######## pc ########
pc, routing congestion:
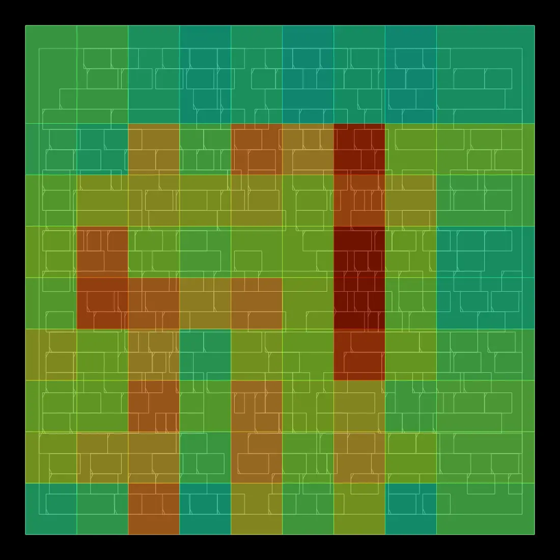

`src/rtl/pc_pkg.sv`:
```
`default_nettype none
// +----------------------------------------------------------------------+
// | pc_pkg : shared processor address constants (PC width, vectors)      |
// | Rev 1.0                                                              |
// +----------------------------------------------------------------------+
package pc_pkg;

   localparam int unsigned PC_WIDTH        = 32;
   localparam logic [31:0] PC_RESET_VECTOR = 32'h0000_0000;
   localparam int unsigned PC_ALIGN_BITS   = 2;
   localparam int unsigned INSTR_BYTES     = 4;
   localparam logic [31:0] TRAP_VECTOR     = 32'h0000_0100;

endpackage : pc_pkg
`default_nettype wire

```
`src/rtl/pc.sv`:
```
`default_nettype none
// +----------------------------------------------------------------------+
// | pc : program-counter register with stall, async clear and +4 output  |
// | Rev 1.0                                                              |
// +----------------------------------------------------------------------+
module pc
   import pc_pkg::*;
#(
   parameter int unsigned      WIDTH        = PC_WIDTH,
   parameter logic [WIDTH-1:0] RESET_VECTOR = WIDTH'(PC_RESET_VECTOR),
   parameter int unsigned      ALIGN_BITS   = PC_ALIGN_BITS
) (
   input  logic             clk,
   input  logic             rst,
   input  logic             stall_pc,
   input  logic [WIDTH-1:0] pc_in,
   output logic [WIDTH-1:0] pc_out,
   output logic [WIDTH-1:0] pc_plus4,
   output logic             misaligned
);

   logic [WIDTH-1:0] r_pc;
   logic             r_misaligned;
   logic             w_load;
   logic             w_mis_next;

   assign w_load = ~stall_pc;

   // A zero-width alignment field cannot be sliced, so the flag is tied off.
   if (ALIGN_BITS > 0) begin : g_align
      assign w_mis_next = |pc_in[ALIGN_BITS-1:0];
   end else begin : g_no_align
      assign w_mis_next = 1'b0;
   end

   always_ff @(posedge clk or negedge rst) begin
      if (!rst) begin
         r_pc         <= RESET_VECTOR;
         r_misaligned <= 1'b0;
      end else if (w_load) begin
         r_pc         <= pc_in;
         r_misaligned <= w_mis_next;
      end
   end

   assign pc_out     = r_pc;
   assign misaligned = r_misaligned;
   assign pc_plus4   = r_pc + WIDTH'(INSTR_BYTES);

endmodule : pc
`default_nettype wire

```
`config.mk`:
```
export PLATFORM = sky130hd
export DESIGN_NAME = pc
export DESIGN_NICKNAME = d
export VERILOG_FILES = /design/src/rtl/pc_pkg.sv /design/src/rtl/pc.sv
export SDC_FILE = /design/constraint.sdc
export NUM_CORES = 1
export LEC_CHECK = 0
export CAP_MARGIN = 15
export CORE_MARGIN = 1.5
export CORE_UTILIZATION = 42
export CTS_CLUSTER_SIZE = 14
export DETAILED_ROUTE_END_ITERATION = 7
export HOLD_SLACK_MARGIN = 0.05
export PLACE_DENSITY_LB_ADDON = 0.15
export SYNTH_ARGS = -nofsm -noshare
export SYNTH_HDL_FRONTEND = slang
export SYNTH_SLANG_ARGS = --single-unit
export TNS_END_PERCENT = 30
```
`constraint.sdc`:
```
create_clock -name clk -period 4.7 [get_ports clk]
set_input_delay 0.94 -clock clk [delete_from_list [all_inputs] [get_ports clk]]
set_output_delay 0.94 -clock clk [all_outputs]
set_load 0.01 [all_outputs]
```
######## dmem_ctrl_flat ########
`src/rtl/dmem_ctrl_pkg.sv`:
```
// Shared RV32I types for the MEM-stage data-memory controller: opcodes,
// load/store funct3 encodings, controller states and access-width decode.
package dmem_ctrl_pkg;

    typedef enum logic [6:0] {
        op_lui   = 7'b0110111,
        op_auipc = 7'b0010111,
        op_jal   = 7'b1101111,
        op_jalr  = 7'b1100111,
        op_br    = 7'b1100011,
        op_load  = 7'b0000011,
        op_store = 7'b0100011,
        op_imm   = 7'b0010011,
        op_reg   = 7'b0110011,
        op_csr   = 7'b1110011
    } rv32i_opcode;

    typedef enum logic [2:0] {
        lb  = 3'b000,
        lh  = 3'b001,
        lw  = 3'b010,
        lbu = 3'b100,
        lhu = 3'b101
    } load_funct3_t;

    typedef enum logic [2:0] {
        sb = 3'b000,
        sh = 3'b001,
        sw = 3'b010
    } store_funct3_t;

    typedef enum logic [1:0] {
        IDLE   = 2'b00,
        ACCESS = 2'b01,
        DONE   = 2'b10
    } dmem_state_t;

    typedef enum logic [1:0] {
        W_BYTE = 2'b00,
        W_HALF = 2'b01,
        W_WORD = 2'b10
    } access_width_t;

    // Unrecognised funct3 encodings fall back to a full-word access.
    function automatic access_width_t decode_width(input logic is_store,
                                                   input logic [2:0] funct3);
        access_width_t w;
        w = W_WORD;
        if (is_store) begin
            case (funct3)
                sb:      w = W_BYTE;
                sh:      w = W_HALF;
                default: w = W_WORD;
            endcase
        end else begin
            case (funct3)
                lb, lbu: w = W_BYTE;
                lh, lhu: w = W_HALF;
                default: w = W_WORD;
            endcase
        end
        return w;
    endfunction

endpackage

```
`src/rtl/dmem_ctrl_if.sv`:
```
// Pipeline-side and memory-side signals of the data-memory controller.
interface dmem_ctrl_if;
    import dmem_ctrl_pkg::*;

    logic        req_valid;
    rv32i_opcode opcode;
    logic [2:0]  funct3;
    logic [31:0] addr;
    logic [31:0] store_data;
    logic [31:0] mem_rdata;
    logic        mem_resp;

    logic        mem_read;
    logic        mem_write;
    logic [31:0] mem_address;
    logic [31:0] mem_wdata;
    logic [3:0]  mem_byte_enable;
    logic        stall;
    logic [31:0] rdata_buf;
    logic        misalign_err;
    logic        timeout_err;

    modport slave (
        input  req_valid, opcode, funct3, addr, store_data, mem_rdata, mem_resp,
        output mem_read, mem_write, mem_address, mem_wdata, mem_byte_enable,
               stall, rdata_buf, misalign_err, timeout_err
    );

    modport master (
        output req_valid, opcode, funct3, addr, store_data, mem_rdata, mem_resp,
        input  mem_read, mem_write, mem_address, mem_wdata, mem_byte_enable,
               stall, rdata_buf, misalign_err, timeout_err
    );

endinterface

```
`src/rtl/dmem_ctrl_lane_gen.sv`:
```
// Combinational lane logic: byte enables, lane-replicated store data and
// the alignment check for one load/store.
module dmem_lane_gen
    import dmem_ctrl_pkg::*;
(
    input  logic        is_store,
    input  logic [2:0]  funct3,
    input  logic [1:0]  addr_lo,
    input  logic [31:0] store_data,
    output logic [3:0]  be,
    output logic [31:0] wdata,
    output logic        misaligned
);

    access_width_t width;

    always_comb begin
        width      = decode_width(is_store, funct3);
        be         = 4'b1111;
        wdata      = store_data;
        misaligned = 1'b0;
        case (width)
            W_BYTE: begin
                be    = 4'b0001 << addr_lo;
                wdata = {4{store_data[7:0]}};
            end
            W_HALF: begin
                be         = 4'b0011 << {addr_lo[1], 1'b0};
                wdata      = {2{store_data[15:0]}};
                misaligned = addr_lo[0];
            end
            default: begin
                misaligned = |addr_lo;
            end
        endcase
        // Loads always fetch the full word; WB extracts the lane.
        if (!is_store) be = 4'b1111;
    end

endmodule

```
`src/rtl/dmem_ctrl.sv`:
```
// MEM-stage data-memory access controller: issues one load/store, holds it
// until mem_resp, stalls the pipeline and captures the read word for WB.
module dmem_ctrl
    import dmem_ctrl_pkg::*;
#(
    parameter int unsigned TIMEOUT_CYCLES = 0
) (
    input  logic       clk,
    input  logic       rst,
    dmem_ctrl_if.slave bus
);

    // state  | meaning
    // IDLE   | waiting for a valid load/store from MEM
    // ACCESS | request held on the memory port until mem_resp or watchdog
    // DONE   | one unstalled cycle so the pipeline advances past the access

    dmem_state_t state_q, state_d;
    logic        mem_read_q, mem_read_d;
    logic        mem_write_q, mem_write_d;
    logic [31:0] addr_q, addr_d;
    logic [31:0] wdata_q, wdata_d;
    logic [3:0]  be_q, be_d;
    logic [31:0] rdata_q, rdata_d;
    logic        misalign_q, misalign_d;
    logic        timeout_q, timeout_d;
    logic [31:0] wd_cnt_q, wd_cnt_d;

    logic        is_ldst;
    logic        is_store;
    logic        accept;
    logic [3:0]  lane_be;
    logic [31:0] lane_wdata;
    logic        lane_misaligned;

    assign is_ldst  = (bus.opcode == op_load) || (bus.opcode == op_store);
    assign is_store = (bus.opcode == op_store);
    assign accept   = (state_q == IDLE) && bus.req_valid && is_ldst;

    dmem_lane_gen u_lane_gen (
        .is_store   (is_store),
        .funct3     (bus.funct3),
        .addr_lo    (bus.addr[1:0]),
        .store_data (bus.store_data),
        .be         (lane_be),
        .wdata      (lane_wdata),
        .misaligned (lane_misaligned)
    );

    always_comb begin
        state_d     = state_q;
        mem_read_d  = mem_read_q;
        mem_write_d = mem_write_q;
        addr_d      = addr_q;
        wdata_d     = wdata_q;
        be_d        = be_q;
        rdata_d     = rdata_q;
        misalign_d  = 1'b0;
        timeout_d   = 1'b0;
        wd_cnt_d    = wd_cnt_q;

        case (state_q)
            IDLE: begin
                if (accept) begin
                    if (lane_misaligned) begin
                        misalign_d = 1'b1;
                    end else begin
                        state_d     = ACCESS;
                        mem_read_d  = !is_store;
                        mem_write_d = is_store;
                        addr_d      = {bus.addr[31:2], 2'b00};
                        wdata_d     = lane_wdata;
                        be_d        = lane_be;
                        wd_cnt_d    = '0;
                    end
                end
            end
            ACCESS: begin
                if (bus.mem_resp) begin
                    state_d     = DONE;
                    mem_read_d  = 1'b0;
                    mem_write_d = 1'b0;
                    if (mem_read_q) rdata_d = bus.mem_rdata;
                end else begin
                    wd_cnt_d = wd_cnt_q + 32'd1;
                    // A response arriving on the final cycle takes the branch above.
                    if ((TIMEOUT_CYCLES != 0) && (wd_cnt_d == TIMEOUT_CYCLES)) begin
                        state_d     = DONE;
                        mem_read_d  = 1'b0;
                        mem_write_d = 1'b0;
                        timeout_d   = 1'b1;
                    end
                end
            end
            DONE: begin
                state_d = IDLE;
            end
            default: begin
                state_d     = IDLE;
                mem_read_d  = 1'b0;
                mem_write_d = 1'b0;
            end
        endcase
    end

    always_ff @(posedge clk or posedge rst) begin
        if (rst) begin
            state_q     <= IDLE;
            mem_read_q  <= 1'b0;
            mem_write_q <= 1'b0;
            addr_q      <= '0;
            wdata_q     <= '0;
            be_q        <= '0;
            rdata_q     <= '0;
            misalign_q  <= 1'b0;
            timeout_q   <= 1'b0;
            wd_cnt_q    <= '0;
        end else begin
            state_q     <= state_d;
            mem_read_q  <= mem_read_d;
            mem_write_q <= mem_write_d;
            addr_q      <= addr_d;
            wdata_q     <= wdata_d;
            be_q        <= be_d;
            rdata_q     <= rdata_d;
            misalign_q  <= misalign_d;
            timeout_q   <= timeout_d;
            wd_cnt_q    <= wd_cnt_d;
        end
    end

    // The accept cycle stalls before the FSM has left IDLE.
    assign bus.stall           = (accept && !lane_misaligned) || (state_q == ACCESS);
    assign bus.mem_read        = mem_read_q;
    assign bus.mem_write       = mem_write_q;
    assign bus.mem_address     = addr_q;
    assign bus.mem_wdata       = wdata_q;
    assign bus.mem_byte_enable = be_q;
    assign bus.rdata_buf       = rdata_q;
    assign bus.misalign_err    = misalign_q;
    assign bus.timeout_err     = timeout_q;

endmodule

```
`src/flat_wrapper.sv`:
```
// flat-port wrapper written by rule: the top's interface ports become plain ports
module dmem_ctrl_flat import dmem_ctrl_pkg::*;
#(
    parameter int unsigned TIMEOUT_CYCLES = 0
)
  (clk, rst, bus_req_valid, bus_opcode, bus_funct3, bus_addr, bus_store_data, bus_mem_rdata, bus_mem_resp, bus_mem_read, bus_mem_write, bus_mem_address, bus_mem_wdata, bus_mem_byte_enable, bus_stall, bus_rdata_buf, bus_misalign_err, bus_timeout_err);
  dmem_ctrl_if bus_i ();
  input  logic clk;
  input  logic rst;
  input wire logic [$bits(bus_i.req_valid)-1:0] bus_req_valid;
  input wire logic [$bits(bus_i.opcode)-1:0] bus_opcode;
  input wire logic [$bits(bus_i.funct3)-1:0] bus_funct3;
  input wire logic [$bits(bus_i.addr)-1:0] bus_addr;
  input wire logic [$bits(bus_i.store_data)-1:0] bus_store_data;
  input wire logic [$bits(bus_i.mem_rdata)-1:0] bus_mem_rdata;
  input wire logic [$bits(bus_i.mem_resp)-1:0] bus_mem_resp;
  output wire logic [$bits(bus_i.mem_read)-1:0] bus_mem_read;
  output wire logic [$bits(bus_i.mem_write)-1:0] bus_mem_write;
  output wire logic [$bits(bus_i.mem_address)-1:0] bus_mem_address;
  output wire logic [$bits(bus_i.mem_wdata)-1:0] bus_mem_wdata;
  output wire logic [$bits(bus_i.mem_byte_enable)-1:0] bus_mem_byte_enable;
  output wire logic [$bits(bus_i.stall)-1:0] bus_stall;
  output wire logic [$bits(bus_i.rdata_buf)-1:0] bus_rdata_buf;
  output wire logic [$bits(bus_i.misalign_err)-1:0] bus_misalign_err;
  output wire logic [$bits(bus_i.timeout_err)-1:0] bus_timeout_err;
  assign bus_i.req_valid = bus_req_valid;
  assign bus_i.opcode = bus_opcode;
  assign bus_i.funct3 = bus_funct3;
  assign bus_i.addr = bus_addr;
  assign bus_i.store_data = bus_store_data;
  assign bus_i.mem_rdata = bus_mem_rdata;
  assign bus_i.mem_resp = bus_mem_resp;
  assign bus_mem_read = bus_i.mem_read;
  assign bus_mem_write = bus_i.mem_write;
  assign bus_mem_address = bus_i.mem_address;
  assign bus_mem_wdata = bus_i.mem_wdata;
  assign bus_mem_byte_enable = bus_i.mem_byte_enable;
  assign bus_stall = bus_i.stall;
  assign bus_rdata_buf = bus_i.rdata_buf;
  assign bus_misalign_err = bus_i.misalign_err;
  assign bus_timeout_err = bus_i.timeout_err;
  dmem_ctrl #(.TIMEOUT_CYCLES(TIMEOUT_CYCLES)) u_core (.clk(clk), .rst(rst), .bus(bus_i));
endmodule
```
`config.mk`:
```
export PLATFORM = sky130hd
export DESIGN_NAME = dmem_ctrl_flat
export DESIGN_NICKNAME = d
export VERILOG_FILES = /design/src/rtl/dmem_ctrl_pkg.sv /design/src/rtl/dmem_ctrl_if.sv /design/src/rtl/dmem_ctrl_lane_gen.sv /design/src/rtl/dmem_ctrl.sv /design/src/flat_wrapper.sv
export SDC_FILE = /design/constraint.sdc
export NUM_CORES = 1
export LEC_CHECK = 0
export CORE_UTILIZATION = 37
export DETAILED_ROUTE_END_ITERATION = 10
export PLACE_DENSITY = 0.77
export SYNTH_ARGS = -nofsm -noshare
export SYNTH_HDL_FRONTEND = slang
export SYNTH_SLANG_ARGS = --single-unit
```
`constraint.sdc`:
```
create_clock -name clk -period 2.7 [get_ports clk]
set_input_delay 0.27 -clock clk [delete_from_list [all_inputs] [get_ports clk]]
set_output_delay 0.27 -clock clk [all_outputs]
set_load 0.01 [all_outputs]
```
pc, cells coloured by class:
Scale: 6 px per µm. Fill, decap, tap and diode cells in grey.
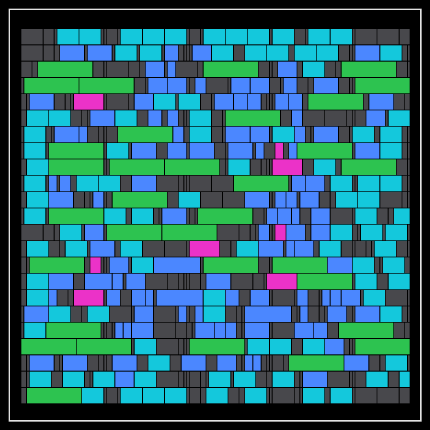
legend:
  green:
    class: sequential cells
    cells: 33
    share_of_their_area: 29%
  cyan:
    class: remaining buffers and delay cells
    cells: 100
    share_of_their_area: 35%
  blue:
    class: combinational and other logic
    cells: 113
    share_of_their_area: 33%
  magenta:
    class: clock drivers and dummy loads
    cells: 8
    share_of_their_area: 2.9%

## Picture notes: 'routing congestion' of pc
overall global routing resource usage: 20.2%
global-route track usage on met3: 6.91%
final core utilization: 71.4%
global routing's busiest layer: met2
global routing usage on met2: 30.8%

==> run summary, pc <==
Figures from the implementation reports.

- The flow ran to the end, and the final reports show no timing, DRC or antenna violations.
- The kind of cell with the highest combined delay on the critical path reads simple AND/OR/NAND/NOR gates.
- The final routed DRC violation total is 0.
- The mean instance size in the synthesized netlist is 11.7 µm².
- After the last flow step, the layout net total stands at 289.
- Yosys mapped a number of flops with a built-in enable equal to 0.
- The routed length on met3 reads 323 µm.
- The multi-input logic cell count reads 111.
- The transition time at the pin with the least slew margin is 733 ps.
- The number of clock buffers inserted by TritonCTS is 5.
- The area taken by sequential standard cells is reported as 826 µm².
- The Yosys warning count reads 0.
- The setup fix buffers added after clock tree synthesis reads 0.
- The number of antenna cells inserted is 0.
- The met1 track utilization from global routing is 25.7%.
- The total sequential power is 0.356 mW.
- The starting DRC count in detailed routing reads 109.
- The launch point of the critical path reads pc_out[2]$_DFFE_PN0N_.
- The number of nets in the synthesized netlist reads 189.
- The clock network consumes a total of 0.204 mW.
- The count of clock buffers in the final design is 6.
- The Yosys chip area is 1790 µm².
- The highest attainable clock frequency reads 0.286 GHz.
- The final layout contains routed wiring with a total length of 4430 µm.
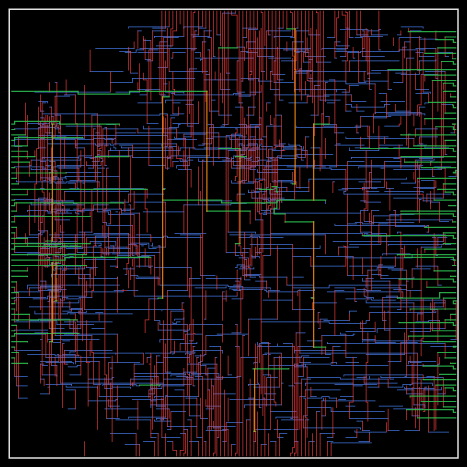
dmem_ctrl_flat: metal layers overlaid
Scale: 4 px per µm.
legend:
  green:
    layer: metal 3
    wire_length: 1,040 µm
  blue:
    layer: metal 1
    wire_length: 5,000 µm
  red:
    layer: metal 2
    wire_length: 6,020 µm
  orange:
    layer: metal 4
    wire_length: 267 µm
Routed WL per cell: 17.9 µm
total via count in the routed design: 3,479

==> run summary, dmem_ctrl_flat <==
Figures from the implementation reports.

- The fraction of synthesis flops using an asynchronous set or reset pin reads 100%.
- The synthesis-to-layout area growth reads 58.9%.
- The HPWL reported at the end of detailed placement reads 8860 µm.
- The area of the multi-input gates is 1730 µm².
- The buffer and inverter count on the worst path is 2.
- The final reports fail on design-rule violations.
- The inverter tally of the final layout excluding the clock network is 5.
- The Yosys warning count reads 0.
- The run finished, with violations left.
- The number of antenna violations at the first check in global routing is 0.
- The worst register-to-register path has a depth of 5.
- In the final layout, flip-flops and latches occupy 2580 µm².
- Once routing completed, OpenROAD measured the worst setup slack at 351 ps.
- The final routed DRC violation total reads 18.
- Gates resized during post-CTS repair numbered 0.
- In this run the maximum-capacitance check reported violations numbering 0.
- The number of standard cells in the layout, taps in and fillers out reads 688.

==> layout pictures side by side <==
Floorplan with the power grid.
image #1
Scale: 6 px per µm. Pins as bars on the die edge. Tap cells in grey.
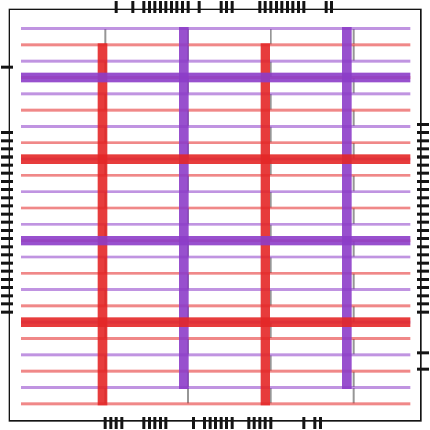
image #2
Scale: 4 px per µm. Pins as bars on the die edge. Tap cells in grey.
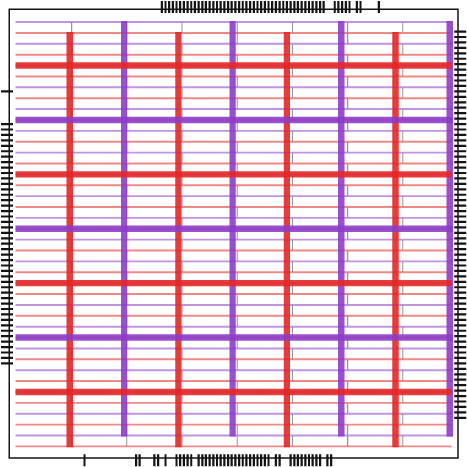
For pc, see image #1.
For dmem_ctrl_flat, see image #2.
- largest die: image #2
- most pins: image #2


######## rf_access_arbiter_flat ########
<file path="config.mk">
export PLATFORM = sky130hd
export DESIGN_NAME = rf_access_arbiter_flat
export DESIGN_NICKNAME = d
export VERILOG_FILES = /design/src/rtl/rf_access_arbiter_if.sv /design/src/rtl/rf_access_arbiter.sv /design/src/flat_wrapper.sv
export SDC_FILE = /design/constraint.sdc
export NUM_CORES = 1
export LEC_CHECK = 0
export CAP_MARGIN = 0
export CORE_AREA = 2 2 90 92
export CTS_BUF_LIST = sky130_fd_sc_hd__clkbuf_16
export CTS_CLUSTER_SIZE = 30
export DETAILED_ROUTE_END_ITERATION = 7
export DIE_AREA = 0 0 92 94
export PLACE_DENSITY = 0.67
export SLEW_MARGIN = 20
export SYNTH_ARGS = -nofsm -noshare
export SYNTH_HDL_FRONTEND = slang
export SYNTH_SLANG_ARGS = --single-unit
</file>
<file path="constraint.sdc">
create_clock -name clk -period 1.04 [get_ports clk]
set_input_delay 0.208 -clock clk [delete_from_list [all_inputs] [get_ports clk]]
set_output_delay 0.208 -clock clk [all_outputs]
set_load 0.02 [all_outputs]
</file>
<file path="src/rtl/rf_access_arbiter_if.sv">
// -----------------------------------------------------------------------------
// rf_access_arbiter_if
// Purpose : Bundles the requester-side signals of the register-file access
//           arbiter: the writeback request, the operand-read request and the
//           read response.
// Modports:
//   master : requester side (drives requests, receives ready and response)
//   slave  : arbiter side  (receives requests, drives ready and response)
// Signals :
//   wr_valid/wr_ready/wr_rd/wr_data           writeback handshake and payload
//   rd_valid/rd_ready/rd_rs1/rd_rs2           operand-read handshake and addresses
//   rsp_valid/rsp_out1/rsp_out2               read response, one cycle after grant
// -----------------------------------------------------------------------------
interface rf_access_arbiter_if #(
  parameter int DATA_W = 32,
  parameter int ADDR_W = 5
);
  logic              wr_valid;
  logic              wr_ready;
  logic [ADDR_W-1:0] wr_rd;
  logic [DATA_W-1:0] wr_data;
  logic              rd_valid;
  logic              rd_ready;
  logic [ADDR_W-1:0] rd_rs1;
  logic [ADDR_W-1:0] rd_rs2;
  logic              rsp_valid;
  logic [DATA_W-1:0] rsp_out1;
  logic [DATA_W-1:0] rsp_out2;

  modport master (
    output wr_valid, wr_rd, wr_data, rd_valid, rd_rs1, rd_rs2,
    input  wr_ready, rd_ready, rsp_valid, rsp_out1, rsp_out2
  );

  modport slave (
    input  wr_valid, wr_rd, wr_data, rd_valid, rd_rs1, rd_rs2,
    output wr_ready, rd_ready, rsp_valid, rsp_out1, rsp_out2
  );
endinterface

</file>
<file path="src/rtl/rf_access_arbiter.sv">
// -----------------------------------------------------------------------------
// rf_access_arbiter
// Purpose : Shares a single-port register file (one write or one dual read per
//           clock) between a writeback requester and an operand-read requester.
//           Writes win contention, but after MAX_WR_STREAK consecutive contended
//           write grants a pending read is forced through. Read data returns one
//           cycle after the grant.
// Ports   :
//   clk, rst                 clock, synchronous active-high reset
//   bus (slave modport)      request/ready/response signals
//   rf_write                 file write strobe (0 = file performs a read)
//   rf_write_data, rf_rd     write data / destination register to the file
//   rf_rs1, rf_rs2           read addresses to the file
//   rf_out1, rf_out2         file read data, valid the cycle after a read cycle
// -----------------------------------------------------------------------------
module rf_access_arbiter #(
  parameter int DATA_W        = 32,
  parameter int ADDR_W        = 5,
  parameter int MAX_WR_STREAK = 3
) (
  input  logic              clk,
  input  logic              rst,
  rf_access_arbiter_if.slave bus,
  output logic              rf_write,
  output logic [DATA_W-1:0] rf_write_data,
  output logic [ADDR_W-1:0] rf_rs1,
  output logic [ADDR_W-1:0] rf_rs2,
  output logic [ADDR_W-1:0] rf_rd,
  input  logic [DATA_W-1:0] rf_out1,
  input  logic [DATA_W-1:0] rf_out2
);

  localparam int SW = $clog2(MAX_WR_STREAK + 1);
  localparam logic [SW-1:0] STREAK_MAX = SW'(MAX_WR_STREAK);

  typedef enum logic {
    WR_PRI = 1'b0,
    RD_PRI = 1'b1
  } state_t;

  state_t        state;
  logic [SW-1:0] streak;
  logic [SW-1:0] streak_inc;
  logic          rsp_valid_q;
  logic          wr_real;
  logic          contention;
  logic          wr_grant;
  logic          rd_grant;

  // Grant decision: writes to x0 never occupy the file port, so they are
  // acknowledged at once and never count as contention.
  always_comb begin
    wr_real    = bus.wr_valid && (bus.wr_rd != {ADDR_W{1'b0}});
    contention = bus.rd_valid && wr_real;
    wr_grant   = 1'b0;
    rd_grant   = 1'b0;
    if (rst) begin
      wr_grant = 1'b0;
      rd_grant = 1'b0;
    end else if (contention) begin
      if (state == RD_PRI) begin
        rd_grant = 1'b1;
      end else begin
        wr_grant = 1'b1;
      end
    end else begin
      wr_grant = bus.wr_valid;
      rd_grant = bus.rd_valid;
    end
  end

  // Saturating increment of the contended-write streak.
  always_comb begin
    if (streak == STREAK_MAX) begin
      streak_inc = streak;
    end else begin
      streak_inc = streak + {{(SW-1){1'b0}}, 1'b1};
    end
  end

  // Priority FSM, streak counter and response-valid pipeline.
  always_ff @(posedge clk) begin
    if (rst) begin
      state       <= WR_PRI;
      streak      <= {SW{1'b0}};
      rsp_valid_q <= 1'b0;
    end else begin
      rsp_valid_q <= rd_grant;
      if (rd_grant || !bus.rd_valid) begin
        // A served or withdrawn read ends any starvation episode.
        state  <= WR_PRI;
        streak <= {SW{1'b0}};
      end else if (contention && wr_grant) begin
        streak <= streak_inc;
        if (streak_inc == STREAK_MAX) begin
          state <= RD_PRI;
        end else begin
          state <= state;
        end
      end else begin
        state  <= state;
        streak <= streak;
      end
    end
  end

  assign bus.wr_ready  = wr_grant;
  assign bus.rd_ready  = rd_grant;
  // A response whose grant preceded reset is dropped while reset is high.
  assign bus.rsp_valid = rsp_valid_q && !rst;
  assign bus.rsp_out1  = rf_out1;
  assign bus.rsp_out2  = rf_out2;

  assign rf_write      = wr_grant && wr_real;
  assign rf_write_data = bus.wr_data;
  assign rf_rd         = bus.wr_rd;
  assign rf_rs1        = bus.rd_rs1;
  assign rf_rs2        = bus.rd_rs2;

endmodule

</file>
<file path="src/flat_wrapper.sv">
// flat-port wrapper written by rule: the top's interface ports become plain ports
module rf_access_arbiter_flat 
#(
  parameter int DATA_W        = 32,
  parameter int ADDR_W        = 5,
  parameter int MAX_WR_STREAK = 3
)
  (clk, rst, rf_write, rf_write_data, rf_rs1, rf_rs2, rf_rd, rf_out1, rf_out2, bus_wr_valid, bus_wr_rd, bus_wr_data, bus_rd_valid, bus_rd_rs1, bus_rd_rs2, bus_wr_ready, bus_rd_ready, bus_rsp_valid, bus_rsp_out1, bus_rsp_out2);
  rf_access_arbiter_if #(.DATA_W(DATA_W), .ADDR_W(ADDR_W)) bus_i ();
  input  logic clk;
  input  logic rst;
  output logic rf_write;
  output logic [DATA_W-1:0] rf_write_data;
  output logic [ADDR_W-1:0] rf_rs1;
  output logic [ADDR_W-1:0] rf_rs2;
  output logic [ADDR_W-1:0] rf_rd;
  input  logic [DATA_W-1:0] rf_out1;
  input  logic [DATA_W-1:0] rf_out2;
  input wire logic [$bits(bus_i.wr_valid)-1:0] bus_wr_valid;
  input wire logic [$bits(bus_i.wr_rd)-1:0] bus_wr_rd;
  input wire logic [$bits(bus_i.wr_data)-1:0] bus_wr_data;
  input wire logic [$bits(bus_i.rd_valid)-1:0] bus_rd_valid;
  input wire logic [$bits(bus_i.rd_rs1)-1:0] bus_rd_rs1;
  input wire logic [$bits(bus_i.rd_rs2)-1:0] bus_rd_rs2;
  output wire logic [$bits(bus_i.wr_ready)-1:0] bus_wr_ready;
  output wire logic [$bits(bus_i.rd_ready)-1:0] bus_rd_ready;
  output wire logic [$bits(bus_i.rsp_valid)-1:0] bus_rsp_valid;
  output wire logic [$bits(bus_i.rsp_out1)-1:0] bus_rsp_out1;
  output wire logic [$bits(bus_i.rsp_out2)-1:0] bus_rsp_out2;
  assign bus_i.wr_valid = bus_wr_valid;
  assign bus_i.wr_rd = bus_wr_rd;
  assign bus_i.wr_data = bus_wr_data;
  assign bus_i.rd_valid = bus_rd_valid;
  assign bus_i.rd_rs1 = bus_rd_rs1;
  assign bus_i.rd_rs2 = bus_rd_rs2;
  assign bus_wr_ready = bus_i.wr_ready;
  assign bus_rd_ready = bus_i.rd_ready;
  assign bus_rsp_valid = bus_i.rsp_valid;
  assign bus_rsp_out1 = bus_i.rsp_out1;
  assign bus_rsp_out2 = bus_i.rsp_out2;
  rf_access_arbiter #(.DATA_W(DATA_W), .ADDR_W(ADDR_W), .MAX_WR_STREAK(MAX_WR_STREAK)) u_core (.clk(clk), .rst(rst), .bus(bus_i), .rf_write(rf_write), .rf_write_data(rf_write_data), .rf_rs1(rf_rs1), .rf_rs2(rf_rs2), .rf_rd(rf_rd), .rf_out1(rf_out1), .rf_out2(rf_out2));
endmodule
</file>
######## miss_ctrl ########
==> config.mk <==
export PLATFORM = sky130hd
export DESIGN_NAME = miss_ctrl
export DESIGN_NICKNAME = d
export VERILOG_FILES = /design/src/rtl/cache_pkg.sv /design/src/rtl/rr_arb.sv /design/src/rtl/miss_ctrl.sv
export SDC_FILE = /design/constraint.sdc
export NUM_CORES = 1
export LEC_CHECK = 0
export CELL_PAD_IN_SITES_DETAIL_PLACEMENT = 0
export CELL_PAD_IN_SITES_GLOBAL_PLACEMENT = 1
export CORE_MARGIN = 2
export CORE_UTILIZATION = 40
export CTS_CLUSTER_DIAMETER = 100
export DETAILED_ROUTE_END_ITERATION = 16
export PLACE_DENSITY = 0.8
export SYNTH_ARGS = -nofsm -noshare
export SYNTH_HDL_FRONTEND = slang
export SYNTH_SLANG_ARGS = --single-unit
export TNS_END_PERCENT = 20
==> constraint.sdc <==
create_clock -name clk -period 20.7 [get_ports clk]
set_input_delay 4.14 -clock clk [delete_from_list [all_inputs] [get_ports clk]]
set_output_delay 4.14 -clock clk [all_outputs]
set_load 0.01 [all_outputs]
==> src/rtl/cache_pkg.sv <==
// Shared encodings for the L1 data-cache control path.
//   Op codes   : request/transaction operations, same encodings as the
//                metadata next-state logic (LD/ST from the core side,
//                RD/WR/RWITM toward L2, INV/UPD for coherence updates).
//   mshr_state_e: life cycle of one miss-status entry.
package cache_pkg;

    localparam logic [2:0] NO_OP = 3'd0;
    localparam logic [2:0] LD    = 3'd1;
    localparam logic [2:0] ST    = 3'd2;
    localparam logic [2:0] RD    = 3'd3;
    localparam logic [2:0] WR    = 3'd4;
    localparam logic [2:0] INV   = 3'd5;
    localparam logic [2:0] UPD   = 3'd6;
    localparam logic [2:0] RWITM = 3'd7;

    typedef enum logic [2:0] {
        FREE    = 3'd0,
        WB_REQ  = 3'd1,
        WB_WAIT = 3'd2,
        RD_REQ  = 3'd3,
        RD_WAIT = 3'd4,
        FILL    = 3'd5
    } mshr_state_e;

endpackage

==> src/rtl/rr_arb.sv <==
// N-way round-robin arbiter with one-hot grant.
//   clk, rst_n : clock, asynchronous active-low reset
//   req        : per-requester request bitmap
//   ack        : the current grant was consumed this cycle; the pointer
//                moves to granted+1 mod N
//   lock       : the current grant is stalled; next cycle repeats it
//                regardless of new requests
//   grant      : one-hot grant (all zero when nothing requests)
module rr_arb #(
    parameter int N = 4
) (
    input  logic         clk,
    input  logic         rst_n,
    input  logic [N-1:0] req,
    input  logic         ack,
    input  logic         lock,
    output logic [N-1:0] grant
);

    localparam int IW = (N > 1) ? $clog2(N) : 1;

    logic [IW-1:0] ptr;
    logic [IW-1:0] gnt_idx;
    logic          lock_q;
    logic [N-1:0]  grant_q;
    logic [N-1:0]  hi_pick, lo_pick;
    logic          hi_found, lo_found;

    // First requester at or above the pointer wins; otherwise wrap to the
    // lowest requester overall.
    always_comb begin
        // NOTE: every always_comb output gets a default first so no path
        // leaves it unassigned, which would infer a latch.
        hi_pick  = '0;
        lo_pick  = '0;
        hi_found = 1'b0;
        lo_found = 1'b0;
        gnt_idx  = '0;
        for (int i = 0; i < N; i++) begin
            if (req[i] && IW'(i) >= ptr && !hi_found) begin
                hi_pick[i] = 1'b1;
                hi_found   = 1'b1;
            end
            if (req[i] && !lo_found) begin
                lo_pick[i] = 1'b1;
                lo_found   = 1'b1;
            end
        end
        grant = lock_q ? grant_q : (hi_found ? hi_pick : lo_pick);
        for (int i = 0; i < N; i++) begin
            if (grant[i]) gnt_idx = IW'(i);
        end
    end

    // NOTE: state registers use non-blocking assignments so every flop
    // samples pre-edge values, independent of statement order.
    always_ff @(posedge clk or negedge rst_n) begin
        if (!rst_n) begin
            ptr     <= '0;
            lock_q  <= 1'b0;
            grant_q <= '0;
        end else begin
            lock_q  <= lock;
            grant_q <= grant;
            if (ack) ptr <= (gnt_idx == IW'(N - 1)) ? '0 : gnt_idx + 1'b1;
        end
    end

endmodule

==> src/rtl/miss_ctrl.sv <==
// L1 data-cache miss-handling controller.
// Owns N_MSHR miss entries; each sequences an optional dirty-victim
// writeback, the line read to L2, then the fill handback to the arrays.
//   alloc_*     : allocation from the tag pipeline (valid/ready handshake)
//   lookup_addr : tag-pipeline probe; mshr_hit flags an outstanding line
//   l2_req_*    : request channel to L2 (round-robin, locked while stalled)
//   l2_resp_*   : L2 completion by entry id
//   fill_*      : fill to meta/data arrays (lowest FILL index, held while stalled)
//   resp_err    : sticky, a response arrived for an entry not waiting on one
//   busy        : per-entry non-FREE bitmap
module miss_ctrl
    import cache_pkg::*;
#(
    parameter int N_MSHR   = 4,
    parameter int ADDR_W   = 32,
    parameter int OFFSET_W = 6,
    parameter int ID_W     = 2
) (
    input  logic              clk,
    input  logic              rst_n,
    input  logic              alloc_valid,
    output logic              alloc_ready,
    input  logic [ADDR_W-1:0] alloc_addr,
    input  logic [2:0]        alloc_op,
    input  logic [3:0]        alloc_way,
    input  logic              alloc_wb,
    input  logic [ADDR_W-1:0] alloc_victim_addr,
    input  logic [ADDR_W-1:0] lookup_addr,
    output logic              mshr_hit,
    output logic              l2_req_valid,
    input  logic              l2_req_ready,
    output logic [2:0]        l2_req_op,
    output logic [ADDR_W-1:0] l2_req_addr,
    output logic [ID_W-1:0]   l2_req_id,
    input  logic              l2_resp_valid,
    input  logic [ID_W-1:0]   l2_resp_id,
    output logic              fill_valid,
    input  logic              fill_ready,
    output logic [ID_W-1:0]   fill_id,
    output logic [ADDR_W-1:0] fill_addr,
    output logic [3:0]        fill_way,
    output logic [2:0]        fill_op,
    output logic              resp_err,
    output logic [N_MSHR-1:0] busy
);

    localparam int LINE_W = ADDR_W - OFFSET_W;

    mshr_state_e       st        [N_MSHR];
    logic [LINE_W-1:0] miss_line [N_MSHR];
    logic [LINE_W-1:0] vict_line [N_MSHR];
    logic [2:0]        op_q      [N_MSHR];
    logic [3:0]        way_q     [N_MSHR];

    logic              ready_en;
    logic              fill_hold_q;
    logic [ID_W-1:0]   fill_hold_id;
    logic [N_MSHR-1:0] req_vec, fill_vec, grant;
    logic [ID_W-1:0]   alloc_idx, gnt_idx, fill_pick, fill_idx;
    logic              free_any, alloc_match, hit_any;
    logic              alloc_fire, l2_hs, fill_hs, resp_ok;
    logic              unused_offsets;

    assign unused_offsets = ^{alloc_addr[OFFSET_W-1:0], lookup_addr[OFFSET_W-1:0],
                              alloc_victim_addr[OFFSET_W-1:0]};

    // Descending scan so the lowest matching index is the one left standing.
    always_comb begin
        busy        = '0;
        req_vec     = '0;
        fill_vec    = '0;
        free_any    = 1'b0;
        alloc_match = 1'b0;
        hit_any     = 1'b0;
        alloc_idx   = '0;
        fill_pick   = '0;
        gnt_idx     = '0;
        for (int i = N_MSHR - 1; i >= 0; i--) begin
            busy[i]    = (st[i] != FREE);
            req_vec[i] = (st[i] == WB_REQ) || (st[i] == RD_REQ);
            if (st[i] == FREE) begin
                free_any  = 1'b1;
                alloc_idx = ID_W'(i);
            end
            if (st[i] == FILL) begin
                fill_vec[i] = 1'b1;
                fill_pick   = ID_W'(i);
            end
            if (st[i] != FREE && miss_line[i] == alloc_addr[ADDR_W-1:OFFSET_W])  alloc_match = 1'b1;
            if (st[i] != FREE && miss_line[i] == lookup_addr[ADDR_W-1:OFFSET_W]) hit_any     = 1'b1;
            if (grant[i]) gnt_idx = ID_W'(i);
        end
    end

    // ready_en keeps alloc_ready low while in reset and for the first
    // cycle after it, so every output reads 0 during reset.
    assign alloc_ready = ready_en && free_any && !alloc_match;
    assign alloc_fire  = alloc_valid && alloc_ready;
    assign mshr_hit    = hit_any;

    rr_arb #(.N(N_MSHR)) u_req_arb (
        .clk   (clk),
        .rst_n (rst_n),
        .req   (req_vec),
        .ack   (l2_hs),
        .lock  (l2_req_valid && !l2_req_ready),
        .grant (grant)
    );

    assign l2_req_valid = |grant;
    assign l2_hs        = l2_req_valid && l2_req_ready;

    always_comb begin
        l2_req_op   = NO_OP;
        l2_req_addr = '0;
        l2_req_id   = '0;
        if (l2_req_valid) begin
            l2_req_id = gnt_idx;
            if (st[gnt_idx] == WB_REQ) begin
                l2_req_op   = WR;
                l2_req_addr = {vict_line[gnt_idx], {OFFSET_W{1'b0}}};
            end else begin
                l2_req_op   = (op_q[gnt_idx] == ST) ? RWITM : RD;
                l2_req_addr = {miss_line[gnt_idx], {OFFSET_W{1'b0}}};
            end
        end
    end

    // A stalled fill keeps its id even if a lower index reaches FILL.
    assign fill_idx   = fill_hold_q ? fill_hold_id : fill_pick;
    assign fill_valid = |fill_vec;
    assign fill_hs    = fill_valid && fill_ready;
    assign fill_id    = fill_valid ? fill_idx : '0;
    assign fill_addr  = fill_valid ? {miss_line[fill_idx], {OFFSET_W{1'b0}}} : '0;
    assign fill_way   = fill_valid ? way_q[fill_idx] : '0;
    assign fill_op    = fill_valid ? op_q[fill_idx] : NO_OP;

    assign resp_ok = (st[l2_resp_id] == WB_WAIT) || (st[l2_resp_id] == RD_WAIT);

    always_ff @(posedge clk or negedge rst_n) begin
        if (!rst_n) begin
            for (int i = 0; i < N_MSHR; i++) st[i] <= FREE;
            ready_en     <= 1'b0;
            resp_err     <= 1'b0;
            fill_hold_q  <= 1'b0;
            fill_hold_id <= '0;
        end else begin
            ready_en     <= 1'b1;
            fill_hold_q  <= fill_valid && !fill_ready;
            fill_hold_id <= fill_idx;
            if (l2_resp_valid && !resp_ok) resp_err <= 1'b1;
            for (int i = 0; i < N_MSHR; i++) begin
                case (st[i])
                    FREE:    if (alloc_fire && alloc_idx == ID_W'(i))
                                 st[i] <= alloc_wb ? WB_REQ : RD_REQ;
                    WB_REQ:  if (l2_hs && gnt_idx == ID_W'(i)) st[i] <= WB_WAIT;
                    WB_WAIT: if (l2_resp_valid && l2_resp_id == ID_W'(i)) st[i] <= RD_REQ;
                    RD_REQ:  if (l2_hs && gnt_idx == ID_W'(i)) st[i] <= RD_WAIT;
                    RD_WAIT: if (l2_resp_valid && l2_resp_id == ID_W'(i)) st[i] <= FILL;
                    FILL:    if (fill_hs && fill_idx == ID_W'(i)) st[i] <= FREE;
                    default: st[i] <= FREE;
                endcase
            end
        end
    end

    // NOTE: entry payload has no reset; it is only read while the entry's
    // state is non-FREE, and allocation always writes it first.
    always_ff @(posedge clk) begin
        if (alloc_fire) begin
            miss_line[alloc_idx] <= alloc_addr[ADDR_W-1:OFFSET_W];
            vict_line[alloc_idx] <= alloc_victim_addr[ADDR_W-1:OFFSET_W];
            op_q[alloc_idx]      <= alloc_op;
            way_q[alloc_idx]     <= alloc_way;
        end
    end

endmodule

######## display_scan_ctrl ########
[src/rtl/display_scan_ctrl.sv]
// Digit-scan controller for a 4-digit 7-segment display: one-hot digit select,
// active-low anodes with inter-digit dead-time, frame-latched value and leading-zero blanking.
module display_scan_ctrl #(
   parameter int unsigned PRESCALE     = 100000,
   parameter int unsigned BLANK_CYCLES = 1000
) (
   input  logic        clk,
   input  logic        rst_n,
   input  logic        en,
   input  logic [15:0] value,
   input  logic        blank_lz,
   output logic [15:0] nval,
   output logic [3:0]  sel,
   output logic [3:0]  an,
   output logic        frame_tick
);

   localparam int unsigned MAX_CNT = (PRESCALE > BLANK_CYCLES) ? PRESCALE : BLANK_CYCLES;
   localparam int unsigned CNT_W   = $clog2(MAX_CNT + 1);
   localparam int unsigned GAP_END = (BLANK_CYCLES == 0) ? 0 : BLANK_CYCLES - 1;
   localparam logic [CNT_W-1:0] ON_LAST  = CNT_W'(PRESCALE - 1);
   localparam logic [CNT_W-1:0] GAP_LAST = CNT_W'(GAP_END);

   typedef enum logic [1:0] {
      S_IDLE = 2'd0,
      S_ON   = 2'd1,
      S_GAP  = 2'd2
   } state_t;

   state_t           state_q, state_d;
   logic [CNT_W-1:0] cnt_q, cnt_d;
   logic [3:0]       sel_q, sel_d;
   logic [3:0]       an_q, an_d;
   logic [15:0]      nval_q, nval_d;
   logic             tick_q, tick_d;
   logic             rotate;
   logic [3:0]       blank;

   always_ff @(posedge clk or negedge rst_n) begin
      if (!rst_n) begin
         state_q <= S_IDLE;
         cnt_q   <= '0;
         sel_q   <= 4'b0001;
         an_q    <= 4'b1111;
         nval_q  <= 16'h0000;
         tick_q  <= 1'b0;
      end else begin
         state_q <= state_d;
         cnt_q   <= cnt_d;
         sel_q   <= sel_d;
         an_q    <= an_d;
         nval_q  <= nval_d;
         tick_q  <= tick_d;
      end
   end

   always_comb begin
      state_d = state_q;
      cnt_d   = cnt_q;
      sel_d   = sel_q;
      nval_d  = nval_q;
      tick_d  = 1'b0;
      rotate  = 1'b0;
      blank   = 4'b0000;
      an_d    = 4'b1111;

      if (!en) begin
         state_d = S_IDLE;
         cnt_d   = '0;
         sel_d   = 4'b0001;
      end else begin
         case (state_q)
            S_IDLE: begin
               state_d = S_ON;
               cnt_d   = '0;
               sel_d   = 4'b0001;
               nval_d  = value;
            end
            S_ON: begin
               if (cnt_q == ON_LAST) begin
                  cnt_d = '0;
                  if (BLANK_CYCLES == 0) begin
                     rotate = 1'b1;
                  end else begin
                     state_d = S_GAP;
                  end
               end else begin
                  cnt_d = cnt_q + CNT_W'(1);
               end
            end
            S_GAP: begin
               if (cnt_q == GAP_LAST) begin
                  state_d = S_ON;
                  cnt_d   = '0;
                  rotate  = 1'b1;
               end else begin
                  cnt_d = cnt_q + CNT_W'(1);
               end
            end
            default: begin
               state_d = S_IDLE;
               cnt_d   = '0;
               sel_d   = 4'b0001;
            end
         endcase
      end

      // Leaving the leftmost digit closes the frame: latch a fresh value.
      if (rotate) begin
         sel_d = {sel_q[2:0], sel_q[3]};
         if (sel_q[3]) begin
            nval_d = value;
            tick_d = 1'b1;
         end
      end

      blank[3] = (nval_d[15:12] == 4'h0);
      blank[2] = blank[3] && (nval_d[11:8] == 4'h0);
      blank[1] = blank[2] && (nval_d[7:4] == 4'h0);
      blank[0] = 1'b0;

      if ((state_d == S_ON) && !(blank_lz && ((sel_d & blank) != 4'b0000))) begin
         an_d = ~sel_d;
      end
   end

   assign nval       = nval_q;
   assign sel        = sel_q;
   assign an         = an_q;
   assign frame_tick = tick_q;

endmodule
[config.mk]
export PLATFORM = sky130hd
export DESIGN_NAME = display_scan_ctrl
export DESIGN_NICKNAME = d
export VERILOG_FILES = /design/src/rtl/display_scan_ctrl.sv
export SDC_FILE = /design/constraint.sdc
export NUM_CORES = 1
export LEC_CHECK = 0
export ABC_AREA = 1
export CORE_MARGIN = 2
export CORE_UTILIZATION = 35
export CTS_BUF_LIST = sky130_fd_sc_hd__clkbuf_16
export DETAILED_ROUTE_END_ITERATION = 10
export PLACE_DENSITY = 0.65
export SYNTH_ARGS = -nofsm -noshare
export SYNTH_HDL_FRONTEND = slang
export SYNTH_SLANG_ARGS = --single-unit
[constraint.sdc]
create_clock -name clk -period 2 [get_ports clk]
set_clock_uncertainty 0.1 [all_clocks]
set_input_delay 0.3 -clock clk [delete_from_list [all_inputs] [get_ports clk]]
set_output_delay 0.3 -clock clk [all_outputs]
set_load 0.01 [all_outputs]
rf_access_arbiter_flat, metal layers overlaid:
Scale: 4 px per µm.
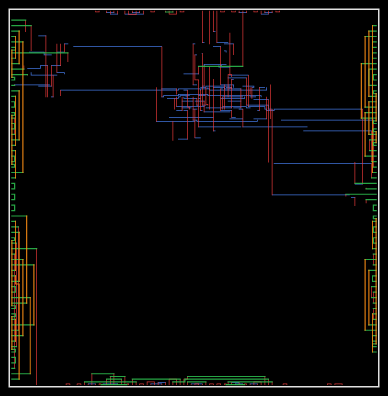
legend:
  red:
    layer: metal 2
    wire_length: 657 µm
  blue:
    layer: metal 1
    wire_length: 517 µm
  green:
    layer: metal 3
    wire_length: 384 µm
  orange:
    layer: metal 4
    wire_length: 444 µm

==> run summary, rf_access_arbiter_flat <==
Figures from the implementation reports.

- The final tally of hold violations reads 0.
- The maximum single-stage delay on the critical path reads 540 ps.
- After layout, the worst setup slack is -299 ps.
- Once synthesis finished, the tally of register bits stood at 4.
- The final reports fail on negative setup slack.
- The number of iterations in the first detailed-routing pass reads 2.
- The flow ran to the end, but the final reports show violations.
- Summing the areas of all fa, ha and maj instances in the mapped netlist gives 0% of the synthesized area.
- Entering global routing, the biggest net connects 7 pins.
- The highest attainable clock frequency is 0.747 GHz.
- The power group with the highest consumption is clock.
- The layout has 24 buffers outside the clock class.
- For this run, the script counts the antenna cells in the layout as 0.
- The number of standard cells in the layout, taps in and fillers out reads 153.
- The detailed router reports a met3 wire length of 383 µm.
- The end-of-flow timing check tallies setup violations at 3.
- The final worst clock skew is 2.27 ps.
- The stage logs contain a warning count of 29.
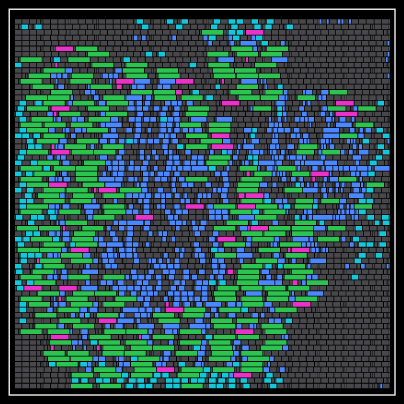
miss_ctrl: cells coloured by class
Scale: 2 px per µm. Fill, decap, tap and diode cells in grey.
legend:
  magenta:
    class: clock drivers and dummy loads
    cells: 53
    share_of_their_area: 5.5%
  cyan:
    class: remaining buffers and delay cells
    cells: 186
    share_of_their_area: 11%
  green:
    class: sequential cells
    cells: 260
    share_of_their_area: 47%
  blue:
    class: combinational and other logic
    cells: 732
    share_of_their_area: 37%

==> run summary, miss_ctrl <==
Figures from the implementation reports.

- Ranked by total area, the top cell class in this layout is registers.
- The clock input transition at the sequential cells of the worst setup and hold paths reads 60 ps.
- The layout has 34 clock buffers.
- The synthesized netlist occupies a cell area of 14,100 µm².
- The die boundary width is 192 µm.
- The maximum single-stage delay on the critical path reads 630 ps.
- The worst hold slack is 473 ps.
- The number of flops mapped to enable cells by yosys reads 236.
- Counting buffers and inverters, the worst setup path is 7 cells deep.
- The total leakage power is 5.66 nW.
- The flow ran to the end, and the final reports show no timing, DRC or antenna violations.
- Per the synthesis report, the AND-OR/OR-AND share of the synthesized area is 10.5%.
- The Yosys chip area is 14,100 µm².
- The total internal power reads 1.63 mW.
- The worst-case hold path end point reads resp_err$_DFFE_PN0P_.
- Sequential cells account for 27.6% of the total power.
- The required time of the critical path reads 16,560 ps.
- The launch point of the critical path reads alloc_addr[19].
- The average vias per placed instance reads 5.94.
- The multi-input combinational area share is 35.2%.
- The main logic family after synthesis is XOR/XNOR gates.
- The power share of the clock group is 18.2%.
- The minimum clock period reads 11,300 ps.
- Looking at the max-slew report, the worst-margin pin has a slew of 1000 ps.
- The synthesis-to-layout area growth reads 20.5%.
- The starting DRC count in detailed routing reads 918.
- The startpoint of the lowest-slack register-to-register path reads st[2]$_DFFE_PN0P_.
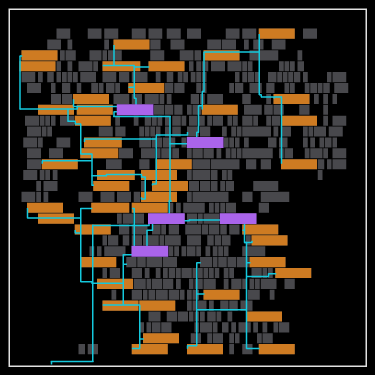
display_scan_ctrl: clock network drawn from the DEF
Scale: 4 px per µm.
legend:
  purple:
    item: clock drivers
    count: 5
  cyan:
    item: clock wires
    length: 595 µm
  orange:
    item: flip-flops
    count: 44
routed clock nets: 6
flops lie: all over the die
clk pwr: 0.846 mW
part of the power in the clock network: 37.7%

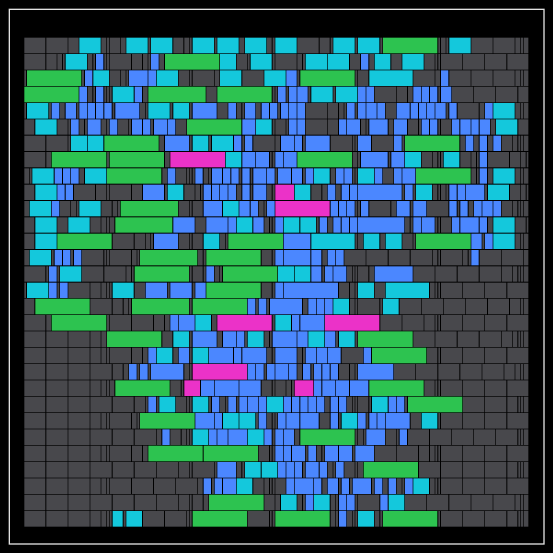
display_scan_ctrl: cells coloured by class
Scale: 6 px per µm. Fill, decap, tap and diode cells in grey.
legend:
  magenta:
    class: clock drivers and dummy loads
    cells: 8
    share_of_their_area: 4.0%
  blue:
    class: combinational and other logic
    cells: 290
    share_of_their_area: 42%
  cyan:
    class: remaining buffers and delay cells
    cells: 102
    share_of_their_area: 25%
  green:
    class: sequential cells
    cells: 44
    share_of_their_area: 30%

==> run summary, display_scan_ctrl <==
Figures from the implementation reports.

- Counting stages on the worst path, the most repeated cell is sky130_fd_sc_hd__nand2_1.
- The final worst slack is -56.9 ps.
- The Yosys chip area reads 2520 µm².
- The power per cell area reads 587 nW/µm².
- The number of antenna violations at the first check in global routing was 0.
- The number of standard cells in the layout, taps in and fillers out is 540.
- The kind of cell with the highest combined delay on the critical path is simple AND/OR/NAND/NOR gates.
- The portion of the layout cell area used by clock cells reads 3.92%.
- The final reports fail on negative hold slack, negative setup slack.
- The final tally of hold violations is 19.
- The number of different library cells used by synthesis comes to 35.
- The combined flip-flop and latch cell area reads 1110 µm².
- The run finished, with violations left.
- The cell at the slowest stage of the critical path reads sky130_fd_sc_hd__dfrtp_1.
- Per the finish-stage timing summary, setup violations number 4.
- The worst hold slack reads -10.2 ps.

######## dec139_rr_arbiter ########
dec139_rr_arbiter, cells coloured by class:
Scale: 8 px per µm. Fill, decap, tap and diode cells in grey.
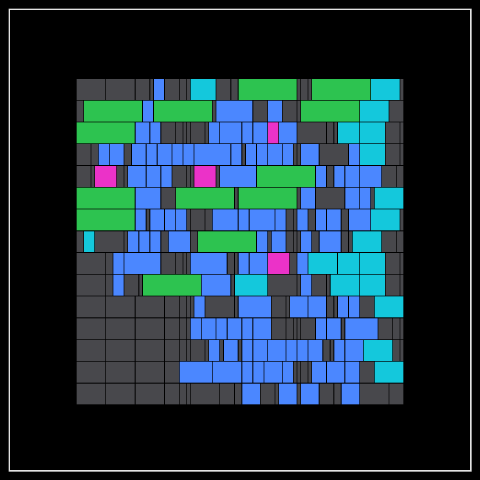

$ cat config.mk
export PLATFORM = sky130hd
export DESIGN_NAME = dec139_rr_arbiter
export DESIGN_NICKNAME = d
export VERILOG_FILES = /design/src/rtl/dec139_rr_arbiter.sv
export SDC_FILE = /design/constraint.sdc
export NUM_CORES = 1
export LEC_CHECK = 0
export ABC_AREA = 1
export CAP_MARGIN = 10
export CORE_MARGIN = 8
export CORE_UTILIZATION = 50
export CTS_CLUSTER_SIZE = 28
export DETAILED_ROUTE_END_ITERATION = 10
export GPL_TIMING_DRIVEN = 0
export PLACE_DENSITY = 0.8
export RECOVER_POWER = 25
export SYNTH_ARGS = -nofsm -noshare
export SYNTH_HDL_FRONTEND = slang
export SYNTH_SLANG_ARGS = --single-unit
$ cat constraint.sdc
create_clock -name clk -period 1.8 [get_ports clk]
set_input_delay 0.36 -clock clk [delete_from_list [all_inputs] [get_ports clk]]
set_output_delay 0.36 -clock clk [all_outputs]
set_load 0.05 [all_outputs]
$ cat src/rtl/dec139_rr_arbiter.sv
// Round-robin arbiter driving one half of a 74x139 decoder (G/A/B) so Y[n] is the grant strobe.
// Select lines only move while G is high; each grant is capped at HOLD_MAX cycles.
//   state | meaning
//   IDLE  | no grant, G=1, looking for a winner
//   SETUP | select lines set to winner, G still 1
//   GRANT | G=0, holding grant, counting hold cycles
//   GAP   | G=1, selects held, break-before-make
module dec139_rr_arbiter #(
  parameter int HOLD_MAX = 8,
  parameter int CNT_W    = 4
) (
  input  logic       clk,
  input  logic       reset,
  input  logic [3:0] req,
  input  logic [3:0] done,
  output logic       G,
  output logic       A,
  output logic       B,
  output logic       busy,
  output logic [1:0] gnt_id,
  output logic       timeout
);

  typedef enum logic [1:0] {IDLE, SETUP, GRANT, GAP} state_t;

  state_t           state_q, state_d;
  logic [1:0]       last_q, last_d;
  logic [1:0]       sel_q, sel_d;
  logic [CNT_W-1:0] cnt_q, cnt_d;
  logic             g_q, g_d;
  logic             busy_q;
  logic             timeout_q, timeout_d;

  logic [1:0] winner;
  logic [1:0] idx;
  logic       found;
  logic       done_hit, req_hit, limit_hit;

  // Scan starts just after the previous winner and wraps through the 2-bit index.
  always_comb begin
    winner = last_q;
    found  = 1'b0;
    idx    = '0;
    for (int i = 1; i <= 4; i++) begin
      idx = last_q + 2'(i);
      if (!found && req[idx]) begin
        winner = idx;
        found  = 1'b1;
      end
    end
  end

  assign done_hit  = done[sel_q];
  assign req_hit   = req[sel_q];
  assign limit_hit = (cnt_q == CNT_W'(HOLD_MAX - 1));

  always_comb begin
    state_d   = state_q;
    last_d    = last_q;
    sel_d     = sel_q;
    cnt_d     = cnt_q;
    g_d       = g_q;
    timeout_d = 1'b0;
    case (state_q)
      IDLE: begin
        if (|req) begin
          sel_d   = winner;
          last_d  = winner;
          state_d = SETUP;
        end
      end
      SETUP: begin
        g_d     = 1'b0;
        cnt_d   = '0;
        state_d = GRANT;
      end
      GRANT: begin
        cnt_d = cnt_q + CNT_W'(1);
        if (done_hit || !req_hit || limit_hit) begin
          g_d       = 1'b1;
          state_d   = GAP;
          // Only a pure hold-limit release is reported; done takes precedence.
          timeout_d = limit_hit && !done_hit && req_hit;
        end
      end
      GAP: begin
        state_d = IDLE;
      end
      default: begin
        state_d = IDLE;
      end
    endcase
  end

  always_ff @(posedge clk) begin
    if (reset) begin
      state_q   <= IDLE;
      last_q    <= 2'd3;
      sel_q     <= 2'd0;
      cnt_q     <= '0;
      g_q       <= 1'b1;
      busy_q    <= 1'b0;
      timeout_q <= 1'b0;
    end else begin
      state_q   <= state_d;
      last_q    <= last_d;
      sel_q     <= sel_d;
      cnt_q     <= cnt_d;
      g_q       <= g_d;
      busy_q    <= (state_d != IDLE);
      timeout_q <= timeout_d;
    end
  end

  assign G       = g_q;
  assign A       = sel_q[0];
  assign B       = sel_q[1];
  assign gnt_id  = sel_q;
  assign busy    = busy_q;
  assign timeout = timeout_q;

endmodule
######## pc_fetch_unit ########
`config.mk`:
```
export PLATFORM = sky130hd
export DESIGN_NAME = pc_fetch_unit
export DESIGN_NICKNAME = d
export VERILOG_FILES = /design/src/rtl/cpu_pkg.sv /design/src/rtl/next_pc_calc.sv /design/src/rtl/pc_fetch_unit.sv
export SDC_FILE = /design/constraint.sdc
export NUM_CORES = 1
export LEC_CHECK = 0
export CAP_MARGIN = 20
export CORE_ASPECT_RATIO = 0.6
export CORE_MARGIN = 2
export CORE_UTILIZATION = 42
export DETAILED_ROUTE_END_ITERATION = 12
export GPL_TIMING_DRIVEN = 0
export PLACE_DENSITY = 0.78
export SLEW_MARGIN = 20
export SYNTH_ARGS = -nofsm -noshare
export SYNTH_HDL_FRONTEND = slang
export SYNTH_HIERARCHICAL = 1
export SYNTH_SLANG_ARGS = --single-unit
```
`constraint.sdc`:
```
create_clock -name clk -period 4.04 [get_ports clk]
set_clock_uncertainty 0.15 [all_clocks]
set_input_delay 0.404 -clock clk [delete_from_list [all_inputs] [get_ports clk]]
set_output_delay 0.404 -clock clk [all_outputs]
set_load 0.05 [all_outputs]
```
`src/rtl/cpu_pkg.sv`:
```
// Shared types for the fetch path: FSM state encoding and next-PC select codes.
package cpu_pkg;

  typedef enum logic [1:0] {
    FETCH = 2'd0,
    WAIT  = 2'd1,
    EXEC  = 2'd2,
    HALT  = 2'd3
  } fetch_state_t;

  localparam logic [1:0] PCS_SEQ = 2'b00;
  localparam logic [1:0] PCS_BR  = 2'b01;
  localparam logic [1:0] PCS_J   = 2'b10;
  localparam logic [1:0] PCS_JR  = 2'b11;

endpackage

```
`src/rtl/next_pc_calc.sv`:
```
// Combinational next-PC mux: sequential, branch, J-type and jump-register targets.
module next_pc_calc
  import cpu_pkg::*;
#(
  parameter int ADDR_W = 32
) (
  input  logic [ADDR_W-1:0] pc,
  input  logic [1:0]        pc_src,
  input  logic              branch_taken,
  input  logic [15:0]       imm16,
  input  logic [25:0]       jtarget,
  input  logic [ADDR_W-1:0] jr_addr,
  output logic [ADDR_W-1:0] next_pc
);

  logic [ADDR_W-1:0] p4;
  logic [31:0]       off32;
  logic [ADDR_W-1:0] br_off;
  logic [ADDR_W-1:0] jump_tgt;

  assign p4     = pc + ADDR_W'(4);
  // word offset, sign-extended and scaled to bytes; truncation keeps sums modulo 2^ADDR_W
  assign off32  = {{14{imm16[15]}}, imm16, 2'b00};
  assign br_off = off32[ADDR_W-1:0];

  if (ADDR_W > 28) begin : g_jwide
    assign jump_tgt = {p4[ADDR_W-1:28], jtarget, 2'b00};
  end else begin : g_jnarrow
    logic [27:0] jt_full;
    assign jt_full  = {jtarget, 2'b00};
    assign jump_tgt = jt_full[ADDR_W-1:0];
  end

  always_comb begin
    next_pc = p4;
    case (pc_src)
      PCS_SEQ: next_pc = p4;
      PCS_BR:  next_pc = branch_taken ? (p4 + br_off) : p4;
      PCS_J:   next_pc = jump_tgt;
      PCS_JR:  next_pc = jr_addr;
      default: next_pc = p4;
    endcase
  end

endmodule

```
`src/rtl/pc_fetch_unit.sv`:
```
// PC register, fetch FSM and imem handshake. Define PC_TRAP_EN to redirect
// misaligned targets to TRAP_VEC with a trap pulse; otherwise targets are word-aligned.
//
// state | meaning
// FETCH | present pc; request is raised on leaving
// WAIT  | imem_req held, waiting for imem_ack
// EXEC  | instr valid; advance when pc_wre=1
// HALT  | idle until reset
module pc_fetch_unit
  import cpu_pkg::*;
#(
  parameter int                ADDR_W    = 32,
  parameter logic [ADDR_W-1:0] RESET_VEC = '0
`ifdef PC_TRAP_EN
  , parameter logic [ADDR_W-1:0] TRAP_VEC = ADDR_W'(32'h0000_0080)
`endif
) (
  input  logic              clk,
  input  logic              rst_n,
  output logic              imem_req,
  output logic [ADDR_W-1:0] imem_addr,
  input  logic              imem_ack,
  input  logic [31:0]       imem_rdata,
  output logic [31:0]       instr,
  output logic              instr_valid,
  output logic [ADDR_W-1:0] pc,
  input  logic              pc_wre,
  input  logic [1:0]        pc_src,
  input  logic              branch_taken,
  input  logic [15:0]       imm16,
  input  logic [25:0]       jtarget,
  input  logic [ADDR_W-1:0] jr_addr,
  input  logic              halt,
  output logic              trap
);

  fetch_state_t      state;
  logic [ADDR_W-1:0] next_pc;
  logic [ADDR_W-1:0] pc_load;
  logic              misaligned;

  next_pc_calc #(.ADDR_W(ADDR_W)) u_next_pc (
    .pc           (pc),
    .pc_src       (pc_src),
    .branch_taken (branch_taken),
    .imm16        (imm16),
    .jtarget      (jtarget),
    .jr_addr      (jr_addr),
    .next_pc      (next_pc)
  );

`ifdef PC_TRAP_EN
  assign misaligned = (next_pc[1:0] != 2'b00);
  assign pc_load    = misaligned ? TRAP_VEC : next_pc;
`else
  assign misaligned = 1'b0;
  assign pc_load    = next_pc & ~ADDR_W'(3);
`endif

  assign imem_addr = pc;

  always_ff @(posedge clk or negedge rst_n) begin
    if (!rst_n) begin
      state       <= FETCH;
      pc          <= RESET_VEC;
      imem_req    <= 1'b0;
      instr       <= '0;
      instr_valid <= 1'b0;
      trap        <= 1'b0;
    end else begin
      trap <= 1'b0;
      case (state)
        FETCH: begin
          imem_req <= 1'b1;
          state    <= WAIT;
        end
        WAIT: begin
          if (imem_ack) begin
            instr       <= imem_rdata;
            imem_req    <= 1'b0;
            instr_valid <= 1'b1;
            state       <= EXEC;
          end
        end
        EXEC: begin
          if (pc_wre) begin
            instr_valid <= 1'b0;
            if (halt) begin
              state <= HALT;
            end else begin
              pc    <= pc_load;
              trap  <= misaligned;
              state <= FETCH;
            end
          end
        end
        HALT: begin
          imem_req    <= 1'b0;
          instr_valid <= 1'b0;
        end
        default: state <= FETCH;
      endcase
    end
  end

endmodule

```
######## lv1_victim_ctrl ########
### src/rtl/lv1_victim_ctrl.sv
// L1 victim controller: picks a replacement way on a miss, sequences writeback and fill,
// then strobes the LRU block. Also forwards hit-path LRU updates.
module lv1_victim_ctrl #(
  parameter int ASSOC_WID = 2,
  parameter int INDEX_MSB = 11,
  parameter int INDEX_LSB = 6,
  parameter int NUM_WAYS  = 4
) (
  input  logic                         clk,
  input  logic                         rst,
  input  logic                         miss_req,
  input  logic [INDEX_MSB-INDEX_LSB:0] miss_index,
  output logic                         miss_ack,
  input  logic                         hit_update,
  input  logic [INDEX_MSB-INDEX_LSB:0] hit_index,
  input  logic [ASSOC_WID-1:0]         hit_way,
  output logic                         hit_ready,
  input  logic [NUM_WAYS-1:0]          valid_vec,
  input  logic [NUM_WAYS-1:0]          dirty_vec,
  output logic [INDEX_MSB-INDEX_LSB:0] index_proc,
  input  logic [ASSOC_WID-1:0]         lru_replacement_proc,
  output logic                         lru_update,
  output logic [ASSOC_WID-1:0]         blk_accessed_main,
  output logic                         wb_req,
  output logic [ASSOC_WID-1:0]         wb_way,
  input  logic                         wb_ack,
  output logic                         fill_req,
  input  logic                         fill_ack,
  output logic [ASSOC_WID-1:0]         alloc_way,
  output logic                         done
);

  localparam int IW = INDEX_MSB - INDEX_LSB + 1;

  typedef enum logic [2:0] {
    S_IDLE, S_HIT_UPD, S_LOOKUP, S_WB, S_FILL, S_UPD
  } state_e;

  state_e               state_q, state_d;
  logic [IW-1:0]        idx_q, idx_d;
  logic [ASSOC_WID-1:0] hit_way_q, hit_way_d;
  logic [ASSOC_WID-1:0] alloc_way_q, alloc_way_d;

  logic [ASSOC_WID-1:0] victim;
  logic                 victim_found;
  logic                 victim_dirty;

  // An empty way always beats evicting a live line; LRU only decides for full sets.
  always_comb begin
    victim       = lru_replacement_proc;
    victim_found = 1'b0;
    for (int w = 0; w < NUM_WAYS; w++) begin
      if (!victim_found && !valid_vec[w]) begin
        victim       = ASSOC_WID'(w);
        victim_found = 1'b1;
      end
    end
    victim_dirty = valid_vec[victim] && dirty_vec[victim];
  end

  always_ff @(posedge clk or posedge rst) begin
    if (rst) begin
      state_q     <= S_IDLE;
      idx_q       <= '0;
      hit_way_q   <= '0;
      alloc_way_q <= '0;
    end else begin
      state_q     <= state_d;
      idx_q       <= idx_d;
      hit_way_q   <= hit_way_d;
      alloc_way_q <= alloc_way_d;
    end
  end

  // One index register serves both paths: only one of hit/miss is ever in flight.
  always_comb begin
    state_d     = state_q;
    idx_d       = idx_q;
    hit_way_d   = hit_way_q;
    alloc_way_d = alloc_way_q;
    case (state_q)
      S_IDLE: begin
        if (hit_update) begin
          idx_d     = hit_index;
          hit_way_d = hit_way;
          state_d   = S_HIT_UPD;
        end else if (miss_req) begin
          idx_d   = miss_index;
          state_d = S_LOOKUP;
        end
      end
      S_HIT_UPD: state_d = S_IDLE;
      S_LOOKUP: begin
        alloc_way_d = victim;
        state_d     = victim_dirty ? S_WB : S_FILL;
      end
      S_WB:      if (wb_ack)   state_d = S_FILL;
      S_FILL:    if (fill_ack) state_d = S_UPD;
      S_UPD:     state_d = S_IDLE;
      default:   state_d = S_IDLE;
    endcase
  end

  always_comb begin
    miss_ack          = 1'b0;
    hit_ready         = 1'b0;
    lru_update        = 1'b0;
    blk_accessed_main = '0;
    wb_req            = 1'b0;
    wb_way            = '0;
    fill_req          = 1'b0;
    done              = 1'b0;
    index_proc        = idx_q;
    alloc_way         = alloc_way_q;
    case (state_q)
      S_IDLE: begin
        hit_ready = !rst;
        miss_ack  = !rst && miss_req && !hit_update;
      end
      S_HIT_UPD: begin
        lru_update        = 1'b1;
        blk_accessed_main = hit_way_q;
      end
      S_WB: begin
        wb_req = 1'b1;
        wb_way = alloc_way_q;
      end
      S_FILL: fill_req = 1'b1;
      S_UPD: begin
        lru_update        = 1'b1;
        blk_accessed_main = alloc_way_q;
        done              = 1'b1;
      end
      default: ;
    endcase
  end

endmodule

### config.mk
export PLATFORM = sky130hd
export DESIGN_NAME = lv1_victim_ctrl
export DESIGN_NICKNAME = d
export VERILOG_FILES = /design/src/rtl/lv1_victim_ctrl.sv
export SDC_FILE = /design/constraint.sdc
export NUM_CORES = 1
export LEC_CHECK = 0
export CAP_MARGIN = 25
export CORE_MARGIN = 2
export CORE_UTILIZATION = 30
export DETAILED_ROUTE_END_ITERATION = 16
export HOLD_SLACK_MARGIN = 0.02
export PLACE_DENSITY = 0.75
export SLEW_MARGIN = 20
export SYNTH_ARGS = -nofsm -noshare
export SYNTH_HDL_FRONTEND = slang
export SYNTH_SLANG_ARGS = --single-unit
### constraint.sdc
create_clock -name clk -period 2.85 [get_ports clk]
set_input_delay 0.855 -clock clk [delete_from_list [all_inputs] [get_ports clk]]
set_output_delay 0.855 -clock clk [all_outputs]
set_load 0.02 [all_outputs]
######## sound_playback_sched ########
--- src/rtl/sound_pkg.sv ---
// Shared definitions for the sound playback scheduler: channel IDs, ROM base
// addresses per channel, scheduler FSM states and the 16-bit saturation helper.
// No ports; imported by sound_playback_sched and sound_channel_seq.
package sound_pkg;

  localparam int NUM_CH        = 2;
  localparam int CH_SOUNDTRACK = 0;
  localparam int CH_SHOT       = 1;
  localparam int DEPTH_W       = 18;

  // Half-word base address of each channel's sample block; slice i = channel i.
  localparam logic [NUM_CH-1:0][31:0] BASE = {32'h0001_0000, 32'h0000_0000};

  typedef enum logic [2:0] {IDLE, SCAN, WAIT, CAPTURE, OUT} sched_state_t;

  // Clamp a 17-bit signed sum to the 16-bit signed range. Overflow shows up as
  // the two top bits disagreeing; the sign bit tells which rail to pick.
  function automatic logic [15:0] sat16(input logic [16:0] v);
    logic [15:0] r;
    if (v[16] == v[15]) r = v[15:0];
    else if (v[16])     r = 16'h8000;
    else                r = 16'h7FFF;
    return r;
  endfunction

endpackage

--- src/rtl/sound_channel_seq.sv ---
// Per-channel playback state: sample index, completed-pass count, active flag.
// Ports: play/stop/advance strobes, live depth and repeat count in; idx and
// active out. Priority: stop > play > advance (a restart beats end-of-sound).
module sound_channel_seq #(
  parameter int DEPTH_W = 18
) (
  input  logic               clk,
  input  logic               resetN,
  input  logic               play,
  input  logic               stop,
  input  logic               advance,
  input  logic [DEPTH_W-1:0] depth,
  input  logic [31:0]        repeats,
  output logic [DEPTH_W-1:0] idx,
  output logic               active
);

  logic [31:0] rep;
  logic        at_end;
  logic        last_pass;

  assign at_end    = (idx == depth - DEPTH_W'(1));
  assign last_pass = (repeats != 32'd0) && (rep + 32'd1 == repeats);

  always_ff @(posedge clk or negedge resetN) begin
    if (!resetN) begin
      idx    <= '0;
      rep    <= '0;
      active <= 1'b0;
    end else if (stop) begin
      active <= 1'b0;
    end else if (play && (depth != '0)) begin
      // A zero-length sound is never started.
      idx    <= '0;
      rep    <= '0;
      active <= 1'b1;
    end else if (advance && active) begin
      if (at_end) begin
        idx <= '0;
        rep <= rep + 32'd1;
        if (last_pass) active <= 1'b0;
      end else begin
        idx <= idx + DEPTH_W'(1);
      end
    end
  end

endmodule

--- src/rtl/sound_playback_sched.sv ---
// Per sample_tick, reads one sample per active channel from the shared ROM port,
// sums them with saturation and strobes sample_valid with the mixed result.
// Ports: clk/resetN, sample_tick, play_req/stop_all, ch_depth/ch_repeats,
// rom_addr/rom_dout, sample_out/sample_valid, ch_active, sticky overrun.
module sound_playback_sched #(
  parameter int NUM_CH  = sound_pkg::NUM_CH,
  parameter int ROM_LAT = 3,
  parameter int ADDR_W  = 32,
  parameter int DEPTH_W = sound_pkg::DEPTH_W
) (
  input  logic                      clk,
  input  logic                      resetN,
  input  logic                      sample_tick,
  input  logic [NUM_CH-1:0]         play_req,
  input  logic                      stop_all,
  input  logic [NUM_CH*DEPTH_W-1:0] ch_depth,
  input  logic [NUM_CH*32-1:0]      ch_repeats,
  output logic [ADDR_W-1:0]         rom_addr,
  input  logic [15:0]               rom_dout,
  output logic [15:0]               sample_out,
  output logic                      sample_valid,
  output logic [NUM_CH-1:0]         ch_active,
  output logic                      overrun
);

  import sound_pkg::*;

  localparam int PTR_W  = (NUM_CH > 1) ? $clog2(NUM_CH) : 1;
  localparam int WCNT_W = $clog2(ROM_LAT + 1);

  sched_state_t       state, state_nxt;
  logic [PTR_W-1:0]   ch_ptr, ptr_nxt;
  logic [WCNT_W-1:0]  wait_cnt, wcnt_nxt;
  logic [16:0]        acc, acc_nxt;
  logic               addr_ld;
  logic [NUM_CH-1:0]  adv;
  logic               last_ch;
  logic [DEPTH_W-1:0] idx [NUM_CH];

  for (genvar i = 0; i < NUM_CH; i++) begin : g_ch
    sound_channel_seq #(.DEPTH_W(DEPTH_W)) u_seq (
      .clk     (clk),
      .resetN  (resetN),
      .play    (play_req[i]),
      .stop    (stop_all),
      .advance (adv[i]),
      .depth   (ch_depth[i*DEPTH_W +: DEPTH_W]),
      .repeats (ch_repeats[i*32 +: 32]),
      .idx     (idx[i]),
      .active  (ch_active[i])
    );
  end

  assign last_ch = (ch_ptr == PTR_W'(NUM_CH - 1));

  always_ff @(posedge clk or negedge resetN) begin
    if (!resetN) state <= IDLE;
    else         state <= state_nxt;
  end

  always_comb begin
    state_nxt = state;
    ptr_nxt   = ch_ptr;
    wcnt_nxt  = wait_cnt;
    acc_nxt   = acc;
    addr_ld   = 1'b0;
    adv       = '0;
    unique case (state)
      IDLE: begin
        if (sample_tick) begin
          acc_nxt   = '0;
          ptr_nxt   = '0;
          state_nxt = SCAN;
        end
      end
      SCAN: begin
        // ch_active is sampled here, so a play_req landing before the scan
        // reaches a channel gets that channel read on this tick.
        if (ch_active[ch_ptr]) begin
          addr_ld   = 1'b1;
          wcnt_nxt  = '0;
          state_nxt = WAIT;
        end else if (last_ch) begin
          state_nxt = OUT;
        end else begin
          ptr_nxt = ch_ptr + PTR_W'(1);
        end
      end
      WAIT: begin
        if (wait_cnt == WCNT_W'(ROM_LAT - 1)) state_nxt = CAPTURE;
        else                                  wcnt_nxt  = wait_cnt + WCNT_W'(1);
      end
      CAPTURE: begin
        acc_nxt     = acc + {rom_dout[15], rom_dout};
        adv[ch_ptr] = 1'b1;
        if (last_ch) begin
          state_nxt = OUT;
        end else begin
          ptr_nxt   = ch_ptr + PTR_W'(1);
          state_nxt = SCAN;
        end
      end
      OUT:     state_nxt = IDLE;
      default: state_nxt = IDLE;
    endcase
  end

  // Output sample and strobe are loaded on entry to OUT so both are visible
  // during the OUT cycle itself.
  always_ff @(posedge clk or negedge resetN) begin
    if (!resetN) begin
      ch_ptr       <= '0;
      wait_cnt     <= '0;
      acc          <= '0;
      rom_addr     <= '0;
      sample_out   <= '0;
      sample_valid <= 1'b0;
      overrun      <= 1'b0;
    end else begin
      ch_ptr       <= ptr_nxt;
      wait_cnt     <= wcnt_nxt;
      acc          <= acc_nxt;
      sample_valid <= (state_nxt == OUT);
      if (addr_ld)
        rom_addr <= ADDR_W'(BASE[ch_ptr]) + ADDR_W'(idx[ch_ptr]);
      if (state_nxt == OUT)
        sample_out <= sat16(acc_nxt);
      if (sample_tick && (state != IDLE))
        overrun <= 1'b1;
    end
  end

endmodule

--- config.mk ---
export PLATFORM = sky130hd
export DESIGN_NAME = sound_playback_sched
export DESIGN_NICKNAME = d
export VERILOG_FILES = /design/src/rtl/sound_pkg.sv /design/src/rtl/sound_channel_seq.sv /design/src/rtl/sound_playback_sched.sv
export SDC_FILE = /design/constraint.sdc
export NUM_CORES = 1
export LEC_CHECK = 0
export CORE_MARGIN = 2
export CORE_UTILIZATION = 40
export DETAILED_ROUTE_END_ITERATION = 8
export PLACE_DENSITY = 0.64
export SLEW_MARGIN = 20
export SYNTH_ARGS = -nofsm -noshare
export SYNTH_HDL_FRONTEND = slang
export SYNTH_SLANG_ARGS = --single-unit
--- constraint.sdc ---
create_clock -name clk -period 3.55 [get_ports clk]
set_input_delay 0.8875 -clock clk [delete_from_list [all_inputs] [get_ports clk]]
set_output_delay 0.8875 -clock clk [all_outputs]
set_load 0.01 [all_outputs]
dec139_rr_arbiter, metal layers overlaid:
Scale: 8 px per µm.
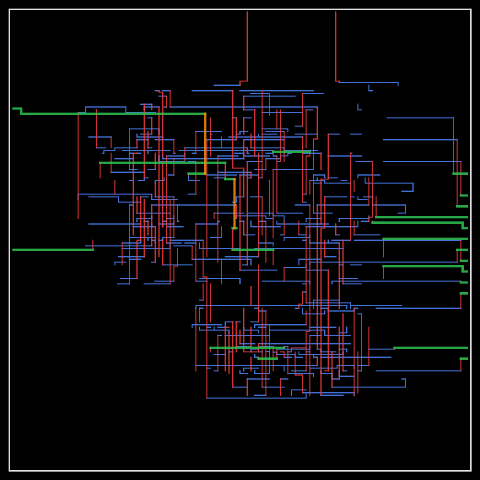
legend:
  red:
    layer: metal 2
    wire_length: 812 µm
  green:
    layer: metal 3
    wire_length: 137 µm
  orange:
    layer: metal 4
    wire_length: 13.6 µm
  blue:
    layer: metal 1
    wire_length: 891 µm
overall global routing resource usage: 12.0%
total wire length: 1850 µm
Routed WL per cell: 11.7 µm
total via count in the routed design: 824

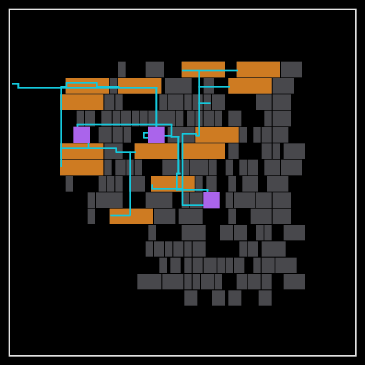
dec139_rr_arbiter: clock network drawn from the DEF
Scale: 6 px per µm.
legend:
  orange:
    item: flip-flops
    count: 13
  cyan:
    item: clock wires
    length: 180 µm
  purple:
    item: clock drivers
    count: 3
routed clock nets: 4

Notes on 'cells coloured by class' of dec139_rr_arbiter above:
legend:
  green:
    class: sequential cells
    cells: 13
    share_of_their_area: 25%
  magenta:
    class: clock drivers and dummy loads
    cells: 4
    share_of_their_area: 2.5%
  blue:
    class: combinational and other logic
    cells: 105
    share_of_their_area: 55%
  cyan:
    class: remaining buffers and delay cells
    cells: 19
    share_of_their_area: 17%

==> run summary, dec139_rr_arbiter <==
Figures from the implementation reports.

- The worst hold path startpoint is reset.
- By count the netlist is led by sky130_fd_sc_hd__nand2_1, sky130_fd_sc_hd__dfxtp_1, sky130_fd_sc_hd__inv_1.
- Per the final report, the share of cell area in clock cells is 2.49%.
- The worst-case register-to-register setup slack is 320 ps.
- The total stage count of the critical path reads 1.
- The average vias per placed instance reads 5.22.
- Across the placement rows, the number of tap cells is 17.
- The setup TNS is 0 ps.
- The number of nets in the synthesized netlist reads 137.
- The largest net degree at the start of global routing reads 10.
- The flow reports that sequential cells draw 24.1% of the design power.
- The transition time at the pin with the least slew margin reads 503 ps.
- The starting density of the core reads 51.6%.
- Hold analysis shows the worst path with a depth of 2.
- The multi-input combinational cells in the finished layout cover a total of 508 µm².
- Per the skew report, the later register of the worst-skew pair sees a clock latency of 280 ps.
- The total core area is 1670 µm².
- Logged for this run, the post-placement worst setup slack is 12.4 ps.
- The global-route track usage on met2 is 19.8%.
- The share of final layout cell area taken by non-clock buffers is 16.5%.
- The required time of the critical path reads 1440 ps.
- The worst-case hold path end point is state_q[1]$_SDFF_PP0_.
- At the end of the flow, the number of nets in the layout was 157.
- Clock-pin slew was measured on the worst setup and hold paths at 80 ps.
- The xor and xnor area share after synthesis is 0%.
- The run finished with clean final reports.
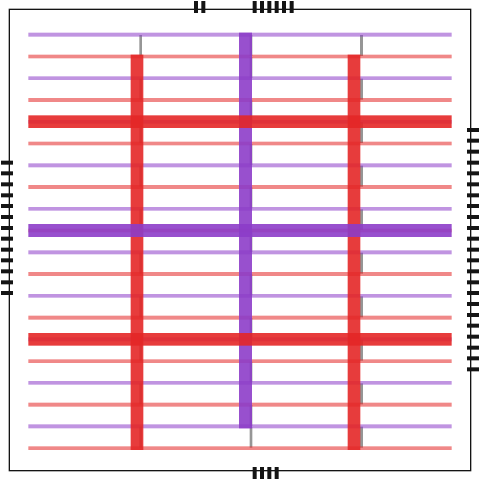
lv1_victim_ctrl: floorplan with the power grid
Scale: 8 px per µm. Pins as bars on the die edge. Tap cells in grey.
legend:
  purple:
    net: VDD
  red:
    net: VSS
rows: 19
tap cells: 31

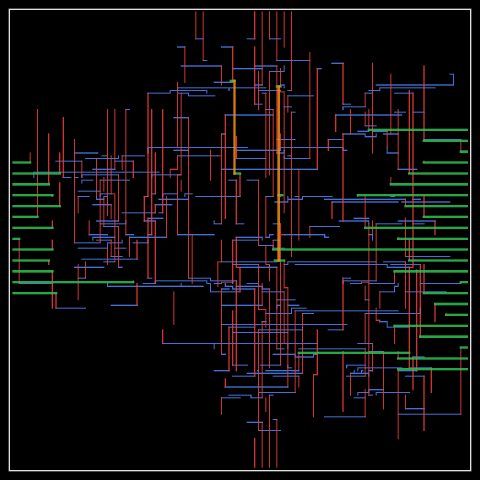
lv1_victim_ctrl: metal layers overlaid
Scale: 8 px per µm.
legend:
  blue:
    layer: metal 1
    wire_length: 760 µm
  red:
    layer: metal 2
    wire_length: 1,050 µm
  green:
    layer: metal 3
    wire_length: 256 µm
  orange:
    layer: metal 4
    wire_length: 33.3 µm

==> run summary, lv1_victim_ctrl <==
Figures from the implementation reports.

- Counting cells, the worst reg-to-reg path comes to 4.
- Looking at hold timing, the worst path starts from index_proc[0]$_DFFE_PP0P_.
- The startpoint of the lowest-slack register-to-register path is state_q[0]$_DFFE_PP0P_.
- The part of the cycle the worst path needs reads 97.7%.
- Including well taps, the total number of placed cells is 160.
- For reference, the critical path is launched at rst.
- The run finished with clean final reports.
- met2 track demand over resource after global routing is 24.8%.
- Per STA, the worst path accumulates the most delay in the family buffers and inverters.
- The cell count of the worst hold path reads 2.
- Post-CTS timing repair inserted 0 buffers for setup.
- At the worst endpoint, the required time is 2000 ps.
- The power group with the highest consumption is combinational cells.
- The clock input transition at the sequential cells of the worst setup and hold paths reads 70 ps.
- The top fanout value on the critical path is 2.
- The largest net degree at the start of global routing reads 14.
- The synthesized netlist cell count is 84.
- In this run the most used layer during global routing was met2.
- The transition time at the pin with the least slew margin reads 503 ps.
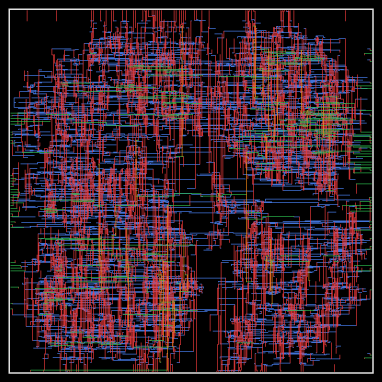
sound_playback_sched: metal layers overlaid
Scale: 2 px per µm.
legend:
  red:
    layer: metal 2
    wire_length: 20.6 mm
  orange:
    layer: metal 4
    wire_length: 968 µm
  blue:
    layer: metal 1
    wire_length: 18,900 µm
  green:
    layer: metal 3
    wire_length: 2,370 µm

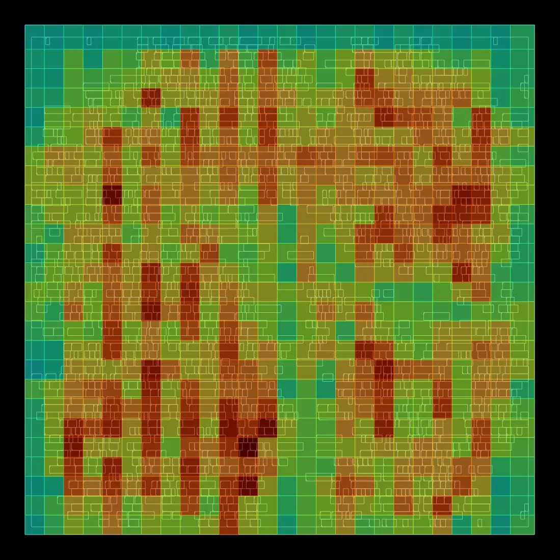
sound_playback_sched: routing congestion
global-route track usage on met3: 4.07%
final core utilization: 56.5%
global routing's busiest layer: met2
global routing usage on met2: 42.9%

==> run summary, sound_playback_sched <==
Figures from the implementation reports.

- The netlist area before placement is 12,500 µm².
- The run finished, with violations left.
- The number of global-route vias before repair is 13,100.
- For this run, design rule violations remaining after detail routing come to 0.
- The number of setup violations in the final report reads 3.
- The most flop-heavy register reads g_ch.u_seq.rep.
- The final reports fail on negative setup slack.
- The element type at the critical path start reads a primary input.
- The total leakage power reads 6.97 nW.
- The multi-input logic cell count is 1,204.
- The maximum single-stage delay on the critical path is 380 ps.
- The highest signal layer in the routed design is met4.
- The cell at the slowest stage of the critical path is sky130_fd_sc_hd__fa_2.
- The final timing report derives a shortest allowable period of 3700 ps.
- The setup fix buffers added after clock tree synthesis is 33.
- The synthesized netlist cell count reads 1,511.
- The net total in the final layout is 1,994.
- The net switching power in the latest report is 2.87 mW.
- Per STA, the worst path is made up of buf_2 > buf_6 > fa_2 > a211oi_2 > o21bai_2 > o21ai_2 > a2111oi_2 > a311oi_4 > mux2i_1 > nand2_1 > ha_4 > inv_4 > and3_4 > mux2_4 > a311oi_4 > a22o_1.
- The final worst slack reads -154 ps.
- The inverter tally of the final layout excluding the clock network reads 58.
- The sequential cell area share reads 23.3%.
- The max-slew check reports its worst relative slack as 43.1%.
- The count of clock buffers in the final design is 17.
- The total count of max-transition violations in the final report reads 0.
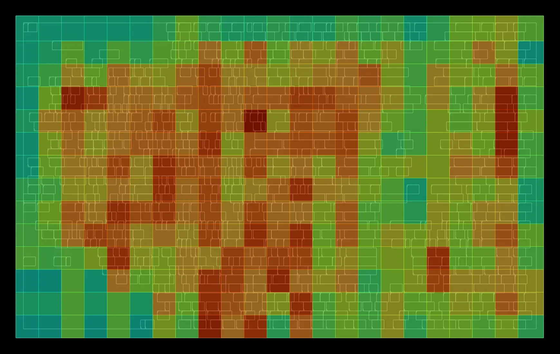
pc_fetch_unit: routing congestion
final core utilization: 64.5%
Routed WL per cell: 19.4 µm
overall global routing resource usage: 26.1%
met1 layer usage reported by global route: 38.4%

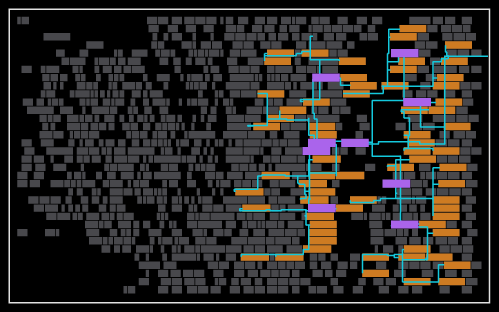
pc_fetch_unit: clock network drawn from the DEF
Scale: 3 px per µm.
legend:
  cyan:
    item: clock wires
    length: 806 µm
  purple:
    item: clock drivers
    count: 9
  orange:
    item: flip-flops
    count: 66
routed clock nets: 10
clk pwr: 0.781 mW
part of the power in the clock network: 9.7%
latest clock arrival within the worst-skew pair: 320 ps

==> run summary, pc_fetch_unit <==
Figures from the implementation reports.

- The total leakage power reads 4.07 nW.
- The tally of filler cells in the layout is 1,192.
- The run finished, with violations left.
- The cell count of the worst hold path is 1.
- STA classifies the critical path endpoint as a register.
- The worst register-to-register path begins at imem_addr[6]$_DFFE_PN0P_.
- The number of setup violations in the final report reads 3.
- The final worst slack is -118 ps.
- The final reports fail on negative setup slack.
- The total power consumption of the routed design is 8.06 mW.
- The sequential fraction of design power reads 16.9%.
- The power dissipated in combinational cells is 5.91 mW.
- Endpoints failing hold in the final report were tallied at 0.
- The sequential cell count of the final layout reads 66.
- The total placed instance area reads 8440 µm².
- The setup fix buffers added after clock tree synthesis reads 14.
- The analysis reports a worst IR drop on VDD of 433 µV.
- The final estimated routing congestion in global placement reads 0.978.
- The cell at the slowest stage of the critical path reads sky130_fd_sc_hd__mux4_2.
- In the layout the commonest cells are sky130_fd_sc_hd__clkdlybuf4s50_1, sky130_fd_sc_hd__buf_4, sky130_fd_sc_hd__dfrtp_1, sky130_fd_sc_hd__nand2_1, sky130_fd_sc_hd__nor2_1.
- STA classifies the critical path startpoint as a register.
- The worst hold path terminates at instr[18]$_DFFE_PN0P_.
- The final cell area excluding filler cells is 9250 µm².

==> gallery <==
Cells coloured by class.
Plate I
Scale: 2 px per µm. Fill, decap, tap and diode cells in grey.
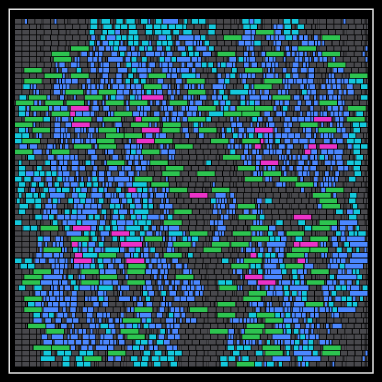
Plate II
Scale: 8 px per µm. Fill, decap, tap and diode cells in grey.
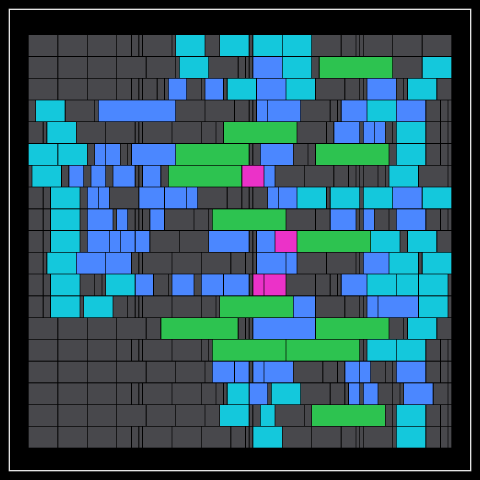
Plate III
Scale: 4 px per µm. Fill, decap, tap and diode cells in grey.
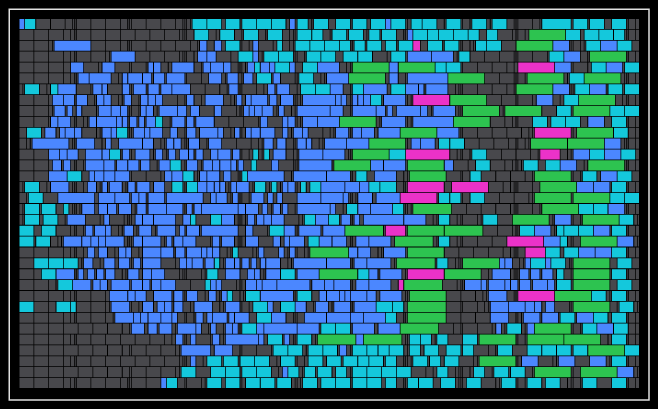
| picture | from |
|---|---|
| Plate I | sound_playback_sched |
| Plate II | lv1_victim_ctrl |
| Plate III | pc_fetch_unit |

Key to Plate I:
legend:
  green:
    class: sequential cells
    cells: 162
    share_of_their_area: 24%
  cyan:
    class: remaining buffers and delay cells
    cells: 400
    share_of_their_area: 21%
  blue:
    class: combinational and other logic
    cells: 1,262
    share_of_their_area: 52%
  magenta:
    class: clock drivers and dummy loads
    cells: 31
    share_of_their_area: 3.5%


######## stage_memory_pipe ########
stage_memory_pipe, metal layers overlaid:
Scale: 4 px per µm.
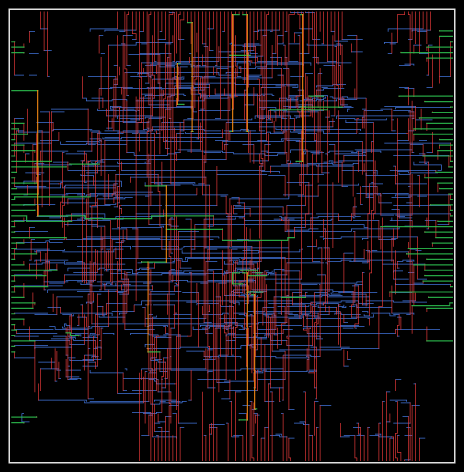

### src/rtl/stage_memory_pkg.sv
// stage_memory_pkg
// Shared encodings and helpers for the memory stage:
//   kind_e         - operation class carried on in_kind
//   size_e         - access size carried on in_size
//   is_misaligned  - natural-alignment test for an access
//   load_extract   - lane select plus sign/zero extension of a load response
// The helpers work on a 64-bit container. 32-bit callers zero-extend their
// inputs and truncate the result.
package stage_memory_pkg;

  typedef enum logic [1:0] {
    KIND_ALU   = 2'd0,
    KIND_LOAD  = 2'd1,
    KIND_STORE = 2'd2,
    KIND_RSVD  = 2'd3   // behaves as ALU
  } kind_e;

  typedef enum logic [1:0] {
    SIZE_BYTE   = 2'd0,
    SIZE_HALF   = 2'd1,
    SIZE_WORD   = 2'd2,
    SIZE_DOUBLE = 2'd3
  } size_e;

  // Width of the stored address offset: enough to select a byte in a double.
  localparam int OFF_W = 3;

  function automatic logic is_misaligned(input size_e size, input logic [2:0] addr,
                                         input logic xlen64);
    logic bad;
    case (size)
      SIZE_BYTE: bad = 1'b0;
      SIZE_HALF: bad = addr[0];
      SIZE_WORD: bad = |addr[1:0];
      default:   bad = (|addr) | ~xlen64;  // a double does not exist on a 32-bit datapath
    endcase
    return bad;
  endfunction

  function automatic logic [63:0] load_extract(input logic [63:0] data, input size_e size,
                                               input logic sgn, input logic [2:0] off,
                                               input logic xlen64);
    logic [2:0]  lane_off;
    logic [63:0] shifted;
    logic [63:0] res;
    // Clear the offset bits below the access size, so the byte offset of the
    // lane is exactly the shift amount.
    lane_off = off;
    case (size)
      SIZE_BYTE: lane_off = off;
      SIZE_HALF: lane_off = {off[2:1], 1'b0};
      SIZE_WORD: lane_off = {off[2], 2'b00};
      default:   lane_off = 3'b000;
    endcase
    // On a 32-bit datapath the whole response is one word, so bit 2 means nothing.
    if (!xlen64) lane_off[2] = 1'b0;
    shifted = data >> {lane_off, 3'b000};
    case (size)
      SIZE_BYTE: res = {{56{sgn & shifted[7]}},  shifted[7:0]};
      SIZE_HALF: res = {{48{sgn & shifted[15]}}, shifted[15:0]};
      SIZE_WORD: res = {{32{sgn & shifted[31]}}, shifted[31:0]};
      default:   res = shifted;
    endcase
    return res;
  endfunction

endpackage

### src/rtl/load_track_fifo.sv
// load_track_fifo
// Small synchronous FIFO that records the metadata of outstanding loads in
// issue order. A push while full and a pop while empty are both ignored.
// Ports:
//   clk, rst              - clock, asynchronous active-high reset (empties the FIFO)
//   push, push_data       - write an entry at the tail
//   pop                   - drop the head entry
//   pop_data              - current head entry (valid when !empty)
//   full, empty           - occupancy flags
module load_track_fifo #(
  parameter int WIDTH = 8,
  parameter int DEPTH = 2
) (
  input  logic             clk,
  input  logic             rst,
  input  logic             push,
  input  logic [WIDTH-1:0] push_data,
  input  logic             pop,
  output logic [WIDTH-1:0] pop_data,
  output logic             full,
  output logic             empty
);

  localparam int PTR_W = (DEPTH > 1) ? $clog2(DEPTH) : 1;
  localparam int CNT_W = $clog2(DEPTH + 1);

  logic [WIDTH-1:0] mem [DEPTH];
  logic [PTR_W-1:0] wr_ptr;
  logic [PTR_W-1:0] rd_ptr;
  logic [CNT_W-1:0] count;
  logic             do_push;
  logic             do_pop;

  // Pointers wrap modulo DEPTH. The explicit compare keeps DEPTH=1 pinned at 0.
  function automatic logic [PTR_W-1:0] next_ptr(input logic [PTR_W-1:0] p);
    return (p == PTR_W'(DEPTH - 1)) ? '0 : p + 1'b1;
  endfunction

  assign full     = (count == CNT_W'(DEPTH));
  assign empty    = (count == '0);
  assign do_push  = push & ~full;
  assign do_pop   = pop & ~empty;
  assign pop_data = mem[rd_ptr];

  always_ff @(posedge clk or posedge rst) begin
    if (rst) begin
      wr_ptr <= '0;
      rd_ptr <= '0;
      count  <= '0;
    end else begin
      if (do_push) wr_ptr <= next_ptr(wr_ptr);
      if (do_pop)  rd_ptr <= next_ptr(rd_ptr);
      case ({do_push, do_pop})
        2'b10:   count <= count + 1'b1;
        2'b01:   count <= count - 1'b1;
        default: count <= count;  // idle, or push and pop together
      endcase
    end
  end

  // Storage needs no reset: an entry is only read after it has been written.
  always_ff @(posedge clk) begin
    if (do_push) mem[wr_ptr] <= push_data;
  end

endmodule

### src/rtl/stage_memory_pipe.sv
// stage_memory_pipe
// Memory stage of an in-order pipeline. ALU results go straight to
// writeback. Loads and stores issue a memory request. Each accepted load is
// tracked in a FIFO so that its in-order response can be lane-selected,
// extended and written back.
//
// Handshakes: each interface uses valid/ready. A beat moves on a cycle where
// both are high, and a source holds its payload stable until it moves.
// in_ready depends only on in_kind/in_size/in_value, mem_req_ready and FIFO
// state, never on mem_resp_*. The response channel has no ready; a beat is
// consumed the cycle it is valid.
//
// Ports:
//   clk, rst                             - clock, asynchronous active-high reset
//   in_valid/in_ready                    - upstream handshake
//   in_kind, in_dest, in_value, in_wdata,
//   in_size, in_signed                   - operation from the previous stage
//   mem_req_*                            - request to memory (addr/wdata/size pass through)
//   mem_resp_valid, mem_resp_data        - in-order load responses
//   wb_valid, wb_addr, wb_value          - registered register-file writeback
//   err_misaligned                       - one-cycle pulse after a misaligned access is accepted
//   err_unexpected                       - sticky: a response arrived with no load outstanding
module stage_memory_pipe
  import stage_memory_pkg::*;
#(
  parameter int XLEN    = 32,  // 32 or 64
  parameter int RADDR_W = 4,
  parameter int DEPTH   = 2    // power of two, >= 1
) (
  input  logic               clk,
  input  logic               rst,
  input  logic               in_valid,
  output logic               in_ready,
  input  logic [1:0]         in_kind,
  input  logic [RADDR_W-1:0] in_dest,
  input  logic [XLEN-1:0]    in_value,
  input  logic [XLEN-1:0]    in_wdata,
  input  logic [1:0]         in_size,
  input  logic               in_signed,
  output logic               mem_req_valid,
  output logic               mem_req_we,
  output logic [XLEN-1:0]    mem_req_addr,
  output logic [XLEN-1:0]    mem_req_wdata,
  output logic [1:0]         mem_req_size,
  input  logic               mem_req_ready,
  input  logic               mem_resp_valid,
  input  logic [XLEN-1:0]    mem_resp_data,
  output logic               wb_valid,
  output logic [RADDR_W-1:0] wb_addr,
  output logic [XLEN-1:0]    wb_value,
  output logic               err_misaligned,
  output logic               err_unexpected
);

  localparam logic XLEN64  = (XLEN == 64);
  localparam int   ENTRY_W = RADDR_W + 3 + OFF_W;  // dest, size, signed, offset

  kind_e              kind;
  logic               is_load;
  logic               is_store;
  logic               misaligned;
  logic               transfer;
  logic               push;
  logic               pop;
  logic               full;
  logic               empty;
  logic [ENTRY_W-1:0] push_entry;
  logic [ENTRY_W-1:0] head;
  logic [RADDR_W-1:0] head_dest;
  logic [1:0]         head_size;
  logic               head_signed;
  logic [OFF_W-1:0]   head_off;
  logic [63:0]        resp64;
  logic [63:0]        load_ext;

  assign kind       = kind_e'(in_kind);
  assign is_load    = (kind == KIND_LOAD);
  assign is_store   = (kind == KIND_STORE);
  assign misaligned = (is_load | is_store)
                    & is_misaligned(size_e'(in_size), in_value[2:0], XLEN64);

  assign mem_req_we    = is_store;
  assign mem_req_addr  = in_value;
  assign mem_req_wdata = in_wdata;
  assign mem_req_size  = in_size;

  // A misaligned access is taken and dropped right away, so it never stalls.
  // ALU results wait for outstanding loads, which keeps writebacks in order
  // and at most one per cycle.
  always_comb begin
    in_ready      = 1'b0;
    mem_req_valid = 1'b0;
    if (misaligned) begin
      in_ready = 1'b1;
    end else if (is_load) begin
      in_ready      = mem_req_ready & ~full;
      mem_req_valid = in_valid & ~full;
    end else if (is_store) begin
      in_ready      = mem_req_ready;
      mem_req_valid = in_valid;
    end else begin
      in_ready = empty;
    end
  end

  assign transfer   = in_valid & in_ready;
  assign push       = transfer & is_load & ~misaligned;
  assign pop        = mem_resp_valid & ~empty;
  assign push_entry = {in_dest, in_size, in_signed, in_value[OFF_W-1:0]};

  load_track_fifo #(
    .WIDTH(ENTRY_W),
    .DEPTH(DEPTH)
  ) u_track (
    .clk      (clk),
    .rst      (rst),
    .push     (push),
    .push_data(push_entry),
    .pop      (pop),
    .pop_data (head),
    .full     (full),
    .empty    (empty)
  );

  assign head_dest   = head[ENTRY_W-1 -: RADDR_W];
  assign head_size   = head[OFF_W+2 -: 2];
  assign head_signed = head[OFF_W];
  assign head_off    = head[OFF_W-1:0];
  assign resp64      = 64'(mem_resp_data);
  assign load_ext    = load_extract(resp64, size_e'(head_size), head_signed, head_off, XLEN64);

  // A load pop needs a non-empty FIFO and an ALU transfer needs an empty one,
  // so at most one writeback source is active in a cycle.
  always_ff @(posedge clk or posedge rst) begin
    if (rst) begin
      wb_valid       <= 1'b0;
      wb_addr        <= '0;
      wb_value       <= '0;
      err_misaligned <= 1'b0;
      err_unexpected <= 1'b0;
    end else begin
      wb_valid       <= 1'b0;
      err_misaligned <= transfer & misaligned;
      if (mem_resp_valid & empty) err_unexpected <= 1'b1;
      if (pop) begin
        wb_valid <= (head_dest != '0);
        wb_addr  <= head_dest;
        wb_value <= load_ext[XLEN-1:0];
      end else if (transfer & ~is_load & ~is_store) begin
        wb_valid <= (in_dest != '0);
        wb_addr  <= in_dest;
        wb_value <= in_value;
      end
    end
  end

endmodule

### config.mk
export PLATFORM = sky130hd
export DESIGN_NAME = stage_memory_pipe
export DESIGN_NICKNAME = d
export VERILOG_FILES = /design/src/rtl/stage_memory_pkg.sv /design/src/rtl/load_track_fifo.sv /design/src/rtl/stage_memory_pipe.sv
export SDC_FILE = /design/constraint.sdc
export NUM_CORES = 1
export LEC_CHECK = 0
export CORE_AREA = 3 3 108 110
export CTS_CLUSTER_SIZE = 30
export DETAILED_ROUTE_END_ITERATION = 10
export DIE_AREA = 0 0 111 113
export GPL_TIMING_DRIVEN = 0
export PLACE_DENSITY = 0.74
export SYNTH_ARGS = -nofsm -noshare
export SYNTH_HDL_FRONTEND = slang
export SYNTH_SLANG_ARGS = --single-unit
### constraint.sdc
create_clock -name clk -period 1.8 [get_ports clk]
set_input_delay 0.36 -clock clk [delete_from_list [all_inputs] [get_ports clk]]
set_output_delay 0.36 -clock clk [all_outputs]
set_load 0.01 [all_outputs]
######## mdu_iterative ########
## config.mk

```make
export PLATFORM = sky130hd
export DESIGN_NAME = mdu_iterative
export DESIGN_NICKNAME = d
export VERILOG_FILES = /design/src/rtl/mdu_iterative.sv
export SDC_FILE = /design/constraint.sdc
export NUM_CORES = 1
export LEC_CHECK = 0
export CAP_MARGIN = 10
export CORE_MARGIN = 2
export CORE_UTILIZATION = 55
export DETAILED_ROUTE_END_ITERATION = 10
export DONT_BUFFER_PORTS = 1
export PLACE_DENSITY = 0.74
export SLEW_MARGIN = 20
export SYNTH_ARGS = -nofsm -noshare
export SYNTH_HDL_FRONTEND = slang
export SYNTH_SLANG_ARGS = --single-unit
```

## constraint.sdc

```tcl
create_clock -name clk -period 13.88 [get_ports clk]
set_input_delay 3.47 -clock clk [delete_from_list [all_inputs] [get_ports clk]]
set_output_delay 3.47 -clock clk [all_outputs]
set_load 0.02 [all_outputs]
```

## src/rtl/mdu_iterative.sv

```systemverilog
// Iterative RV32M multiply/divide unit: shift-add multiply, restoring divide, one bit per cycle.
// Optional MDU_EARLY_OUT_EN: zero-operand multiplies and divisor>dividend divides finish in one cycle.
module mdu_iterative #(
    parameter int XLEN  = 32,
    parameter int CNT_W = 6
) (
    input  logic            clk,
    input  logic            rst,
    input  logic            flush,
    input  logic            start,
    input  logic [2:0]      op,
    input  logic [XLEN-1:0] src1,
    input  logic [XLEN-1:0] src2,
    output logic            busy,
    output logic            done,
    output logic [XLEN-1:0] result
);

    typedef enum logic [1:0] {IDLE, CALC, DONE} state_t;

    localparam logic [XLEN-1:0] MIN_INT = {1'b1, {(XLEN-1){1'b0}}};

    state_t              state, state_nxt;
    logic [CNT_W-1:0]    cnt;
    logic [2:0]          op_q;
    logic                s1_q, s2_q;
    logic [2*XLEN-1:0]   acc;
    logic [XLEN-1:0]     opb;

    // Launch-time decode of the incoming operands
    logic            is_div, sgn1, sgn2, neg1, neg2;
    logic [XLEN-1:0] mag1, mag2;
    logic            short_hit;
    logic [XLEN-1:0] short_res;

    always_comb begin
        is_div    = op[2];
        sgn1      = (op == 3'b001) || (op == 3'b010) || (is_div && !op[0]);
        sgn2      = (op == 3'b001) || (is_div && !op[0]);
        neg1      = sgn1 && src1[XLEN-1];
        neg2      = sgn2 && src2[XLEN-1];
        mag1      = neg1 ? -src1 : src1;
        mag2      = neg2 ? -src2 : src2;
        short_hit = 1'b0;
        short_res = '0;
        if (is_div && (src2 == '0)) begin
            short_hit = 1'b1;
            short_res = op[1] ? src1 : '1;
        end else if (is_div && !op[0] && (src1 == MIN_INT) && (src2 == '1)) begin
            short_hit = 1'b1;
            short_res = op[1] ? '0 : MIN_INT;
        end
`ifdef MDU_EARLY_OUT_EN
        else if (!is_div && ((src1 == '0) || (src2 == '0))) begin
            short_hit = 1'b1;
            short_res = '0;
        end else if (is_div && (mag2 > mag1)) begin
            short_hit = 1'b1;
            short_res = op[1] ? src1 : '0;
        end
`endif
    end

    // One iteration step; acc holds {hi, lo} for multiply and {rem, quo} for divide
    logic [XLEN:0]     mul_sum, rem_sh, rem_diff;
    logic              rem_ge;
    logic [2*XLEN-1:0] acc_nxt, prod;
    logic [XLEN-1:0]   quo, rmd, final_res;

    always_comb begin
        mul_sum  = {1'b0, acc[2*XLEN-1:XLEN]} + (acc[0] ? {1'b0, opb} : '0);
        rem_sh   = acc[2*XLEN-1:XLEN-1];
        rem_diff = rem_sh - {1'b0, opb};
        rem_ge   = rem_sh >= {1'b0, opb};
        if (!op_q[2])
            acc_nxt = {mul_sum, acc[XLEN-1:1]};
        else if (rem_ge)
            acc_nxt = {rem_diff[XLEN-1:0], acc[XLEN-2:0], 1'b1};
        else
            acc_nxt = {acc[2*XLEN-2:0], 1'b0};

        prod = (s1_q ^ s2_q) ? -acc_nxt : acc_nxt;
        quo  = (s1_q ^ s2_q) ? -acc_nxt[XLEN-1:0] : acc_nxt[XLEN-1:0];
        rmd  = s1_q ? -acc_nxt[2*XLEN-1:XLEN] : acc_nxt[2*XLEN-1:XLEN];
        if (op_q[2])
            final_res = op_q[1] ? rmd : quo;
        else
            final_res = (op_q[1:0] == 2'b00) ? prod[XLEN-1:0] : prod[2*XLEN-1:XLEN];
    end

    always_ff @(posedge clk) begin
        if (rst) state <= IDLE;
        else     state <= state_nxt;
    end

    always_comb begin
        state_nxt = state;
        case (state)
            IDLE: if (start && !flush) state_nxt = short_hit ? DONE : CALC;
            CALC: if (flush) state_nxt = IDLE;
                  else if (cnt == CNT_W'(1)) state_nxt = DONE;
            DONE: state_nxt = IDLE;
            default: state_nxt = IDLE;
        endcase
    end

    always_ff @(posedge clk) begin
        if (rst) begin
            cnt    <= '0;
            op_q   <= '0;
            s1_q   <= 1'b0;
            s2_q   <= 1'b0;
            acc    <= '0;
            opb    <= '0;
            result <= '0;
        end else if (state == IDLE && start && !flush) begin
            cnt  <= CNT_W'(XLEN);
            op_q <= op;
            s1_q <= neg1;
            s2_q <= neg2;
            // Divide iterates over the dividend; multiply shifts the multiplier out of lo
            acc  <= is_div ? {{XLEN{1'b0}}, mag1} : {{XLEN{1'b0}}, mag2};
            opb  <= is_div ? mag2 : mag1;
            if (short_hit) result <= short_res;
        end else if (state == CALC && !flush) begin
            acc <= acc_nxt;
            cnt <= cnt - CNT_W'(1);
            if (cnt == CNT_W'(1)) result <= final_res;
        end
    end

    assign busy = (state == CALC);
    assign done = (state == DONE);

endmodule
```

stage_memory_pipe, clock network drawn from the DEF:
Scale: 3 px per µm.
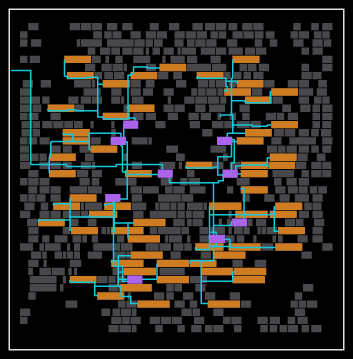
legend:
  orange:
    item: flip-flops
    count: 61
  cyan:
    item: clock wires
    length: 832 µm
  purple:
    item: clock drivers
    count: 9
routed clock nets: 10

## Picture notes: 'metal layers overlaid' of stage_memory_pipe
legend:
  orange:
    layer: metal 4
    wire_length: 271 µm
  green:
    layer: metal 3
    wire_length: 674 µm
  blue:
    layer: metal 1
    wire_length: 5,070 µm
  red:
    layer: metal 2
    wire_length: 6,060 µm

==> run summary, stage_memory_pipe <==
Figures from the implementation reports.

- For this block, the routed nets add up to 12,100 µm of wire.
- The switching share of total power is 34.8%.
- The arrival time of the worst setup path reads 2110 ps.
- The checks that failed: negative setup slack.
- The worst-case register-to-register setup slack is -130 ps.
- The power dissipated in combinational cells reads 3.74 mW.
- The required time of the critical path reads 1970 ps.
- After detailed routing, the met3 layer carries 674 µm of wire.
- The number of nets in the synthesized netlist reads 441.
- In the post-synthesis netlist, the biggest area contributors are sky130_fd_sc_hd__dfrtp_1, sky130_fd_sc_hd__mux2i_1, sky130_fd_sc_hd__edfxtp_1.
- The final worst slack reads -132 ps.
- The total core area reads 10,800 µm².
- From left edge to right edge, the die measures 111 µm.
- The multi-input combinational area share reads 27.1%.
- The Yosys warning count reads 0.
- The number of setup violations in the final report is 29.
- Setup repair after global routing could not meet its margin everywhere.
- The met1 track utilization from global routing reads 23.8%.
- Walking the worst path, the cells encountered are nor4b_4 > buf_4 > o21bai_1 > nand4bb_1 > o311a_4 > buf_8 > a22oi_1.
- The number of rows in the core area reads 38.
- The run finished, with violations left.
- The final routed DRC violation total is 0.
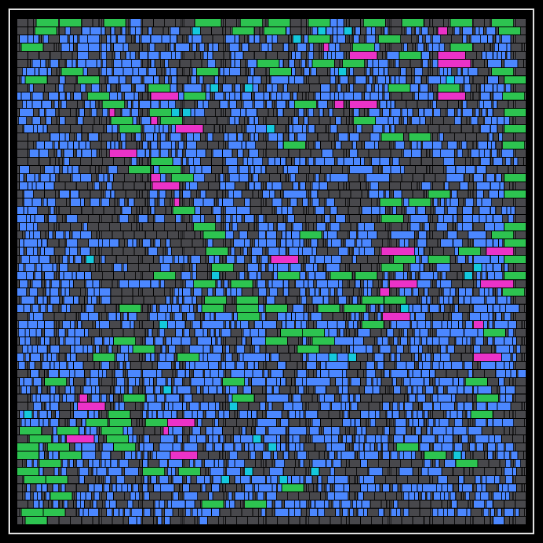
mdu_iterative: cells coloured by class
Scale: 3 px per µm. Fill, decap, tap and diode cells in grey.
legend:
  cyan:
    class: remaining buffers and delay cells
    cells: 29
    share_of_their_area: 1.3%
  magenta:
    class: clock drivers and dummy loads
    cells: 31
    share_of_their_area: 3.7%
  green:
    class: sequential cells
    cells: 141
    share_of_their_area: 18%
  blue:
    class: combinational and other logic
    cells: 1,983
    share_of_their_area: 77%

==> run summary, mdu_iterative <==
Figures from the implementation reports.

- The run finished with clean final reports.
- For reference, the top cells by count after synthesis are sky130_fd_sc_hd__nor2_1, sky130_fd_sc_hd__nand2_1, sky130_fd_sc_hd__a21oi_1.
- The fraction of synthesis flops using an asynchronous set or reset pin reads 0%.
- The synthesized netlist occupies a cell area of 15,900 µm².
- Looking at the max-slew report, the worst-margin pin has a slew of 1330 ps.
- The simple-gate portion of the synthesized area reads 24.4%.
- The layout has 2,797 filler cells.
- The largest net degree at the start of global routing is 130.
- The total placed instance area reads 16,000 µm².
- The total count of max-transition violations in the final report reads 0.
- The total leakage power is 6.01 nW.
- The number of flops mapped to enable cells by yosys is 0.
- The net total in the final layout is 2,316.
- In the final layout, excluding clock buffers the buffer count is 29.
- In this run the VDD rail shows a maximum IR drop of 94.6 µV.
- The layout has 17 clock buffers.
- The power per cell area reads 85.8 nW/µm².
- The number of antenna cells inserted is 0.
- The sequential fraction of design power reads 31.1%.
- Hold repair after CTS inserted 0 buffers.

==> notes/layouts.md <==
Pictures saved along the way, in no particular order.

Routing congestion.
picture 1
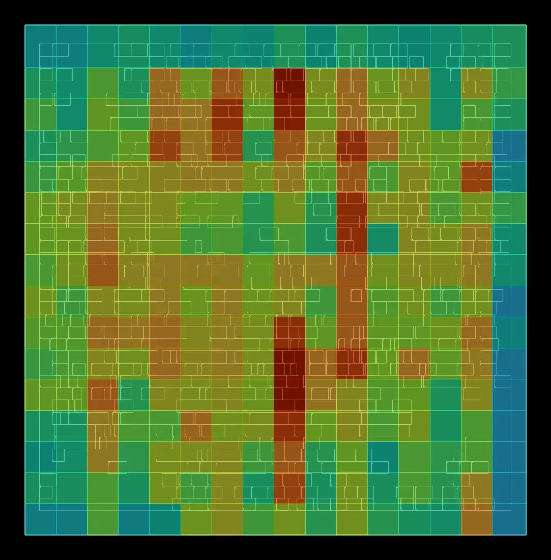
picture 2
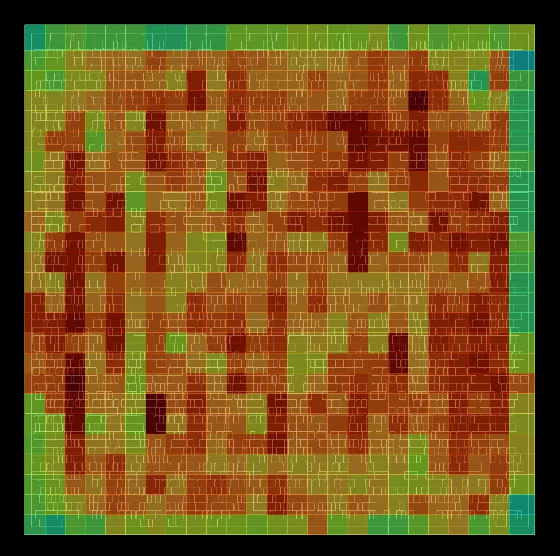
picture 2: mdu_iterative
picture 1: stage_memory_pipe



==> notes/layouts.md <==
Pictures saved along the way, in no particular order.

Floorplan with the power grid.
panel A
Scale: 2 px per µm. Pins as bars on the die edge. Tap cells in grey.
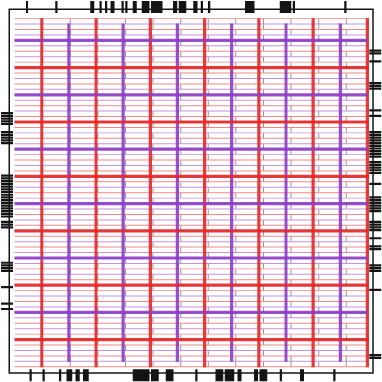
panel B
Scale: 4 px per µm. Pins as bars on the die edge. Tap cells in grey.
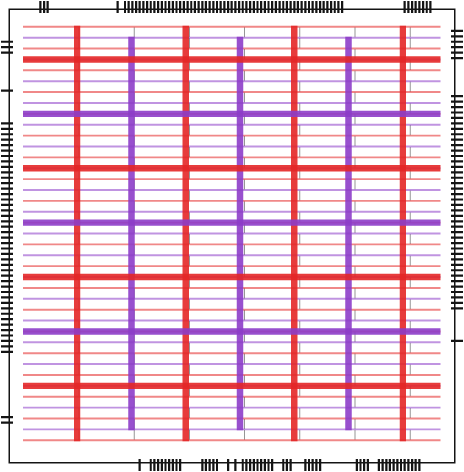
panel C
Scale: 2 px per µm. Pins as bars on the die edge. Tap cells in grey.
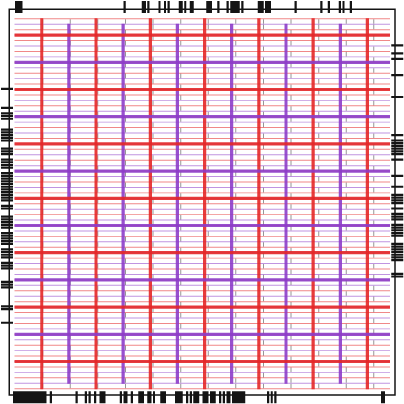
panel D
Scale: 8 px per µm. Pins as bars on the die edge. Tap cells in grey.
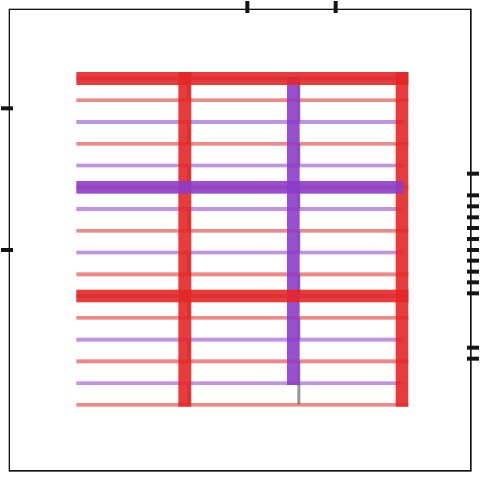
panel E
Scale: 4 px per µm. Pins as bars on the die edge. Tap cells in grey.
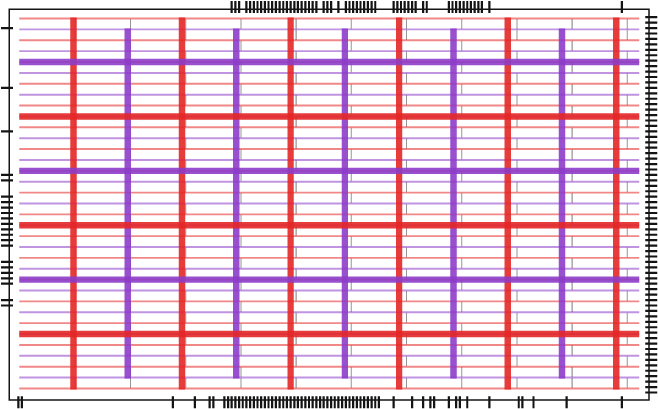
panel F
Scale: 6 px per µm. Pins as bars on the die edge. Tap cells in grey.
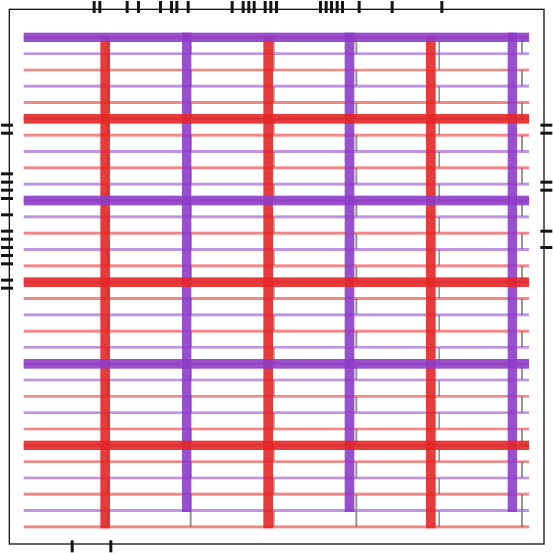
display_scan_ctrl -> panel F
stage_memory_pipe -> panel B
miss_ctrl -> panel C
pc_fetch_unit -> panel E
dec139_rr_arbiter -> panel D
sound_playback_sched -> panel A


==> notes/layouts.md <==
Pictures saved along the way, in no particular order.

Metal layers overlaid.
shot_01.png
Scale: 6 px per µm.
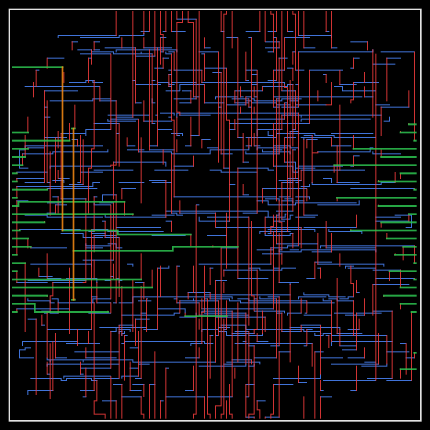
shot_02.png
Scale: 4 px per µm.
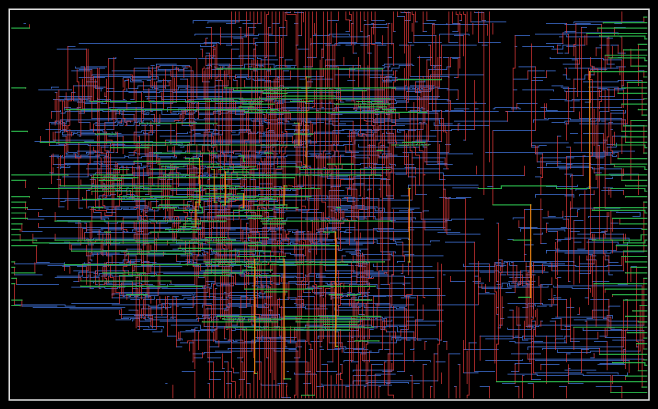
shot_03.png
Scale: 2 px per µm.
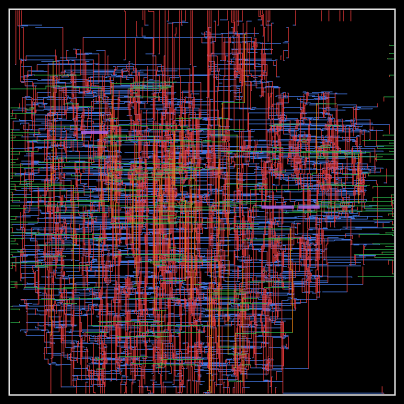
shot_04.png
Scale: 6 px per µm.
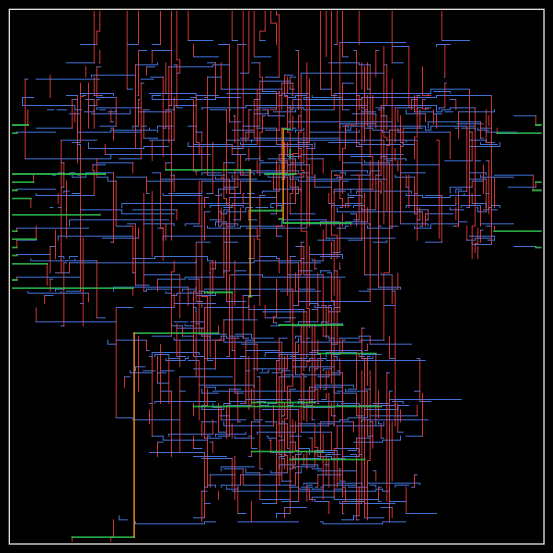
shot_05.png
Scale: 3 px per µm.
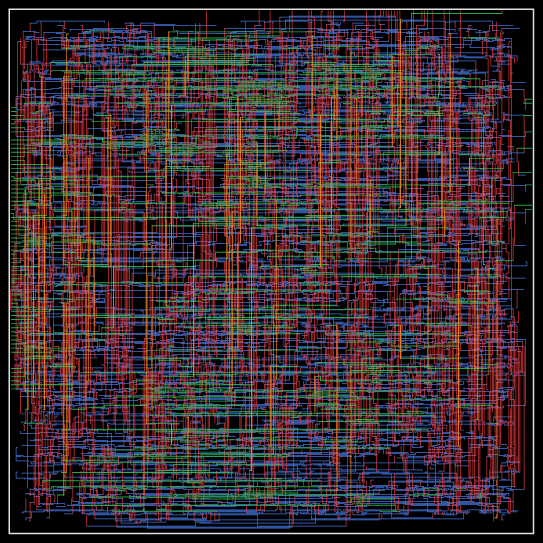
Of these, least wire: shot_01.png
Of these, most wire: shot_05.png
| from | picture |
|---|---|
| display_scan_ctrl | shot_04.png |
| pc_fetch_unit | shot_02.png |
| pc | shot_01.png |
| mdu_iterative | shot_05.png |
| miss_ctrl | shot_03.png |

Key to shot_01.png:
legend:
  green:
    layer: metal 3
    wire_length: 323 µm
  blue:
    layer: metal 1
    wire_length: 1,970 µm
  red:
    layer: metal 2
    wire_length: 2,080 µm
  orange:
    layer: metal 4
    wire_length: 55.8 µm

Power and IR drop assume default switching activity.
